# design 1

==> design_1/final_congestion.png <==
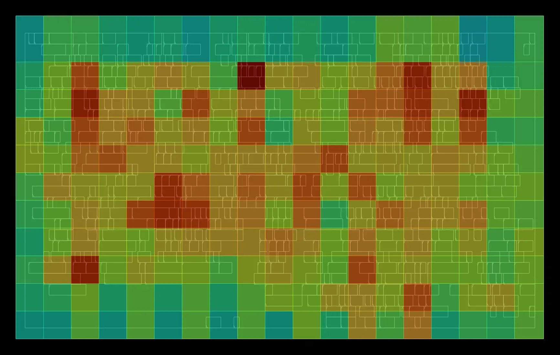

--- config.mk ---
export PLATFORM = sky130hd
export DESIGN_NAME = rtc_hms
export DESIGN_NICKNAME = d
export VERILOG_FILES = /design/src/rtl/rtc_hms.sv
export SDC_FILE = /design/constraint.sdc
export NUM_CORES = 1
export LEC_CHECK = 0
export CAP_MARGIN = 5
export CORE_ASPECT_RATIO = 0.6
export CORE_MARGIN = 2
export CORE_UTILIZATION = 48
export DETAILED_ROUTE_END_ITERATION = 10
export HOLD_SLACK_MARGIN = 0.03
export PLACE_DENSITY = 0.75
export SLEW_MARGIN = 20
export SYNTH_ARGS = -nofsm -noshare
export SYNTH_HDL_FRONTEND = slang
export SYNTH_SLANG_ARGS = --single-unit
--- constraint.sdc ---
create_clock -name clk_50 -period 5.9 [get_ports clk_50]
set_input_delay 1.18 -clock clk_50 [delete_from_list [all_inputs] [get_ports clk_50]]
set_output_delay 1.18 -clock clk_50 [all_outputs]
set_load 0.02 [all_outputs]
--- src/rtl/rtc_hms.sv ---
// rtc_hms: 24-hour h:m:s real-time clock with range-checked load, pause, 12/24-hour BCD and 7-seg display.
// Optional alarm enabled by defining ALARM_EN; otherwise alarm is tied low.

module Led_num (
  input  logic [3:0] num,
  output logic [6:0] seg
);
  // Active-low segments, bit order gfedcba.
  always_comb begin
    seg = 7'b1111111;
    case (num)
      4'd0: seg = 7'b1000000;
      4'd1: seg = 7'b1111001;
      4'd2: seg = 7'b0100100;
      4'd3: seg = 7'b0110000;
      4'd4: seg = 7'b0011001;
      4'd5: seg = 7'b0010010;
      4'd6: seg = 7'b0000010;
      4'd7: seg = 7'b1111000;
      4'd8: seg = 7'b0000000;
      4'd9: seg = 7'b0010000;
      default: seg = 7'b1111111;
    endcase
  end
endmodule

module rtc_hms #(
  parameter int CLK_DIV = 50_000_000
) (
  input  logic       clk_50,
  input  logic       clr,
  input  logic       run,
  input  logic       load,
  input  logic [4:0] h,
  input  logic [5:0] m,
  input  logic [5:0] s,
  input  logic       mode12,
  input  logic       al_set,
  input  logic       al_ack,
  output logic       fault,
  output logic       sec_tick,
  output logic       pm,
  output logic [3:0] hr_t,
  output logic [3:0] hr_u,
  output logic [3:0] mn_t,
  output logic [3:0] mn_u,
  output logic [3:0] sc_t,
  output logic [3:0] sc_u,
  output logic [6:0] HEX0,
  output logic [6:0] HEX1,
  output logic [6:0] HEX2,
  output logic [6:0] HEX3,
  output logic [6:0] HEX4,
  output logic [6:0] HEX5,
  output logic       alarm
);
  localparam int PW = $clog2(CLK_DIV);

  logic [PW-1:0] pre_q, pre_d;
  logic [4:0]    h_q, h_d;
  logic [5:0]    m_q, m_d, s_q, s_d;
  logic          do_load, s_wrap, m_wrap;
  logic [4:0]    disp_h;

  assign fault    = (h >= 5'd24) || (m >= 6'd60) || (s >= 6'd60);
  assign sec_tick = run && (pre_q == PW'(CLK_DIV - 1));
  assign do_load  = load && !fault;
  assign s_wrap   = s_q == 6'd59;
  assign m_wrap   = m_q == 6'd59;

  // A valid load overrides a coincident tick; a faulted load falls through to normal counting.
  always_comb begin
    pre_d = pre_q;
    h_d   = h_q;
    m_d   = m_q;
    s_d   = s_q;
    if (do_load) begin
      pre_d = '0;
      h_d   = h;
      m_d   = m;
      s_d   = s;
    end else if (sec_tick) begin
      pre_d = '0;
      s_d   = s_wrap ? 6'd0 : s_q + 6'd1;
      m_d   = s_wrap ? (m_wrap ? 6'd0 : m_q + 6'd1) : m_q;
      h_d   = (s_wrap && m_wrap) ? (h_q == 5'd23 ? 5'd0 : h_q + 5'd1) : h_q;
    end else if (run) begin
      pre_d = pre_q + 1'b1;
    end
  end

  always_ff @(posedge clk_50 or negedge clr) begin
    if (!clr) begin
      pre_q <= '0;
      h_q   <= '0;
      m_q   <= '0;
      s_q   <= '0;
    end else begin
      pre_q <= pre_d;
      h_q   <= h_d;
      m_q   <= m_d;
      s_q   <= s_d;
    end
  end

  assign pm     = h_q >= 5'd12;
  assign disp_h = !mode12 ? h_q : (h_q == 5'd0) ? 5'd12 : (h_q > 5'd12) ? h_q - 5'd12 : h_q;
  assign hr_t   = 4'(disp_h / 5'd10);
  assign hr_u   = 4'(disp_h % 5'd10);
  assign mn_t   = 4'(m_q / 6'd10);
  assign mn_u   = 4'(m_q % 6'd10);
  assign sc_t   = 4'(s_q / 6'd10);
  assign sc_u   = 4'(s_q % 6'd10);

  Led_num u_hex0 (.num(hr_t), .seg(HEX0));
  Led_num u_hex1 (.num(hr_u), .seg(HEX1));
  Led_num u_hex2 (.num(mn_t), .seg(HEX2));
  Led_num u_hex3 (.num(mn_u), .seg(HEX3));
  Led_num u_hex4 (.num(sc_t), .seg(HEX4));
  Led_num u_hex5 (.num(sc_u), .seg(HEX5));

`ifdef ALARM_EN
  logic [4:0] al_h_q;
  logic [5:0] al_m_q;
  logic       alarm_q, al_fault, al_hit, min_roll;

  assign al_fault = (h >= 5'd24) || (m >= 6'd60);
  assign al_hit   = (do_load || sec_tick) && (s_d == 6'd0) && (h_d == al_h_q) && (m_d == al_m_q);
  assign min_roll = sec_tick && !do_load && s_wrap;

  always_ff @(posedge clk_50 or negedge clr) begin
    if (!clr) begin
      al_h_q  <= '0;
      al_m_q  <= '0;
      alarm_q <= 1'b0;
    end else begin
      if (al_set && !al_fault) begin
        al_h_q <= h;
        al_m_q <= m;
      end
      alarm_q <= al_hit ? 1'b1 : (al_ack || min_roll) ? 1'b0 : alarm_q;
    end
  end

  assign alarm = alarm_q;
`else
  logic unused_al;
  assign unused_al = ^{al_set, al_ack};
  assign alarm     = 1'b0;
`endif
endmodule

# design 2

===== config.mk =====
export PLATFORM = sky130hd
export DESIGN_NAME = selector_c_decoder_flat
export DESIGN_NICKNAME = d
export VERILOG_FILES = /design/src/rtl/selector_c_decoder_if.sv /design/src/rtl/selector_c_decoder.sv /design/src/flat_wrapper.sv
export SDC_FILE = /design/constraint.sdc
export NUM_CORES = 1
export LEC_CHECK = 0
export ABC_AREA = 1
export CAP_MARGIN = 20
export CORE_MARGIN = 8
export CORE_UTILIZATION = 50
export DETAILED_ROUTE_END_ITERATION = 8
export GPL_TIMING_DRIVEN = 0
export PLACE_DENSITY = 0.75
export SYNTH_ARGS = -nofsm -noshare
export SYNTH_HDL_FRONTEND = slang
export SYNTH_SLANG_ARGS = --single-unit

===== constraint.sdc =====
create_clock -name clk -period 2.9 [get_ports clk]
set_clock_uncertainty 0.05 [all_clocks]
set_input_delay 0.725 -clock clk [delete_from_list [all_inputs] [get_ports clk]]
set_output_delay 0.725 -clock clk [all_outputs]
set_load 0.02 [all_outputs]

===== src/rtl/selector_c_decoder_if.sv =====
// Observation bus of a selector_c_decoder: sampled selector pins in, identification status out.
interface selector_c_decoder_if;
   logic       start;
   logic       valid;
   logic       a;
   logic       b;
   logic       q;
   logic       nq;
   logic [3:0] cand;
   logic [1:0] sel_out;
   logic       locked;
   logic       busy;
   logic       error;
   logic [1:0] err_code;

   modport master (
      output start, valid, a, b, q, nq,
      input  cand, sel_out, locked, busy, error, err_code
   );

   modport slave (
      input  start, valid, a, b, q, nq,
      output cand, sel_out, locked, busy, error, err_code
   );
endinterface


===== src/rtl/selector_c_decoder.sv =====
// Recovers the 2-bit function select of a selector_c stage from observed a/b/Q/NQ samples,
// narrowing a candidate mask until one code is confirmed, then watching for deviations.
module selector_c_decoder #(
   parameter int LOCK_SAMPLES = 4,
   parameter int MAX_SAMPLES  = 32
) (
   input  logic                 clk,
   input  logic                 rst_n,
   selector_c_decoder_if.slave  bus
);

   typedef enum logic [1:0] {
      S_IDLE   = 2'd0,
      S_SEARCH = 2'd1,
      S_LOCKED = 2'd2,
      S_ERROR  = 2'd3
   } state_t;

   localparam logic [3:0] LP_LOCK = 4'(LOCK_SAMPLES);
   localparam logic [7:0] LP_MAX  = 8'(MAX_SAMPLES);

   state_t     r_state;
   logic [3:0] r_cand;
   logic [1:0] r_sel;
   logic       r_locked;
   logic       r_busy;
   logic       r_error;
   logic [1:0] r_err_code;
   logic [7:0] r_smp_cnt;
   logic [3:0] r_cfm_cnt;

   logic [3:0] w_m;
   logic [3:0] w_new;
   logic [3:0] w_cfm_nxt;
   logic [7:0] w_smp_nxt;
   logic       w_cmp_bad;

   function automatic logic [1:0] f_bit_index(input logic [3:0] v);
      logic [1:0] idx;
      idx = 2'd0;
      for (int i = 0; i < 4; i++) begin
         if (v[i]) idx = 2'(i);
      end
      return idx;
   endfunction

   // One match bit per select code: does q agree with what that code would produce?
   assign w_m[0]    = (bus.q == bus.a);
   assign w_m[1]    = (bus.q == bus.b);
   assign w_m[2]    = (bus.q == (bus.a & bus.b));
   assign w_m[3]    = (bus.q == (bus.a | bus.b));
   assign w_new     = r_cand & w_m;
   assign w_cmp_bad = (bus.nq == bus.q);
   assign w_cfm_nxt = $onehot(w_new) ? (r_cfm_cnt + 4'd1) : 4'd0;
   assign w_smp_nxt = r_smp_cnt + 8'd1;

   always_ff @(posedge clk or negedge rst_n) begin
      if (!rst_n) begin
         r_state    <= S_IDLE;
         r_cand     <= 4'b1111;
         r_sel      <= 2'b00;
         r_locked   <= 1'b0;
         r_busy     <= 1'b0;
         r_error    <= 1'b0;
         r_err_code <= 2'b00;
         r_smp_cnt  <= 8'd0;
         r_cfm_cnt  <= 4'd0;
      end else if (bus.start) begin
         r_state    <= S_SEARCH;
         r_cand     <= 4'b1111;
         r_sel      <= 2'b00;
         r_locked   <= 1'b0;
         r_busy     <= 1'b1;
         r_error    <= 1'b0;
         r_err_code <= 2'b00;
         r_smp_cnt  <= 8'd0;
         r_cfm_cnt  <= 4'd0;
      end else if (bus.valid) begin
         case (r_state)
            S_SEARCH: begin
               if (w_cmp_bad) begin
                  r_state    <= S_ERROR;
                  r_busy     <= 1'b0;
                  r_error    <= 1'b1;
                  r_err_code <= 2'b01;
               end else if (w_new == 4'b0000) begin
                  r_state    <= S_ERROR;
                  r_cand     <= 4'b0000;
                  r_busy     <= 1'b0;
                  r_error    <= 1'b1;
                  r_err_code <= 2'b10;
               end else begin
                  r_cand    <= w_new;
                  r_smp_cnt <= w_smp_nxt;
                  r_cfm_cnt <= w_cfm_nxt;
                  // Lock wins over timeout when both land on the same sample.
                  if (w_cfm_nxt == LP_LOCK) begin
                     r_state  <= S_LOCKED;
                     r_busy   <= 1'b0;
                     r_locked <= 1'b1;
                     r_sel    <= f_bit_index(w_new);
                  end else if (w_smp_nxt == LP_MAX) begin
                     r_state    <= S_ERROR;
                     r_busy     <= 1'b0;
                     r_error    <= 1'b1;
                     r_err_code <= 2'b11;
                  end
               end
            end
            S_LOCKED: begin
               if (w_cmp_bad) begin
                  r_state    <= S_ERROR;
                  r_locked   <= 1'b0;
                  r_error    <= 1'b1;
                  r_err_code <= 2'b01;
               end else if (!w_m[r_sel]) begin
                  r_state    <= S_ERROR;
                  r_locked   <= 1'b0;
                  r_error    <= 1'b1;
                  r_err_code <= 2'b10;
               end
            end
            default: ;
         endcase
      end
   end

   assign bus.cand     = r_cand;
   assign bus.sel_out  = r_sel;
   assign bus.locked   = r_locked;
   assign bus.busy     = r_busy;
   assign bus.error    = r_error;
   assign bus.err_code = r_err_code;

endmodule


===== src/flat_wrapper.sv =====
// flat-port wrapper written by rule: the top's interface ports become plain ports
module selector_c_decoder_flat 
#(
   parameter int LOCK_SAMPLES = 4,
   parameter int MAX_SAMPLES  = 32
)
  (clk, rst_n, bus_start, bus_valid, bus_a, bus_b, bus_q, bus_nq, bus_cand, bus_sel_out, bus_locked, bus_busy, bus_error, bus_err_code);
  selector_c_decoder_if bus_i ();
  input  logic clk;
  input  logic rst_n;
  input wire logic [$bits(bus_i.start)-1:0] bus_start;
  input wire logic [$bits(bus_i.valid)-1:0] bus_valid;
  input wire logic [$bits(bus_i.a)-1:0] bus_a;
  input wire logic [$bits(bus_i.b)-1:0] bus_b;
  input wire logic [$bits(bus_i.q)-1:0] bus_q;
  input wire logic [$bits(bus_i.nq)-1:0] bus_nq;
  output wire logic [$bits(bus_i.cand)-1:0] bus_cand;
  output wire logic [$bits(bus_i.sel_out)-1:0] bus_sel_out;
  output wire logic [$bits(bus_i.locked)-1:0] bus_locked;
  output wire logic [$bits(bus_i.busy)-1:0] bus_busy;
  output wire logic [$bits(bus_i.error)-1:0] bus_error;
  output wire logic [$bits(bus_i.err_code)-1:0] bus_err_code;
  assign bus_i.start = bus_start;
  assign bus_i.valid = bus_valid;
  assign bus_i.a = bus_a;
  assign bus_i.b = bus_b;
  assign bus_i.q = bus_q;
  assign bus_i.nq = bus_nq;
  assign bus_cand = bus_i.cand;
  assign bus_sel_out = bus_i.sel_out;
  assign bus_locked = bus_i.locked;
  assign bus_busy = bus_i.busy;
  assign bus_error = bus_i.error;
  assign bus_err_code = bus_i.err_code;
  selector_c_decoder #(.LOCK_SAMPLES(LOCK_SAMPLES), .MAX_SAMPLES(MAX_SAMPLES)) u_core (.clk(clk), .rst_n(rst_n), .bus(bus_i));
endmodule


==> layout pictures side by side <==
M2 wires.
(a)
Scale bar: 50 µm.
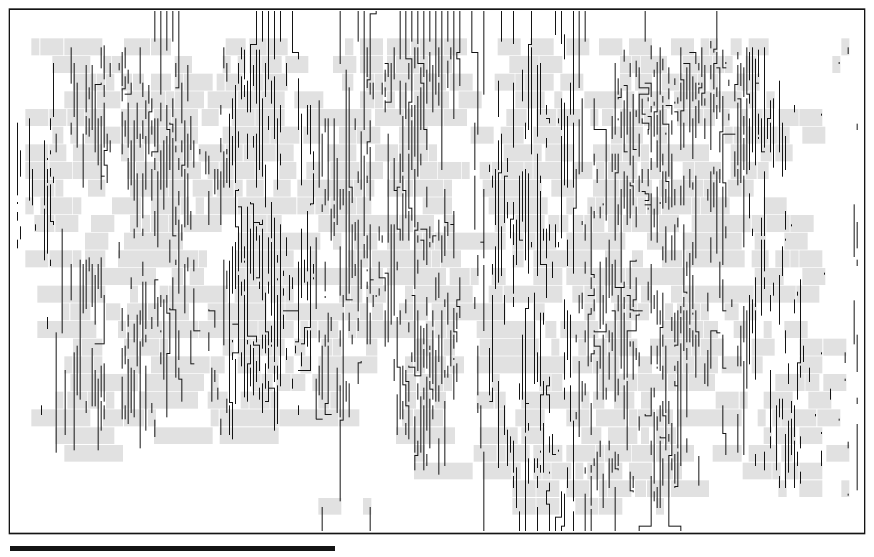
(b)
Scale bar: 20 µm.
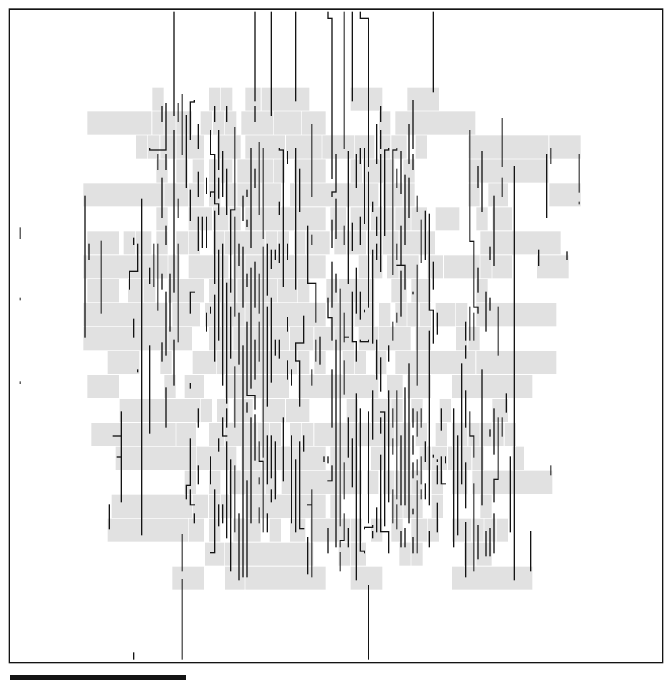
(a) -> design 1
(b) -> design 2

==> design_2/final_congestion.png <==
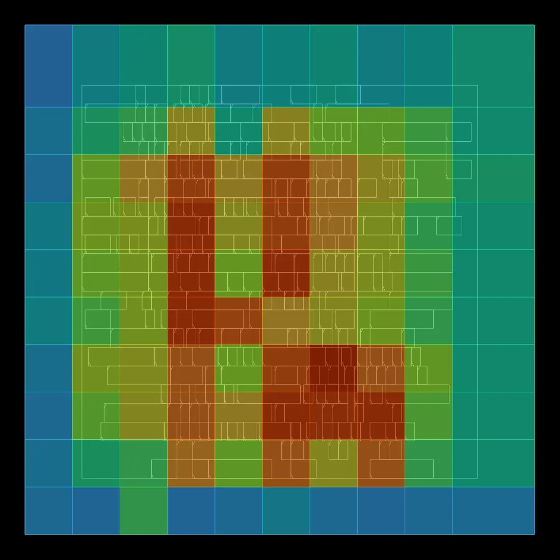
met3 track demand over resource in global routing: 1.21%
total track usage: 14.4%
most heavily used metal layer in global routing: met2
share of the core filled with cells in the final layout: 65.2%

==> Implementation_results.wiki, design 2 <==
=== Physical design figures ===
{| class="wikitable"
! Metric !! Value
|-
| Share of final layout cell area taken by clock buffers and inverters || 1.40%
|-
| FP Core Util || 51.3%
|-
| CP arrival || 3180 ps
|-
| Most common logic cell in the routed design || sky130_fd_sc_hd__nand2_1
|-
| Maximum fanout along the worst path || 6
|-
| Row Count || 21
|-
| Power consumed by sequential cells || 527 µW
|-
| Die boundary width || 74.0 µm
|-
| RSZ-0062 raised after global routing || true
|-
| Group drawing the most power || combinational cells
|-
| Flop share of the area || 29.5%
|-
| Cells after synthesis || 228
|-
| Met2 wire length || 1810 µm
|-
| Post-Synthesis Net Count || 245
|-
| NonClk Buf Share || 14.1%
|-
| Relative contribution of the clock network to total power || 10.9%
|-
| Internal power component || 847 µW
|-
| Syn. warnings || 0
|-
| PnR worst setup slack || -69.4 ps
|-
| Detailed placer's ending HPWL || 2670 µm
|-
| Count of max-cap constraint violations || 0
|-
| Post-synth top flop || sky130_fd_sc_hd__dfrtp_1
|-
| Violations in the final reports || setup timing
|-
| Result of the run || finished with violations
|-
| Share of flip-flops with an asynchronous set or reset after synthesis || 100%
|-
| Source of the worst hold timing path || u_core.bus.error$_DFFE_PN0P_
|-
| Fin nets || 277
|-
| Synthesized-area fraction occupied by xor and xnor cells || 2.15%
|-
| Area of the core || 3280 µm²
|-
| Cell with the largest stage delay on the worst path || sky130_fd_sc_hd__fa_1
|-
| Number of endpoints failing setup at the final stage || 8
|-
| Instance count after placement with tap cells included || 291
|-
| Antenna violation net count after detailed routing || 0
|-
| Number of sinks driven by the clock tree || 25
|-
| Post-route total power || 1.47 mW
|-
| Worst Setup Start Kind || input pin
|-
| Number of flip-flops in the largest register || 8
|-
| Global route overflow || 0
|}
## design 2: metrics by stage
step / setup slack [ps] / hold slack [ps]
floorplan: -228 / 379
global placement: -938 / 405
detailed placement: -962 / 409
CTS: -38.4 / 443
global route: -185 / 474
finish: -69.4 / 439
## design 2: critical path: cells and delay by family
kind | cells | cell delay [ps]
adders and majority gates | 3 | 810
buffers and inverters | 5 | 370
and+or+nand+nor | 13 | 1250
## design 2: timing repair
item                       4_1_cts  5_1_grt
setup endpoints to repair       13        9
resized                         19       15
pin swaps                       15       17
buffers inserted                 7        2
hold buffers                     0        0
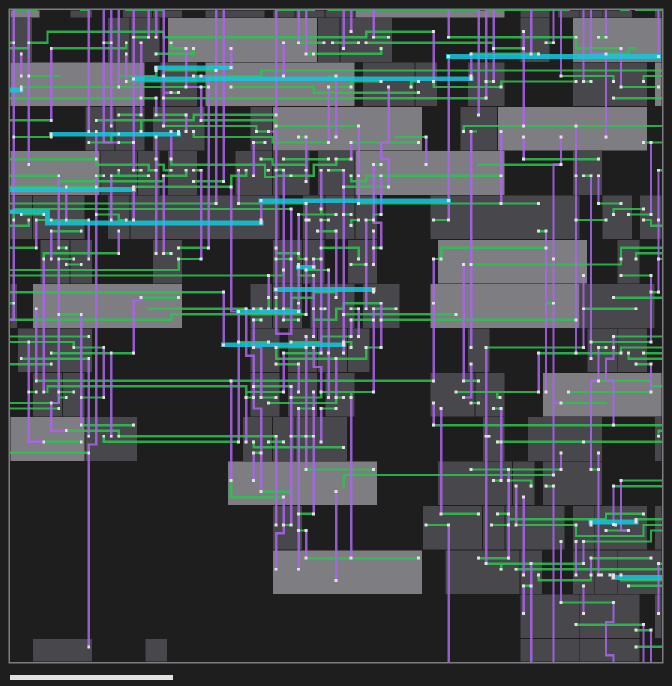
(design_1/zoom.png)
Scale bar: 10 µm. Window x 46 to 86, y 4 to 44 µm. Cells in grey, sequential cells in the stronger grey; small squares are vias.
- met2: purple
- met1: green
- met3: cyan
- most frequent: dfrtp_1 (15), o21ai_0 (13), nor2_1 (12)
- netlist names of flops here include: pre_q (10), m_q (3)
- cells with their middle in the window: 101
- sequential cells in the window: 15

Notes on design_1/final_congestion.png above:
met2 usage in global routing: 35.5%
share of the core filled with cells in the final layout: 62.2%
met3 track demand over resource in global routing: 3.54%
most heavily used metal layer in global routing: met2

==> Implementation_results.wiki, design 1 <==
=== Physical design figures ===
{| class="wikitable"
! Metric !! Value
|-
| Result of the run || complete, no violations
|-
| Starting DRT DRC Count || 432
|-
| Basic Gates by Area || 24.8%
|-
| Number of buffer and inverter stages on the critical path || 4
|-
| Most common logic cell in the routed design || sky130_fd_sc_hd__clkdlybuf4s50_1
|-
| Global-route wire length before repair || 20000 µm
|-
| FP Core Util || 50.2%
|-
| Area Overhead vs Synth || 24.0%
|-
| Row Count || 27
|-
| Post-Route WL || 11800 µm
|-
| Vias in the first global route || 4121
|-
| Synthesized-area fraction occupied by xor and xnor cells || 6.71%
|-
| Count leader, synth || sky130_fd_sc_hd__nor2_1
|-
| Relative contribution of the clock network to total power || 6.9%
|-
| Switching part of the total power || 50.6%
|-
| Die H || 80.5 µm
|-
| Comb area leader || simple AND/OR/NAND/NOR gates
|-
| RSZ-0062 raised after global routing || false
|-
| Top logic cells by instance count in the layout || 76 x sky130_fd_sc_hd__clkdlybuf4s50_1, 70 x sky130_fd_sc_hd__nor2_1, 57 x sky130_fd_sc_hd__nand2_1
|-
| Endpoint of the worst-slack reg-to-reg timing path || s_q[5]$_DFFE_PN0P_
|-
| Die boundary width || 131 µm
|-
| Syn. warnings || 0
|-
| Length in cells of the worst reg-to-reg path || 8
|-
| Maximum number of pins on one net before global-route repair || 44
|-
| Largest type area fraction || 23.0%
|}
==> design 1: cell type report <==
type	count	area [µm²]
Inverter	40	150
Multi-Input combinational cell	484	3290
Tap cell	130	163
Clock buffer	6	129
Timing Repair Buffer	106	992
Fill cell	822	3520
Sequential cell	43	1080
==> design 1: flip-flops by register name, summed over array words and instances, names as in the netlist <==
name	flops
m_q	6
s_q	6
h_q	5
pre_q	26
==> design 1: metrics by stage <==
stage / power [mW] / instance area [µm²]
floorplan: 2.35 / 4700
global placement: 3.44 / 5670
detailed placement: 3.53 / 5670
CTS: 3.72 / 5790
global route: 4.02 / 5800
finish: 3.73 / 5800

# design 3

`src/rtl/steer_pkg.sv`:
```
// Shared types and helpers for the 3-way NCL steer scheduler.
// Holds the FSM state enum, destination index codes, the one-hot steer
// constants and small index helpers used by the arbiter and the scheduler.
package steer_pkg;

    localparam int unsigned IDX_W = 2;
    localparam int unsigned SEL_W = 3;

    typedef enum logic [1:0] {
        IDLE  = 2'd0,
        DATA  = 2'd1,
        NULLW = 2'd2
    } state_t;

    // Destination indices; IDX_NONE marks "no current owner".
    localparam logic [IDX_W-1:0] IDX_S    = 2'd0;
    localparam logic [IDX_W-1:0] IDX_T    = 2'd1;
    localparam logic [IDX_W-1:0] IDX_U    = 2'd2;
    localparam logic [IDX_W-1:0] IDX_NONE = 2'd3;

    localparam logic [SEL_W-1:0] SEL_NULL = 3'b000;
    localparam logic [SEL_W-1:0] SEL_S    = 3'b001;
    localparam logic [SEL_W-1:0] SEL_T    = 3'b010;
    localparam logic [SEL_W-1:0] SEL_U    = 3'b100;

    // Destination index to steer rail; anything else is NULL.
    function automatic logic [SEL_W-1:0] onehot3(input logic [IDX_W-1:0] idx);
        case (idx)
            IDX_S:   return SEL_S;
            IDX_T:   return SEL_T;
            IDX_U:   return SEL_U;
            default: return SEL_NULL;
        endcase
    endfunction

    // Circular successor S->T->U->S.
    function automatic logic [IDX_W-1:0] next_idx(input logic [IDX_W-1:0] idx);
        return (idx >= IDX_U) ? IDX_S : idx + IDX_W'(1);
    endfunction

endpackage

```
`src/rtl/steer_rr_arb3.sv`:
```
// Combinational 3-way arbiter for the steer scheduler.
// Ports:
//   req       : destination requests (bit0=S, bit1=T, bit2=U)
//   mode      : 0 = round-robin with burst quantum, 1 = fixed priority S>T>U
//   rr_ptr    : round-robin search start index
//   owner     : destination holding the burst, IDX_NONE if none
//   burst_cnt : tokens already granted to owner
//   winner_c  : winning destination index
//   valid_c   : at least one request present
module steer_rr_arb3
    import steer_pkg::*;
#(
    parameter int unsigned BURST = 4,
    parameter int unsigned BC_W  = 4
) (
    input  logic [SEL_W-1:0] req,
    input  logic             mode,
    input  logic [IDX_W-1:0] rr_ptr,
    input  logic [IDX_W-1:0] owner,
    input  logic [BC_W-1:0]  burst_cnt,
    output logic [IDX_W-1:0] winner_c,
    output logic             valid_c
);

    // Padded so any 2-bit index (including IDX_NONE) selects a defined bit.
    logic [3:0]       req_x;
    logic [IDX_W-1:0] cand0;
    logic [IDX_W-1:0] cand1;
    logic [IDX_W-1:0] cand2;
    logic             keep_owner;

    assign req_x = {1'b0, req};
    assign cand0 = rr_ptr;
    assign cand1 = next_idx(cand0);
    assign cand2 = next_idx(cand1);

    // Owner keeps the grant while it still requests and its quantum is not used up.
    assign keep_owner = (owner != IDX_NONE) && req_x[owner] && (burst_cnt < BC_W'(BURST));

    // Winner selection.
    always_comb begin
        winner_c = IDX_S;
        valid_c  = |req;
        if (mode) begin
            if (req[0])      winner_c = IDX_S;
            else if (req[1]) winner_c = IDX_T;
            else             winner_c = IDX_U;
        end else if (keep_owner) begin
            winner_c = owner;
        end else begin
            if (req_x[cand0])      winner_c = cand0;
            else if (req_x[cand1]) winner_c = cand1;
            else                   winner_c = cand2;
        end
    end

endmodule

```
`src/rtl/steer_sched3.sv`:
```
// Scheduler issuing the 3-rail one-hot steer token for a 3-way NCL steer
// stage and running its four-phase DATA/NULL handshake.
// Ports:
//   clk, init    : clock and synchronous active-high reset
//   req[2:0]     : destination requests (bit0=S, bit1=T, bit2=U)
//   mode         : 0 = round-robin with burst, 1 = fixed priority (used in IDLE)
//   steer[2:0]   : one-hot steer token, 000 = NULL
//   steer_comp   : stage completion, 1 = DATA consumed, 0 = NULL consumed
//   busy         : FSM not in IDLE
//   tok_cnt      : completed DATA phases, wrapping
//   err_timeout  : sticky handshake stall flag
module steer_sched3
    import steer_pkg::*;
#(
    parameter int unsigned BURST     = 4,
    parameter int unsigned TO_CYCLES = 255,
    parameter int unsigned CNT_W     = 16
) (
    input  logic             clk,
    input  logic             init,
    input  logic [SEL_W-1:0] req,
    input  logic             mode,
    output logic [SEL_W-1:0] steer,
    input  logic             steer_comp,
    output logic             busy,
    output logic [CNT_W-1:0] tok_cnt,
    output logic             err_timeout
);

    localparam int unsigned BC_W   = 4;
    localparam int unsigned WAIT_W = 16;

    state_t           state,     state_nxt;
    logic [SEL_W-1:0] steer_nxt;
    logic             busy_nxt;
    logic [CNT_W-1:0] tok_nxt;
    logic             err_nxt;
    logic [IDX_W-1:0] rr_ptr,    rr_nxt;
    logic [IDX_W-1:0] owner,     owner_nxt;
    logic [BC_W-1:0]  burst_cnt, burst_nxt;
    logic [WAIT_W-1:0] wait_cnt, wait_nxt;
    logic [WAIT_W-1:0] wait_inc;
    logic [BC_W-1:0]  burst_inc;
    logic [IDX_W-1:0] arb_winner;
    logic             arb_valid;

    steer_rr_arb3 #(
        .BURST (BURST),
        .BC_W  (BC_W)
    ) u_arb (
        .req       (req),
        .mode      (mode),
        .rr_ptr    (rr_ptr),
        .owner     (owner),
        .burst_cnt (burst_cnt),
        .winner_c  (arb_winner),
        .valid_c   (arb_valid)
    );

    // Saturating increments for the stall timer and the burst quantum.
    assign wait_inc  = (wait_cnt >= WAIT_W'(TO_CYCLES)) ? wait_cnt : wait_cnt + WAIT_W'(1);
    assign burst_inc = (burst_cnt >= BC_W'(BURST)) ? burst_cnt : burst_cnt + BC_W'(1);

    // State and output registers.
    always_ff @(posedge clk) begin
        if (init) begin
            state       <= IDLE;
            steer       <= SEL_NULL;
            busy        <= 1'b0;
            tok_cnt     <= '0;
            err_timeout <= 1'b0;
            rr_ptr      <= IDX_S;
            owner       <= IDX_NONE;
            burst_cnt   <= '0;
            wait_cnt    <= '0;
        end else begin
            state       <= state_nxt;
            steer       <= steer_nxt;
            busy        <= busy_nxt;
            tok_cnt     <= tok_nxt;
            err_timeout <= err_nxt;
            rr_ptr      <= rr_nxt;
            owner       <= owner_nxt;
            burst_cnt   <= burst_nxt;
            wait_cnt    <= wait_nxt;
        end
    end

    // Next-state and next-output logic; steer only changes on IDLE->DATA and DATA->NULLW.
    always_comb begin
        state_nxt = state;
        steer_nxt = steer;
        tok_nxt   = tok_cnt;
        err_nxt   = err_timeout;
        rr_nxt    = rr_ptr;
        owner_nxt = owner;
        burst_nxt = burst_cnt;
        wait_nxt  = wait_cnt;

        case (state)
            IDLE: begin
                // A completion still high in IDLE is a stale acknowledge; hold off.
                if (!steer_comp && arb_valid) begin
                    state_nxt = DATA;
                    steer_nxt = onehot3(arb_winner);
                    wait_nxt  = '0;
                    if (!mode && (arb_winner != owner)) begin
                        owner_nxt = arb_winner;
                        burst_nxt = '0;
                        rr_nxt    = next_idx(arb_winner);
                    end
                end
            end
            DATA: begin
                if (steer_comp) begin
                    state_nxt = NULLW;
                    steer_nxt = SEL_NULL;
                    tok_nxt   = tok_cnt + CNT_W'(1);
                    burst_nxt = burst_inc;
                    wait_nxt  = '0;
                end else begin
                    // Never abort a DATA phase: just flag the stall and keep waiting.
                    wait_nxt = wait_inc;
                    if (wait_inc >= WAIT_W'(TO_CYCLES)) err_nxt = 1'b1;
                end
            end
            NULLW: begin
                if (!steer_comp) begin
                    state_nxt = IDLE;
                    wait_nxt  = '0;
                end else begin
                    wait_nxt = wait_inc;
                    if (wait_inc >= WAIT_W'(TO_CYCLES)) err_nxt = 1'b1;
                end
            end
            default: begin
                state_nxt = IDLE;
                steer_nxt = SEL_NULL;
                wait_nxt  = '0;
            end
        endcase

        busy_nxt = (state_nxt != IDLE);
    end

endmodule
```
`config.mk`:
```
export PLATFORM = sky130hd
export DESIGN_NAME = steer_sched3
export DESIGN_NICKNAME = d
export VERILOG_FILES = /design/src/rtl/steer_pkg.sv /design/src/rtl/steer_rr_arb3.sv /design/src/rtl/steer_sched3.sv
export SDC_FILE = /design/constraint.sdc
export NUM_CORES = 1
export LEC_CHECK = 0
export CORE_ASPECT_RATIO = 0.7
export CORE_MARGIN = 10
export CORE_UTILIZATION = 56
export DETAILED_ROUTE_END_ITERATION = 8
export HOLD_SLACK_MARGIN = 0.05
export PLACE_DENSITY = 0.8
export SLEW_MARGIN = 20
export SYNTH_ARGS = -nofsm -noshare
export SYNTH_HDL_FRONTEND = slang
export SYNTH_HIERARCHICAL = 1
export SYNTH_SLANG_ARGS = --single-unit
export TNS_END_PERCENT = 30
```
`constraint.sdc`:
```
create_clock -name clk -period 3.5 [get_ports clk]
set_input_delay 1.05 -clock clk [delete_from_list [all_inputs] [get_ports clk]]
set_output_delay 1.05 -clock clk [all_outputs]
set_load 0.05 [all_outputs]
```
# design 4

<file path="src/rtl/road_signal_renderer_if.sv">
// Pixel bus between the VGA timing decoder and the road signal renderer:
// coordinates, enable, syncs and pixel strobe in; colour and aligned syncs out.
interface road_signal_renderer_if;
  logic       pclk;
  logic [9:0] x_pixel;
  logic [9:0] y_pixel;
  logic       DE;
  logic       h_sync;
  logic       v_sync;
  logic [3:0] red;
  logic [3:0] green;
  logic [3:0] blue;
  logic       h_sync_o;
  logic       v_sync_o;

  modport master (
    output pclk, x_pixel, y_pixel, DE, h_sync, v_sync,
    input  red, green, blue, h_sync_o, v_sync_o
  );

  modport slave (
    input  pclk, x_pixel, y_pixel, DE, h_sync, v_sync,
    output red, green, blue, h_sync_o, v_sync_o
  );
endinterface

</file>
<file path="src/rtl/road_signal_renderer.sv">
// Frame-paced traffic-light FSM and two-stage road-scene colour pipeline,
// driving 12-bit RGB with syncs delayed to stay aligned with the colour.
module road_signal_renderer #(
  parameter int GREEN_FRAMES  = 300,
  parameter int YELLOW_FRAMES = 120,
  parameter int RED_FRAMES    = 300,
  parameter int MIN_GREEN     = 60,
  parameter int LAMP_X        = 560,
  parameter int LAMP_Y        = 40,
  parameter int LAMP_SIZE     = 32,
  parameter int LAMP_GAP      = 8,
  parameter int ROAD_Y0       = 300,
  parameter int ROAD_Y1       = 420
) (
  input  logic                        clk,
  input  logic                        reset,
  input  logic                        ped_req,
  road_signal_renderer_if.slave       vga,
  output logic [1:0]                  light_state
);

  typedef enum logic [1:0] {
    ST_RED    = 2'd0,
    ST_GREEN  = 2'd1,
    ST_YELLOW = 2'd2
  } light_t;

  localparam logic [9:0] RED_LAST    = 10'(RED_FRAMES - 1);
  localparam logic [9:0] GREEN_LAST  = 10'(GREEN_FRAMES - 1);
  localparam logic [9:0] YELLOW_LAST = 10'(YELLOW_FRAMES - 1);
  localparam logic [9:0] MIN_LAST    = 10'(MIN_GREEN - 1);

  localparam int STEP = LAMP_SIZE + LAMP_GAP;
  localparam int MID  = (ROAD_Y0 + ROAD_Y1) / 2;

  localparam logic [10:0] LX0 = 11'(LAMP_X);
  localparam logic [10:0] LX1 = 11'(LAMP_X + LAMP_SIZE);
  localparam logic [10:0] RY0 = 11'(LAMP_Y);
  localparam logic [10:0] RY1 = 11'(LAMP_Y + LAMP_SIZE);
  localparam logic [10:0] YY0 = 11'(LAMP_Y + STEP);
  localparam logic [10:0] YY1 = 11'(LAMP_Y + STEP + LAMP_SIZE);
  localparam logic [10:0] GY0 = 11'(LAMP_Y + 2 * STEP);
  localparam logic [10:0] GY1 = 11'(LAMP_Y + 2 * STEP + LAMP_SIZE);
  localparam logic [10:0] HX0 = 11'(LAMP_X - 4);
  localparam logic [10:0] HX1 = 11'(LAMP_X + LAMP_SIZE + 4);
  localparam logic [10:0] HY0 = 11'(LAMP_Y - 4);
  localparam logic [10:0] HY1 = 11'(LAMP_Y + 3 * LAMP_SIZE + 2 * LAMP_GAP + 4);
  localparam logic [10:0] DY0 = 11'(MID - 2);
  localparam logic [10:0] DY1 = 11'(MID + 2);
  localparam logic [10:0] ROAD_LO = 11'(ROAD_Y0);
  localparam logic [10:0] ROAD_HI = 11'(ROAD_Y1);

  light_t      state;
  logic [9:0]  fcnt;
  logic        prev_vs;
  logic        vs_seen_high;
  logic        ped_lat;
  logic        tick;
  logic        go_yellow;

  logic [10:0] x_ext;
  logic [10:0] y_ext;
  logic        in_lamp_x;
  logic [2:0]  lamp_hit;
  logic        housing_hit;
  logic        dash_hit;
  logic        road_hit;

  logic [2:0]  s1_lamp;
  logic        s1_housing;
  logic        s1_dash;
  logic        s1_road;
  logic        s1_de;
  logic        s1_hs;
  logic        s1_vs;

  logic [11:0] colour;
  logic [11:0] rgb;
  logic        hs_out;
  logic        vs_out;

  // A v_sync already low at reset release must not count as a frame start,
  // so a tick also needs v_sync to have been sampled high since reset.
  assign tick      = vga.pclk & vs_seen_high & prev_vs & ~vga.v_sync;
  assign go_yellow = tick && (state == ST_GREEN) &&
                     ((fcnt == GREEN_LAST) || (ped_lat && (fcnt >= MIN_LAST)));

  always_ff @(posedge clk or negedge reset) begin
    if (!reset) begin
      state        <= ST_RED;
      fcnt         <= '0;
      prev_vs      <= 1'b1;
      vs_seen_high <= 1'b0;
    end else if (vga.pclk) begin
      prev_vs <= vga.v_sync;
      if (vga.v_sync) vs_seen_high <= 1'b1;
      if (tick) begin
        case (state)
          ST_RED: begin
            if (fcnt == RED_LAST) begin
              state <= ST_GREEN;
              fcnt  <= '0;
            end else begin
              fcnt <= fcnt + 10'd1;
            end
          end
          ST_GREEN: begin
            if (go_yellow) begin
              state <= ST_YELLOW;
              fcnt  <= '0;
            end else begin
              fcnt <= fcnt + 10'd1;
            end
          end
          ST_YELLOW: begin
            if (fcnt == YELLOW_LAST) begin
              state <= ST_RED;
              fcnt  <= '0;
            end else begin
              fcnt <= fcnt + 10'd1;
            end
          end
          default: begin
            state <= ST_RED;
            fcnt  <= '0;
          end
        endcase
      end
    end
  end

  // The request latch runs every clk so short pulses between strobes are kept.
  always_ff @(posedge clk or negedge reset) begin
    if (!reset) begin
      ped_lat <= 1'b0;
    end else if (go_yellow) begin
      ped_lat <= 1'b0;
    end else if (ped_req) begin
      ped_lat <= 1'b1;
    end
  end

  assign light_state = state;

  assign x_ext       = {1'b0, vga.x_pixel};
  assign y_ext       = {1'b0, vga.y_pixel};
  assign in_lamp_x   = (x_ext >= LX0) && (x_ext < LX1);
  assign lamp_hit[0] = in_lamp_x && (y_ext >= RY0) && (y_ext < RY1);
  assign lamp_hit[1] = in_lamp_x && (y_ext >= YY0) && (y_ext < YY1);
  assign lamp_hit[2] = in_lamp_x && (y_ext >= GY0) && (y_ext < GY1);
  assign housing_hit = (x_ext >= HX0) && (x_ext < HX1) && (y_ext >= HY0) && (y_ext < HY1);
  assign dash_hit    = (y_ext >= DY0) && (y_ext < DY1) && !vga.x_pixel[5];
  assign road_hit    = (y_ext >= ROAD_LO) && (y_ext < ROAD_HI);

  always_comb begin
    colour = 12'h282;
    if (!s1_de)               colour = 12'h000;
    else if (s1_lamp[0])      colour = (state == ST_RED)    ? 12'hF00 : 12'h300;
    else if (s1_lamp[1])      colour = (state == ST_YELLOW) ? 12'hFF0 : 12'h330;
    else if (s1_lamp[2])      colour = (state == ST_GREEN)  ? 12'h0F0 : 12'h030;
    else if (s1_housing)      colour = 12'h111;
    else if (s1_dash)         colour = 12'hFFF;
    else if (s1_road)         colour = 12'h666;
  end

  // S2 reads the live FSM state; a state change at the tick therefore
  // first shows on the pixel sampled at that same tick.
  always_ff @(posedge clk or negedge reset) begin
    if (!reset) begin
      s1_lamp    <= '0;
      s1_housing <= 1'b0;
      s1_dash    <= 1'b0;
      s1_road    <= 1'b0;
      s1_de      <= 1'b0;
      s1_hs      <= 1'b1;
      s1_vs      <= 1'b1;
      rgb        <= '0;
      hs_out     <= 1'b1;
      vs_out     <= 1'b1;
    end else if (vga.pclk) begin
      s1_lamp    <= lamp_hit;
      s1_housing <= housing_hit;
      s1_dash    <= dash_hit;
      s1_road    <= road_hit;
      s1_de      <= vga.DE;
      s1_hs      <= vga.h_sync;
      s1_vs      <= vga.v_sync;
      rgb        <= colour;
      hs_out     <= s1_hs;
      vs_out     <= s1_vs;
    end
  end

  assign vga.red      = rgb[11:8];
  assign vga.green    = rgb[7:4];
  assign vga.blue     = rgb[3:0];
  assign vga.h_sync_o = hs_out;
  assign vga.v_sync_o = vs_out;

endmodule

</file>
<file path="src/flat_wrapper.sv">
// flat-port wrapper written by rule: the top's interface ports become plain ports
module road_signal_renderer_flat 
#(
  parameter int GREEN_FRAMES  = 300,
  parameter int YELLOW_FRAMES = 120,
  parameter int RED_FRAMES    = 300,
  parameter int MIN_GREEN     = 60,
  parameter int LAMP_X        = 560,
  parameter int LAMP_Y        = 40,
  parameter int LAMP_SIZE     = 32,
  parameter int LAMP_GAP      = 8,
  parameter int ROAD_Y0       = 300,
  parameter int ROAD_Y1       = 420
)
  (clk, reset, ped_req, light_state, vga_pclk, vga_x_pixel, vga_y_pixel, vga_DE, vga_h_sync, vga_v_sync, vga_red, vga_green, vga_blue, vga_h_sync_o, vga_v_sync_o);
  road_signal_renderer_if vga_i ();
  input  logic clk;
  input  logic reset;
  input  logic ped_req;
  output logic [1:0] light_state;
  input wire logic [$bits(vga_i.pclk)-1:0] vga_pclk;
  input wire logic [$bits(vga_i.x_pixel)-1:0] vga_x_pixel;
  input wire logic [$bits(vga_i.y_pixel)-1:0] vga_y_pixel;
  input wire logic [$bits(vga_i.DE)-1:0] vga_DE;
  input wire logic [$bits(vga_i.h_sync)-1:0] vga_h_sync;
  input wire logic [$bits(vga_i.v_sync)-1:0] vga_v_sync;
  output wire logic [$bits(vga_i.red)-1:0] vga_red;
  output wire logic [$bits(vga_i.green)-1:0] vga_green;
  output wire logic [$bits(vga_i.blue)-1:0] vga_blue;
  output wire logic [$bits(vga_i.h_sync_o)-1:0] vga_h_sync_o;
  output wire logic [$bits(vga_i.v_sync_o)-1:0] vga_v_sync_o;
  assign vga_i.pclk = vga_pclk;
  assign vga_i.x_pixel = vga_x_pixel;
  assign vga_i.y_pixel = vga_y_pixel;
  assign vga_i.DE = vga_DE;
  assign vga_i.h_sync = vga_h_sync;
  assign vga_i.v_sync = vga_v_sync;
  assign vga_red = vga_i.red;
  assign vga_green = vga_i.green;
  assign vga_blue = vga_i.blue;
  assign vga_h_sync_o = vga_i.h_sync_o;
  assign vga_v_sync_o = vga_i.v_sync_o;
  road_signal_renderer #(.GREEN_FRAMES(GREEN_FRAMES), .YELLOW_FRAMES(YELLOW_FRAMES), .RED_FRAMES(RED_FRAMES), .MIN_GREEN(MIN_GREEN), .LAMP_X(LAMP_X), .LAMP_Y(LAMP_Y), .LAMP_SIZE(LAMP_SIZE), .LAMP_GAP(LAMP_GAP), .ROAD_Y0(ROAD_Y0), .ROAD_Y1(ROAD_Y1)) u_core (.clk(clk), .reset(reset), .ped_req(ped_req), .vga(vga_i), .light_state(light_state));
endmodule
</file>
<file path="config.mk">
export PLATFORM = sky130hd
export DESIGN_NAME = road_signal_renderer_flat
export DESIGN_NICKNAME = d
export VERILOG_FILES = /design/src/rtl/road_signal_renderer_if.sv /design/src/rtl/road_signal_renderer.sv /design/src/flat_wrapper.sv
export SDC_FILE = /design/constraint.sdc
export NUM_CORES = 1
export LEC_CHECK = 0
export ABC_AREA = 1
export CAP_MARGIN = 20
export CORE_UTILIZATION = 45
export CTS_CLUSTER_DIAMETER = 150
export DETAILED_ROUTE_END_ITERATION = 10
export PLACE_DENSITY_LB_ADDON = 0.12
export SYNTH_ARGS = -nofsm -noshare
export SYNTH_HDL_FRONTEND = slang
export SYNTH_SLANG_ARGS = --single-unit
</file>
<file path="constraint.sdc">
create_clock -name clk -period 2.5 [get_ports clk]
set_input_delay 0.75 -clock clk [delete_from_list [all_inputs] [get_ports clk]]
set_output_delay 0.75 -clock clk [all_outputs]
set_load 0.05 [all_outputs]
</file>
# design 5

**config.mk**
```make
export PLATFORM = sky130hd
export DESIGN_NAME = data_cache_line_controller
export DESIGN_NICKNAME = d
export VERILOG_FILES = /design/src/rtl/data_memory_pkg.sv /design/src/rtl/data_cache_line_controller.sv
export SDC_FILE = /design/constraint.sdc
export NUM_CORES = 1
export LEC_CHECK = 0
export CAP_MARGIN = 20
export CORE_ASPECT_RATIO = 1.5
export CORE_UTILIZATION = 43
export DETAILED_ROUTE_END_ITERATION = 10
export HOLD_SLACK_MARGIN = 0.1
export PLACE_DENSITY = 0.87
export SYNTH_ARGS = -nofsm -noshare
export SYNTH_HDL_FRONTEND = slang
export SYNTH_SLANG_ARGS = --single-unit
```
**constraint.sdc**
```tcl
create_clock -name clk_i -period 5.68 [get_ports clk_i]
set_clock_uncertainty 0.15 [all_clocks]
set_input_delay 1.42 -clock clk_i [delete_from_list [all_inputs] [get_ports clk_i]]
set_output_delay 1.42 -clock clk_i [all_outputs]
set_load 0.005 [all_outputs]
```
**src/rtl/data_memory_pkg.sv**
```systemverilog
// Shared data-cache types and constants for the ways, the miss logic and the line refill sequencer.
// Packets carry one bank word plus the line's tag/valid/dirty status.
package data_memory_pkg;

  localparam int WAYS          = 4;
  localparam int WORDS         = 4;
  localparam int TAG_SIZE      = 20;
  localparam int INDEX_SIZE    = 8;
  localparam int WAY_SEL       = $clog2(WAYS);
  localparam int WORD_SEL      = $clog2(WORDS);
  localparam int MEM_ADDR_SIZE = TAG_SIZE + INDEX_SIZE + WORD_SEL;

  typedef struct packed {
    logic tag;
    logic valid;
    logic dirty;
    logic data;
  } data_cache_enable_t;

  typedef logic [WORD_SEL-1:0]   bank_select_t;
  typedef logic [3:0]            data_cache_byte_write_t;
  typedef logic [INDEX_SIZE-1:0] data_cache_index_t;

  typedef struct packed {
    logic [TAG_SIZE-1:0] tag;
    logic                valid;
    logic                dirty;
    logic [31:0]         data;
  } data_cache_packet_t;

  typedef enum logic [2:0] {
    IDLE,
    CHECK,
    CHECK_WAIT,
    WB_READ,
    WB_WRITE,
    INVALIDATE,
    ALLOCATE,
    UPDATE
  } line_state_e;

endpackage

```
**src/rtl/data_cache_line_controller.sv**
```systemverilog
// Miss sequencer: inspect victim, write back if dirty, invalidate, refill word by word, install tag.
// Clean miss takes 4+WORDS cycles to done_o at zero-wait memory; memory requests are held until acknowledged.
module data_cache_line_controller
  import data_memory_pkg::*;
(
  input  logic                          clk_i,
  input  logic                          rst_n_i,
  input  logic                          miss_i,
  input  logic [TAG_SIZE+INDEX_SIZE-1:0] miss_address_i,
  input  logic [WAY_SEL-1:0]            victim_way_i,
  output logic                          ready_o,
  output logic                          done_o,
  output logic                          mem_read_o,
  output logic                          mem_write_o,
  output logic [MEM_ADDR_SIZE-1:0]      mem_address_o,
  output logic [31:0]                   mem_data_o,
  input  logic [31:0]                   mem_data_i,
  input  logic                          mem_valid_i,
  input  logic                          mem_write_done_i,
  output logic [WAYS-1:0]               enable_way_o,
  output logic                          port0_write_o,
  output data_cache_enable_t            port0_enable_o,
  output bank_select_t                  port0_bank_select_o,
  output data_cache_byte_write_t        port0_byte_write_o,
  output data_cache_index_t             port0_address_o,
  output data_cache_packet_t            port0_cache_packet_o,
  output logic                          port1_read_o,
  output data_cache_enable_t            port1_enable_o,
  output bank_select_t                  port1_bank_select_o,
  output data_cache_index_t             port1_address_o,
  input  data_cache_packet_t            port1_cache_packet_i
);

  localparam bank_select_t LAST_WORD = bank_select_t'(WORDS - 1);

  line_state_e         state_q;
  logic                ready_q, done_q, mem_read_q, mem_write_q;
  logic                port1_read_q, port0_write_q, wb_held_q;
  bank_select_t        count_q;
  logic [TAG_SIZE-1:0] tag_q, victim_tag_q;
  data_cache_index_t   index_q;
  logic [WAY_SEL-1:0]  victim_q;
  logic [31:0]         wb_data_q;
  logic                alloc_write;

  always_ff @(posedge clk_i or negedge rst_n_i) begin
    if (!rst_n_i) begin
      state_q       <= IDLE;
      ready_q       <= 1'b1;
      done_q        <= 1'b0;
      mem_read_q    <= 1'b0;
      mem_write_q   <= 1'b0;
      port1_read_q  <= 1'b0;
      port0_write_q <= 1'b0;
      wb_held_q     <= 1'b0;
      count_q       <= '0;
      tag_q         <= '0;
      victim_tag_q  <= '0;
      index_q       <= '0;
      victim_q      <= '0;
      wb_data_q     <= '0;
    end else begin
      done_q        <= 1'b0;
      port1_read_q  <= 1'b0;
      port0_write_q <= 1'b0;
      case (state_q)
        IDLE: if (miss_i) begin
          {tag_q, index_q} <= miss_address_i;
          victim_q         <= victim_way_i;
          count_q          <= '0;
          ready_q          <= 1'b0;
          port1_read_q     <= 1'b1;
          state_q          <= CHECK;
        end
        CHECK: state_q <= CHECK_WAIT;
        CHECK_WAIT: begin
          victim_tag_q <= port1_cache_packet_i.tag;
          if (port1_cache_packet_i.valid && port1_cache_packet_i.dirty) begin
            port1_read_q <= 1'b1;
            state_q      <= WB_READ;
          end else begin
            port0_write_q <= 1'b1;
            state_q       <= INVALIDATE;
          end
        end
        WB_READ: begin
          mem_write_q <= 1'b1;
          state_q     <= WB_WRITE;
        end
        WB_WRITE: begin
          // Port 1 data is only valid in the first cycle; keep it for stalled writes.
          if (!wb_held_q) begin
            wb_data_q <= port1_cache_packet_i.data;
            wb_held_q <= 1'b1;
          end
          if (mem_write_done_i) begin
            mem_write_q <= 1'b0;
            wb_held_q   <= 1'b0;
            if (count_q == LAST_WORD) begin
              count_q       <= '0;
              port0_write_q <= 1'b1;
              state_q       <= INVALIDATE;
            end else begin
              count_q      <= count_q + bank_select_t'(1);
              port1_read_q <= 1'b1;
              state_q      <= WB_READ;
            end
          end
        end
        INVALIDATE: begin
          mem_read_q <= 1'b1;
          state_q    <= ALLOCATE;
        end
        ALLOCATE: if (mem_valid_i) begin
          if (count_q == LAST_WORD) begin
            count_q       <= '0;
            mem_read_q    <= 1'b0;
            port0_write_q <= 1'b1;
            done_q        <= 1'b1;
            state_q       <= UPDATE;
          end else begin
            count_q <= count_q + bank_select_t'(1);
          end
        end
        UPDATE: begin
          ready_q <= 1'b1;
          state_q <= IDLE;
        end
        default: state_q <= IDLE;
      endcase
    end
  end

  // Refill data is written in the same cycle memory returns it.
  assign alloc_write   = (state_q == ALLOCATE) && mem_valid_i;
  assign ready_o       = ready_q;
  assign done_o        = done_q;
  assign mem_read_o    = mem_read_q;
  assign mem_write_o   = mem_write_q;
  assign mem_address_o = mem_write_q ? {victim_tag_q, index_q, count_q} :
                         mem_read_q  ? {tag_q, index_q, count_q} : '0;
  assign mem_data_o    = !mem_write_q ? '0 :
                         wb_held_q    ? wb_data_q : port1_cache_packet_i.data;

  assign port0_write_o   = port0_write_q | alloc_write;
  assign port0_address_o = port0_write_o ? index_q : '0;
  assign enable_way_o    = port0_write_o ? (WAYS'(1) << victim_q) : '0;

  always_comb begin
    port0_enable_o       = '0;
    port0_bank_select_o  = '0;
    port0_byte_write_o   = '0;
    port0_cache_packet_o = '0;
    if (alloc_write) begin
      port0_enable_o.data       = 1'b1;
      port0_bank_select_o       = count_q;
      port0_byte_write_o        = '1;
      port0_cache_packet_o.data = mem_data_i;
    end else if (port0_write_q) begin
      port0_enable_o.valid = 1'b1;
      port0_enable_o.dirty = 1'b1;
      if (state_q == UPDATE) begin
        port0_enable_o.tag         = 1'b1;
        port0_cache_packet_o.tag   = tag_q;
        port0_cache_packet_o.valid = 1'b1;
      end
    end
  end

  assign port1_read_o = port1_read_q;
  assign port1_address_o = port1_read_q ? index_q : '0;
  assign port1_bank_select_o = (port1_read_q && state_q == WB_READ) ? count_q : '0;

  always_comb begin
    port1_enable_o = '0;
    if (port1_read_q) begin
      if (state_q == WB_READ) begin
        port1_enable_o.data = 1'b1;
      end else begin
        port1_enable_o.tag   = 1'b1;
        port1_enable_o.valid = 1'b1;
        port1_enable_o.dirty = 1'b1;
      end
    end
  end

endmodule

```
# design 6

[config.mk]
export PLATFORM = sky130hd
export DESIGN_NAME = serial_adder_ctrl
export DESIGN_NICKNAME = d
export VERILOG_FILES = /design/src/rtl/serial_adder_ctrl.sv
export SDC_FILE = /design/constraint.sdc
export NUM_CORES = 1
export LEC_CHECK = 0
export ABC_AREA = 1
export ABC_CLOCK_PERIOD_IN_PS = 1600
export CAP_MARGIN = 20
export CORE_MARGIN = 4
export CORE_UTILIZATION = 37
export DETAILED_ROUTE_END_ITERATION = 7
export GPL_ROUTABILITY_DRIVEN = 0
export PLACE_DENSITY_LB_ADDON = 0.3
export SYNTH_ARGS = -nofsm -noshare
export SYNTH_HDL_FRONTEND = slang
export SYNTH_SLANG_ARGS = --single-unit
[constraint.sdc]
create_clock -name clk -period 1.6 [get_ports clk]
set_input_delay 0.16 -clock clk [delete_from_list [all_inputs] [get_ports clk]]
set_output_delay 0.16 -clock clk [all_outputs]
set_load 0.05 [all_outputs]
[src/rtl/serial_adder_ctrl.sv]
// Bit-serial WIDTH-bit adder: one full-adder slice made of two half adders is reused
// for every operand bit under a start/busy/done FSM.

module half_adder (
    input  logic a_i,
    input  logic b_i,
    output logic s_o,
    output logic c_o
);
    assign s_o = a_i ^ b_i;
    assign c_o = a_i & b_i;
endmodule

module serial_adder_ctrl #(
    parameter int WIDTH = 8
) (
    input  logic             clk,
    input  logic             rst_n,
    input  logic             start,
    input  logic [WIDTH-1:0] a,
    input  logic [WIDTH-1:0] b,
    output logic             busy,
    output logic             done,
    output logic [WIDTH-1:0] sum,
    output logic             carry_out
);
    localparam int CW = $clog2(WIDTH + 1);
    localparam logic [CW-1:0] CNT_LAST = CW'(WIDTH - 1);
    localparam logic [CW-1:0] CNT_ONE  = CW'(1);

    typedef enum logic [1:0] {
        IDLE = 2'd0,
        RUN  = 2'd1,
        DONE = 2'd2
    } state_t;

    state_t           state_q, state_d;
    logic [WIDTH-1:0] a_sh_q, a_sh_d;
    logic [WIDTH-1:0] b_sh_q, b_sh_d;
    logic [WIDTH-1:0] res_sh_q, res_sh_d;
    logic             cy_q, cy_d;
    logic [CW-1:0]    cnt_q, cnt_d;
    logic [WIDTH-1:0] sum_q, sum_d;
    logic             carry_out_q, carry_out_d;
    logic             busy_q, busy_d;
    logic             done_q, done_d;

    logic             s1_s, c1_s, s2_s, c2_s;
    logic             carry_next_s;
    logic [WIDTH-1:0] res_next_s;
    logic             unused_res_lsb_s;

    half_adder u_ha1 (.a_i(a_sh_q[0]), .b_i(b_sh_q[0]), .s_o(s1_s), .c_o(c1_s));
    half_adder u_ha2 (.a_i(s1_s),      .b_i(cy_q),      .s_o(s2_s), .c_o(c2_s));

    assign carry_next_s = c1_s | c2_s;

    // New result bit enters at the MSB; the old LSB falls off the end and is never read.
    generate
        if (WIDTH == 1) begin : g_res_w1
            assign res_next_s = s2_s;
        end else begin : g_res_wn
            assign res_next_s = {s2_s, res_sh_q[WIDTH-1:1]};
        end
    endgenerate
    assign unused_res_lsb_s = res_sh_q[0];

    // State and datapath registers; everything clears on reset.
    always_ff @(posedge clk or negedge rst_n) begin
        if (!rst_n) begin
            state_q     <= IDLE;
            a_sh_q      <= {WIDTH{1'b0}};
            b_sh_q      <= {WIDTH{1'b0}};
            res_sh_q    <= {WIDTH{1'b0}};
            cy_q        <= 1'b0;
            cnt_q       <= {CW{1'b0}};
            sum_q       <= {WIDTH{1'b0}};
            carry_out_q <= 1'b0;
            busy_q      <= 1'b0;
            done_q      <= 1'b0;
        end else begin
            state_q     <= state_d;
            a_sh_q      <= a_sh_d;
            b_sh_q      <= b_sh_d;
            res_sh_q    <= res_sh_d;
            cy_q        <= cy_d;
            cnt_q       <= cnt_d;
            sum_q       <= sum_d;
            carry_out_q <= carry_out_d;
            busy_q      <= busy_d;
            done_q      <= done_d;
        end
    end

    // Next-state, datapath sequencing and registered-output decode.
    always_comb begin
        state_d     = state_q;
        a_sh_d      = a_sh_q;
        b_sh_d      = b_sh_q;
        res_sh_d    = res_sh_q;
        cy_d        = cy_q;
        cnt_d       = cnt_q;
        sum_d       = sum_q;
        carry_out_d = carry_out_q;
        busy_d      = 1'b0;
        done_d      = 1'b0;

        case (state_q)
            // The edge leaving DONE is the first IDLE sampling point, giving a WIDTH+1 period.
            IDLE, DONE: begin
                if (start) begin
                    a_sh_d  = a;
                    b_sh_d  = b;
                    cy_d    = 1'b0;
                    cnt_d   = {CW{1'b0}};
                    state_d = RUN;
                    busy_d  = 1'b1;
                end else begin
                    state_d = IDLE;
                end
            end
            RUN: begin
                res_sh_d = res_next_s;
                cy_d     = carry_next_s;
                a_sh_d   = a_sh_q >> 1;
                b_sh_d   = b_sh_q >> 1;
                cnt_d    = cnt_q + CNT_ONE;
                if (cnt_q == CNT_LAST) begin
                    sum_d       = res_next_s;
                    carry_out_d = carry_next_s;
                    state_d     = DONE;
                    done_d      = 1'b1;
                end else begin
                    state_d = RUN;
                    busy_d  = 1'b1;
                end
            end
            default: begin
                state_d = IDLE;
            end
        endcase
    end

    assign busy      = busy_q;
    assign done      = done_q;
    assign sum       = sum_q;
    assign carry_out = carry_out_q;

endmodule
==> design_6/met1.png <==
Scale bar: 20 µm. Supply wires on this layer in grey.
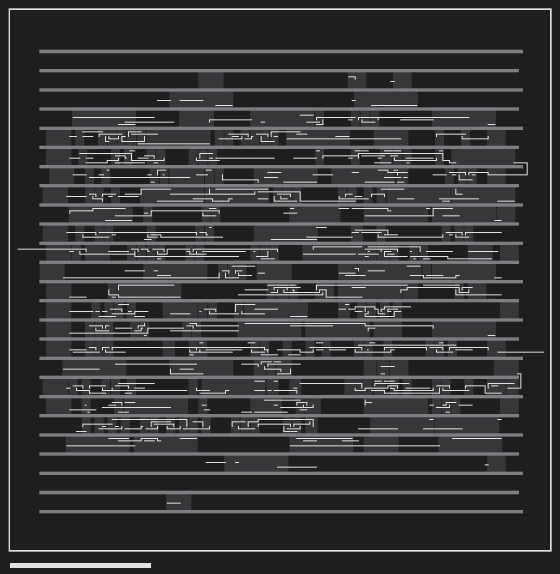
- wire length on this layer: 1490 µm
- share of all routed wire: 48%
- nets with wire on the layer: 230
- longest straight run: 22.1 µm
- main direction: horizontal

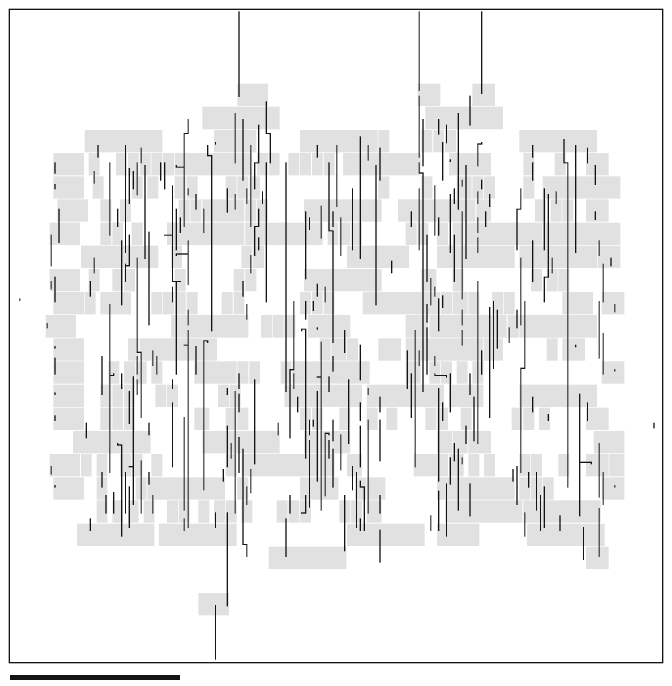
(design_6/met2.png)
Scale bar: 20 µm.
- share of all routed wire: 43%
- main direction: vertical
- wire length on this layer: 1350 µm

==> Implementation_results.wiki, design 6 <==
=== Physical design figures ===
{| class="wikitable"
! Metric !! Value
|-
| Result of the run || complete, no violations
|-
| Hold depth || 3
|-
| Met3 layer wire length in the routed design || 194 µm
|-
| Met2 wire length || 1350 µm
|-
| Post-route total power || 4.31 mW
|-
| Worst Setup Start Kind || register
|-
| Starting DRT DRC Count || 47
|-
| Post-Route WL || 3100 µm
|-
| CP arrival || 1570 ps
|-
| Worst path top cell family by delay || buffers and inverters
|-
| Register area || 1000 µm²
|-
| NonClk Buf Share || 13.8%
|-
| Source of the worst hold timing path || b[7]
|-
| Die boundary width || 76.6 µm
|-
| Syn. warnings || 0
|-
| Post-synth top flop || sky130_fd_sc_hd__dfrtp_1
|-
| Hold Path End || b_sh_q[7]$_DFFE_PN0P_
|-
| Required time of the critical path || 1840 ps
|-
| Post-route DRC violation count || 0
|}
[design 6: report_power, final]
part	switching, mW	leakage [nW]	total, mW	internal (mW)
combinational	1.24	0.633	1.89	0.642
clock	0.345	0.0510	0.689	0.344
sequential	0.281	0.504	1.74	1.46
total	1.87	1.19	4.31	2.44
[design 6: cell families (layout without fill, tap and decap cells)]
kind of cell               count (synthesis)  count (layout)  synth area share [%]
DFF                                       40              40                  57.5
adders and majority gates                  2               2                  1.87
AOI/OAI and AO/OA                          8               8                  2.30
buffers and inverters                     28              64                  6.61
and+or+nand+nor                          140             140                  31.8
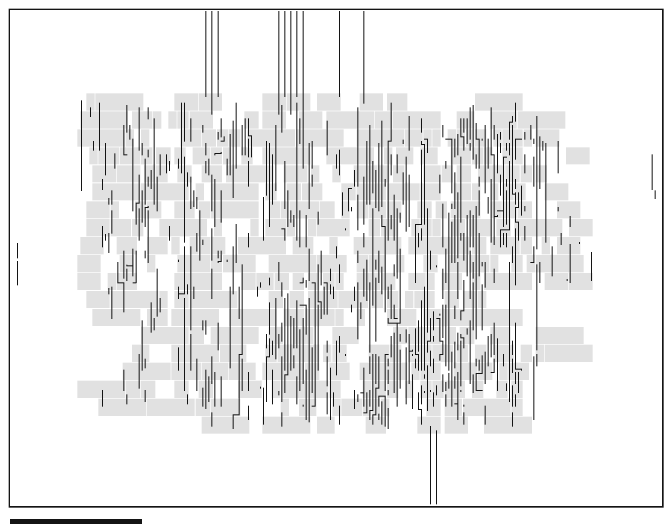
(design_3/met2.png)
Scale bar: 20 µm.
- wire length on this layer: 2300 µm
- nets with wire on the layer: 275

==> Implementation_results.wiki, design 3 <==
=== Physical design figures ===
{| class="wikitable"
! Metric !! Value
|-
| CP arrival || 3240 ps
|-
| Register area || 941 µm²
|-
| CP Class || in2reg
|-
| Met2 usage in global routing || 23.1%
|-
| Clock slew seen by the registers of the worst setup and hold paths || 90 ps
|-
| Drt pass-1 iters || 5
|-
| Syn. warnings || 6
|-
| Internal power component || 754 µW
|-
| Maximum number of pins on one net before global-route repair || 25
|-
| Die H || 75.1 µm
|-
| Number of slew-limit violations in the final report || 0
|-
| Detailed placer's ending HPWL || 3960 µm
|-
| Grt met1 use || 18.2%
|-
| Result of the run || complete, no violations
|-
| Max Freq || 0.327 GHz
|-
| Count leader, synth || sky130_fd_sc_hd__dfxtp_1
|-
| Hold buffers post-CTS || 0
|-
| Count of warning messages emitted by the tools || 29
|-
| Pwr Density || 369 nW/µm²
|-
| Antenna violation net count after detailed routing || 0
|-
| Post-route DRC violation count || 0
|-
| Synthesized-area fraction occupied by xor and xnor cells || 5.40%
|-
| Setup slack on the worst flop-to-flop path || 1190 ps
|-
| Clk power || 332 µW
|-
| Per-cell routed wire length || 14.6 µm
|-
| Reg power frac || 52.8%
|-
| FP Core Util || 60.2%
|-
| Avg Cell Area, Syn || 8.50 µm²
|-
| Power consumed by sequential cells || 558 µW
|-
| Flop share of the area || 32.9%
|-
| Global route overflow || 0
|-
| Number of levels in the clock H-tree || 2
|}
[design 3: critical path, stage by stage]
cell                              delay [ps]
sky130_fd_sc_hd__clkdlybuf4s50_1         510
sky130_fd_sc_hd__mux2_2                  300
sky130_fd_sc_hd__nand2_1                  80
sky130_fd_sc_hd__nand2_1                  50
sky130_fd_sc_hd__o2bb2ai_1               360
sky130_fd_sc_hd__xor2_1                  230
sky130_fd_sc_hd__o21ai_1                 120
sky130_fd_sc_hd__o21ai_0                 270
sky130_fd_sc_hd__mux2i_1                 220
sky130_fd_sc_hd__nor2_1                   50
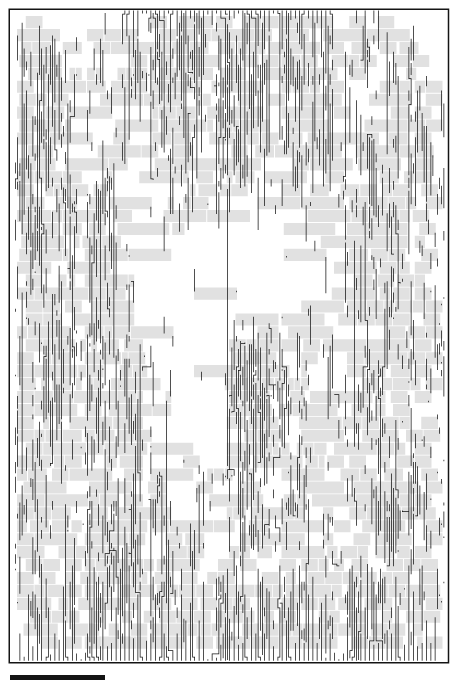
(design_5/met2.png)
Scale bar: 20 µm.
- main direction: vertical
- nets with wire on the layer: 773

==> Implementation_results.wiki, design 5 <==
=== Physical design figures ===
{| class="wikitable"
! Metric !! Value
|-
| Relative contribution of the clock network to total power || 19.3%
|-
| Number of levels in the clock H-tree || 3
|-
| Most common logic cell in the routed design || sky130_fd_sc_hd__clkdlybuf4s50_1
|-
| Avg Cell Area, Syn || 10.6 µm²
|-
| PnR worst setup slack || 860 ps
|-
| Start point of the critical path || mem_valid_i
|-
| Post-Route WL || 15200 µm
|-
| Number of sinks driven by the clock tree || 94
|-
| Result of the run || complete, no violations
|-
| Post-synth top cells || 93 x sky130_fd_sc_hd__dfrtp_1, 74 x sky130_fd_sc_hd__and2_1, 53 x sky130_fd_sc_hd__mux2_2, 47 x sky130_fd_sc_hd__nand2_1, 45 x sky130_fd_sc_hd__nor2b_1
|-
| Area reported by Yosys stat || 5240 µm²
|-
| Top logic cells by instance count in the layout || 276 x sky130_fd_sc_hd__clkdlybuf4s50_1, 91 x sky130_fd_sc_hd__dfrtp_1, 74 x sky130_fd_sc_hd__and2_1
|-
| Endpoint of the worst-slack reg-to-reg timing path || victim_tag_q[16]$_DFFE_PN0N_
|-
| Group drawing the most power || combinational cells
|-
| Standard cell area after detailed placement || 8010 µm²
|-
| Detailed placer's ending HPWL || 11500 µm
|-
| Count leader, synth || sky130_fd_sc_hd__dfrtp_1
|-
| Hold depth || 1
|-
| Number of antenna violations at the first check in global routing || 0
|-
| Number of buffer and inverter stages on the critical path || 3
|-
| Per-cell routed wire length || 16.9 µm
|-
| Comb area leader || multiplexers
|-
| Maximum fanout along the worst path || 41
|-
| Pwr Density || 400 nW/µm²
|-
| Starting DRT DRC Count || 168
|-
| Worst Setup Start Kind || input pin
|-
| Aggregate negative setup slack || 0 ps
|-
| Worst path top cell family by delay || buffers and inverters
|-
| Setup Fix Bufs, Post-CTS || 0
|-
| Aoi/oai-family share of the synthesized area || 4.58%
|-
| Vias in the first global route || 4553
|-
| Clock insertion delay at the later pin of the skew report || 340 ps
|-
| Internal power component || 2.26 mW
|-
| Hold Path Class || reg2reg
|-
| Relative contribution of combinational cells to total power || 41.5%
|}
==> design 5: layout make-up <==
class / instances / area share [%]
clock buffer: 11 / 2.92
timing repair buffer: 283 / 33.9
tap: 153 / 2.30
multi-input combinational: 352 / 31.5
inverter: 5 / 0.225
sequential: 94 / 28.3
clock inverter: 4 / 0.872
==> design 5: registers in the layout (all words and copies together), names as in the netlist <==
register	flops
wb_data_q	32
tag_q	20
victim_tag_q	20
index_q	8
state_q	3
count_q	2
victim_q	2
done_o	1
mem_read_o	1
mem_write_o	1
port0_write_q	1
port1_read_o	1
ready_o	1
wb_held_q	1
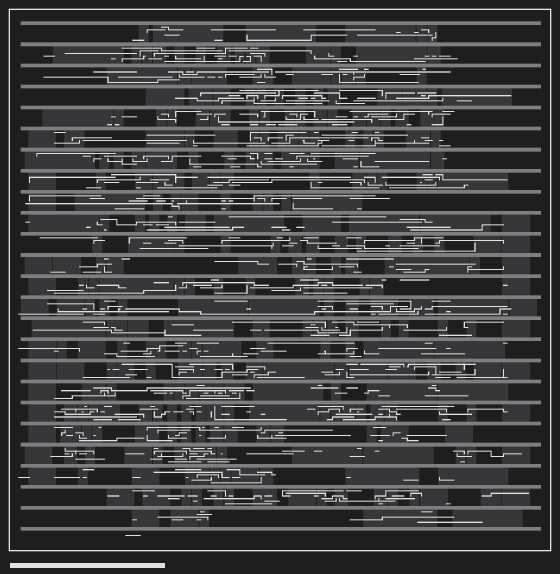
(design_4/met1.png)
Scale bar: 20 µm. Supply wires on this layer in grey.
- longest straight run: 22.5 µm
- wire length on this layer: 2340 µm
- main direction: horizontal
- nets with wire on the layer: 304
- share of all routed wire: 53%

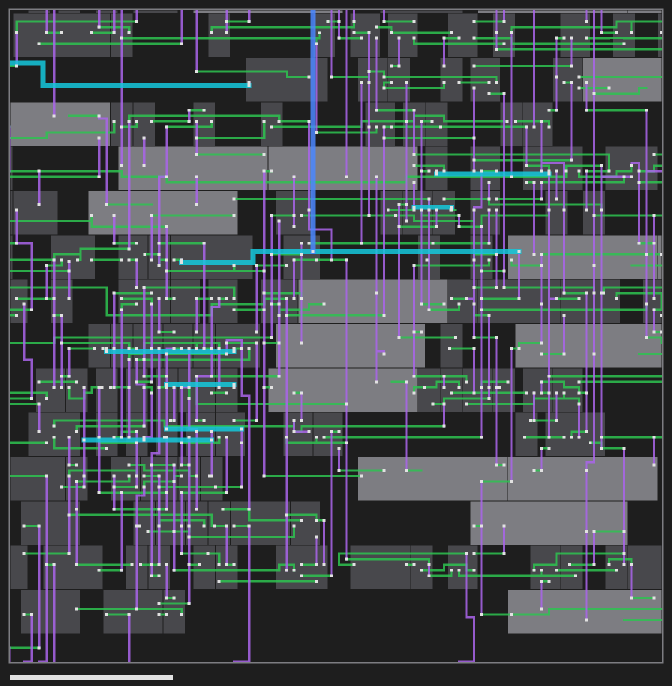
(design_4/zoom.png)
Scale bar: 10 µm. Window x 15 to 55, y 1 to 41 µm. Cells in grey, sequential cells in the stronger grey; small squares are vias.
- met4: blue
- met3: cyan
- met1: green
- met2: purple
- most frequent: nand2_1 (21), o21ai_0 (19), inv_1 (18)
- netlist names of flops here include: u_core.rgb (4), u_core.s1_lamp (3)
- sequential cells in the window: 14
- cells with their middle in the window: 126

==> Implementation_results.wiki, design 4 <==
=== Physical design figures ===
{| class="wikitable"
! Metric !! Value
|-
| Share of layout cells above drive strength 1 || 6.54%
|-
| Count of warning messages emitted by the tools || 29
|-
| Maximum clock skew at final layout || 5.44 ps
|-
| Detailed placer's ending HPWL || 3300 µm
|-
| Antenna violation net count after detailed routing || 0
|-
| Number of unique standard cell types used by synthesis || 30
|-
| CP Class || reg2out
|-
| Number of slew-limit violations in the final report || 0
|-
| Number of port buffers || 39
|-
| Pre-CTS WS || 144 ps
|-
| Synthesized-area fraction occupied by xor and xnor cells || 2.97%
|-
| Metal-1 WL || 2340 µm
|-
| NonClk Buf Share || 16.0%
|-
| Number of enable flip-flop cells || 0
|-
| MUX area fraction || 0%
|-
| Sequential cell count || 37
|-
| Internal power component || 1.01 mW
|-
| Post-Route WL || 4420 µm
|-
| Result of the run || complete, no violations
|-
| Transition at the pin with the smallest max-transition slack || 501 ps
|}
-- design 4: state kept, by name, summed over array words and instances, names as in the netlist, 2 cells and up --
name / count
u_core.fcnt: 10
u_core.light_state: 2
u_core.s1_lamp: 3
u_core.rgb: 12
-- design 4: placed cells by master (no fill, tap or decap), drive strengths merged, types with 2 or more instances in the layout --
cell / count
nand2: 80
o21ai: 19
clkdlybuf4s50: 39
o22ai: 3
dfstp: 4
nor4: 2
xor2: 7
o2111ai: 3
buf: 4
a21oi: 7
dfrtp: 33
nand4: 5
nor2: 31
inv: 38
clkbuf: 7
a32o: 3
nor3: 4
nand3: 21
nand3b: 2

==> gallery <==
Cell sizes after repair.
Scale bar: 20 µm.
panel A
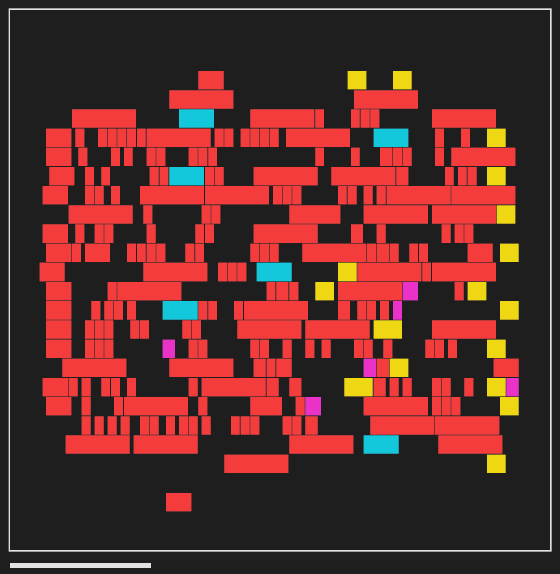
panel B
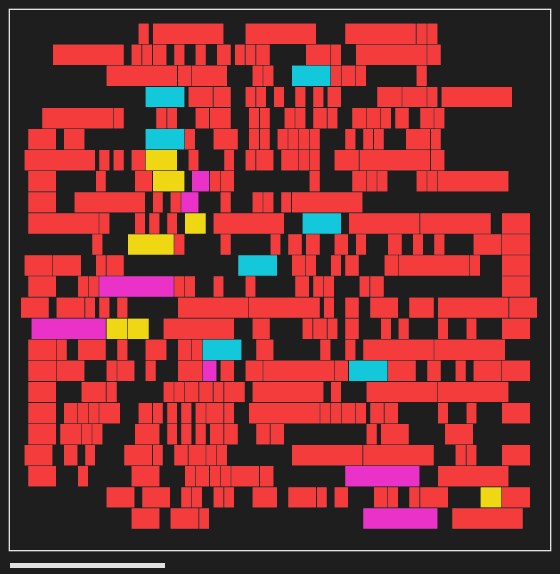
panel C
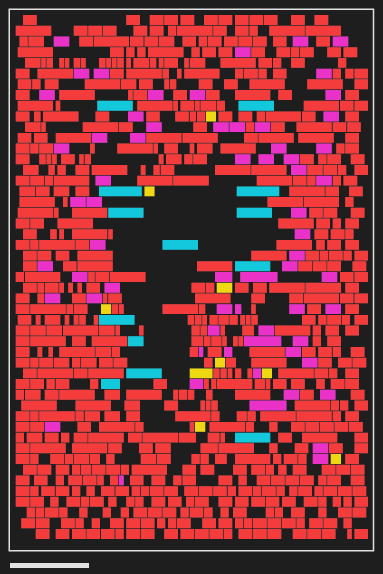
panel D
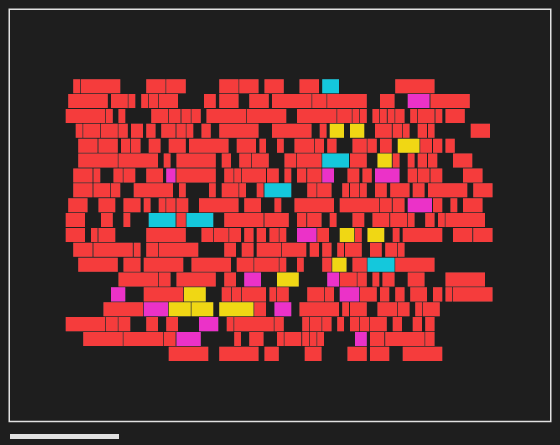
- design 6 = panel A
- design 5 = panel C
- design 3 = panel D
- design 4 = panel B
The one with the most cells is panel C.
The one with the smallest die is panel B.



==> screenshots <==
Metal 1.
picture 1
Scale bar: 20 µm. Supply wires on this layer in grey.
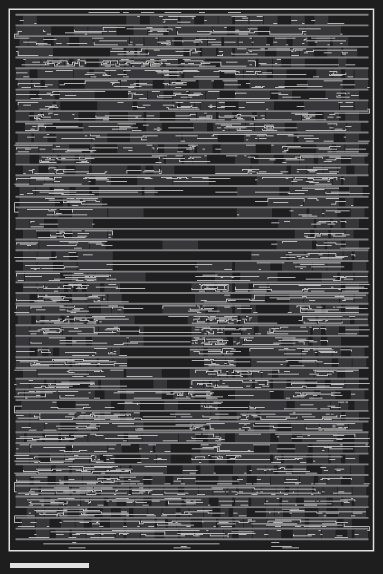
picture 2
Scale bar: 20 µm. Supply wires on this layer in grey.
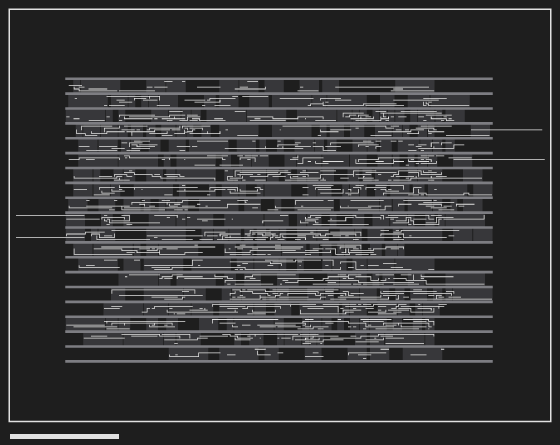
picture 3
Scale bar: 20 µm. Supply wires on this layer in grey.
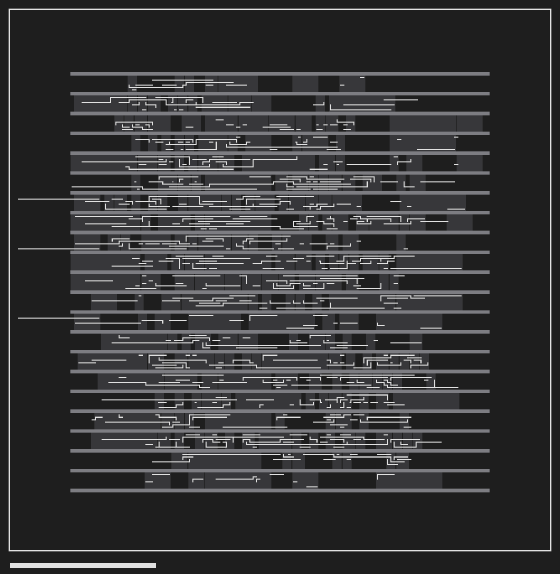
picture 4
Scale bar: 50 µm. Supply wires on this layer in grey.
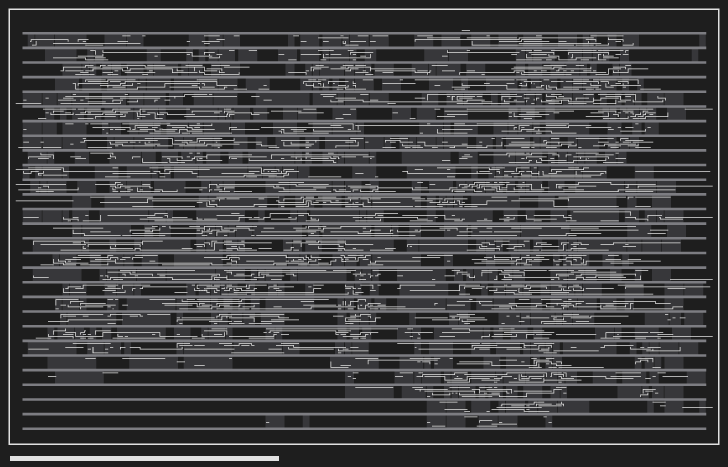
- picture 1 = design 5
- picture 3 = design 2
- picture 2 = design 3
- picture 4 = design 1
The one with the smallest die is picture 3.

Key to picture 2:
- main direction: horizontal
- wire length on this layer: 2630 µm
- longest straight run: 20.7 µm


## Gallery

Zoomed window.
Plate I
Scale bar: 10 µm. Window x 26 to 66, y 21 to 61 µm. Cells in grey, sequential cells in the stronger grey; small squares are vias.
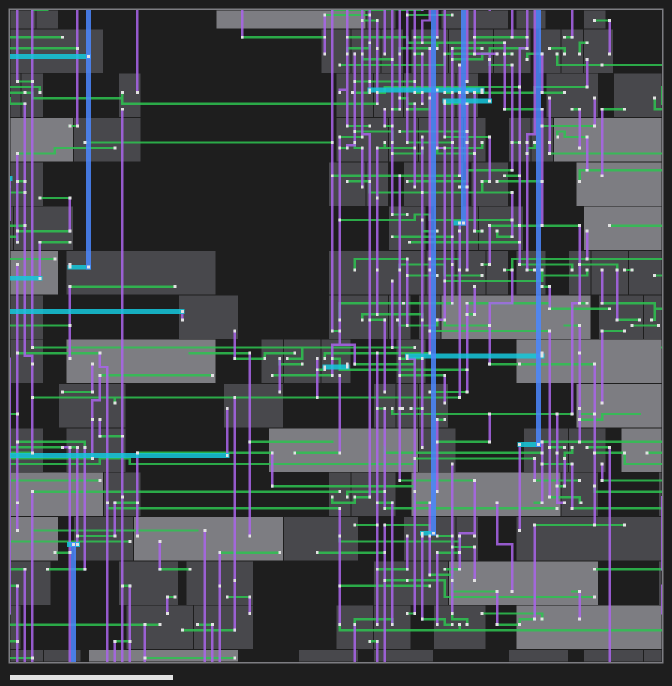
Plate II
Scale bar: 10 µm. Window x 17 to 57, y 2 to 42 µm. Cells in grey, sequential cells in the stronger grey; small squares are vias.
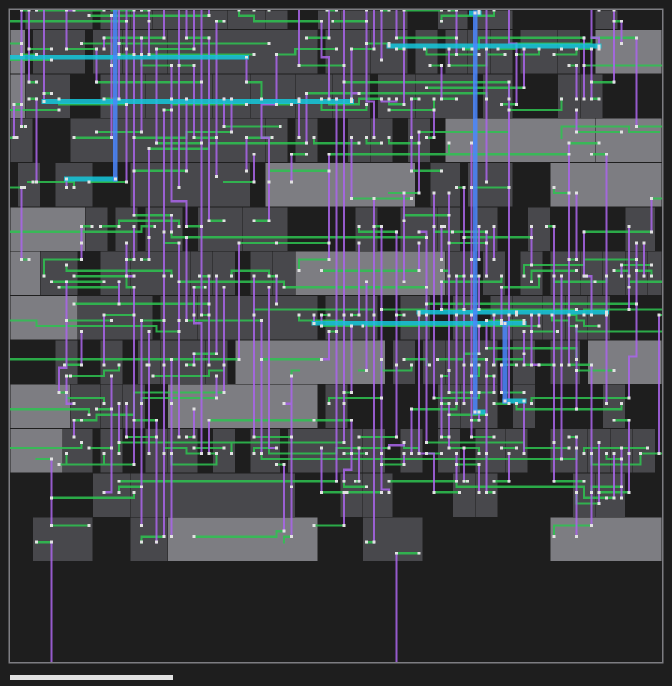
Plate III
Scale bar: 10 µm. Window x 29 to 69, y 3 to 43 µm. Cells in grey, sequential cells in the stronger grey; small squares are vias.
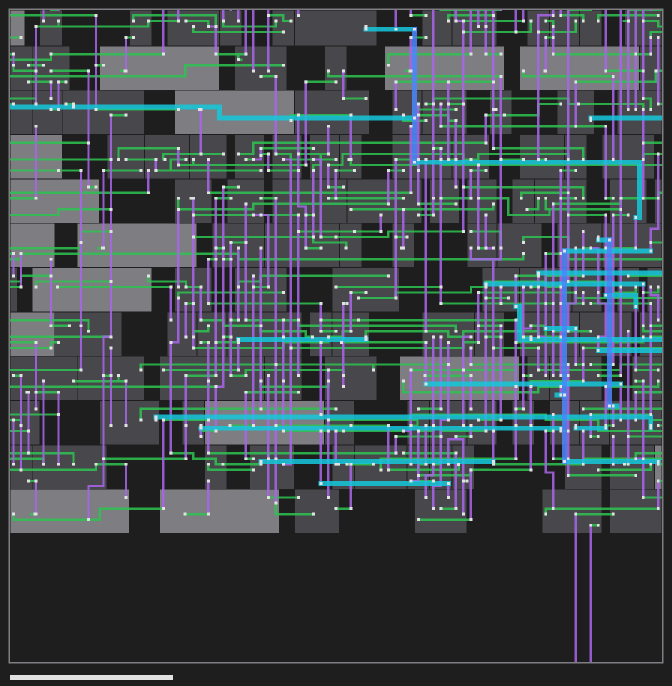
Plate IV
Scale bar: 10 µm. Window x 18 to 58, y 3 to 43 µm. Cells in grey, sequential cells in the stronger grey; small squares are vias.
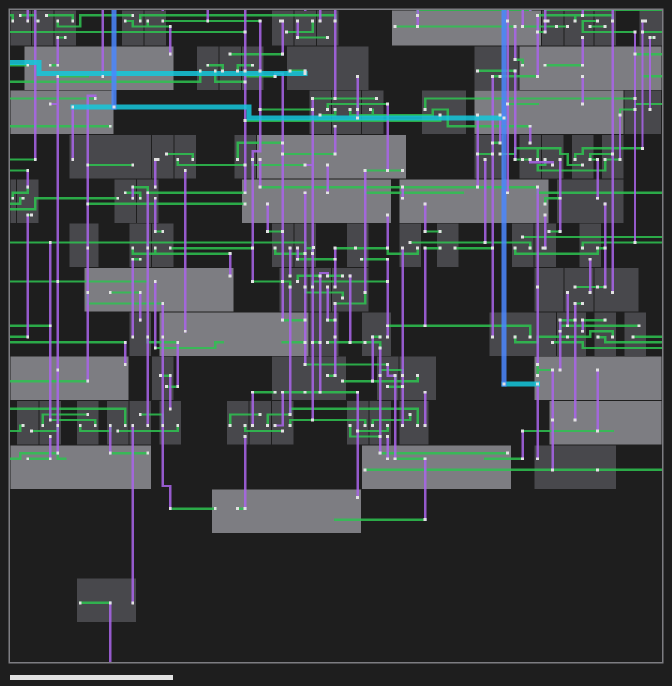
design 6 -> Plate IV
design 2 -> Plate II
design 5 -> Plate I
design 3 -> Plate III
Of these, largest die: Plate I

Power figures rest on the tool's default switching activity, not on a simulated workload.
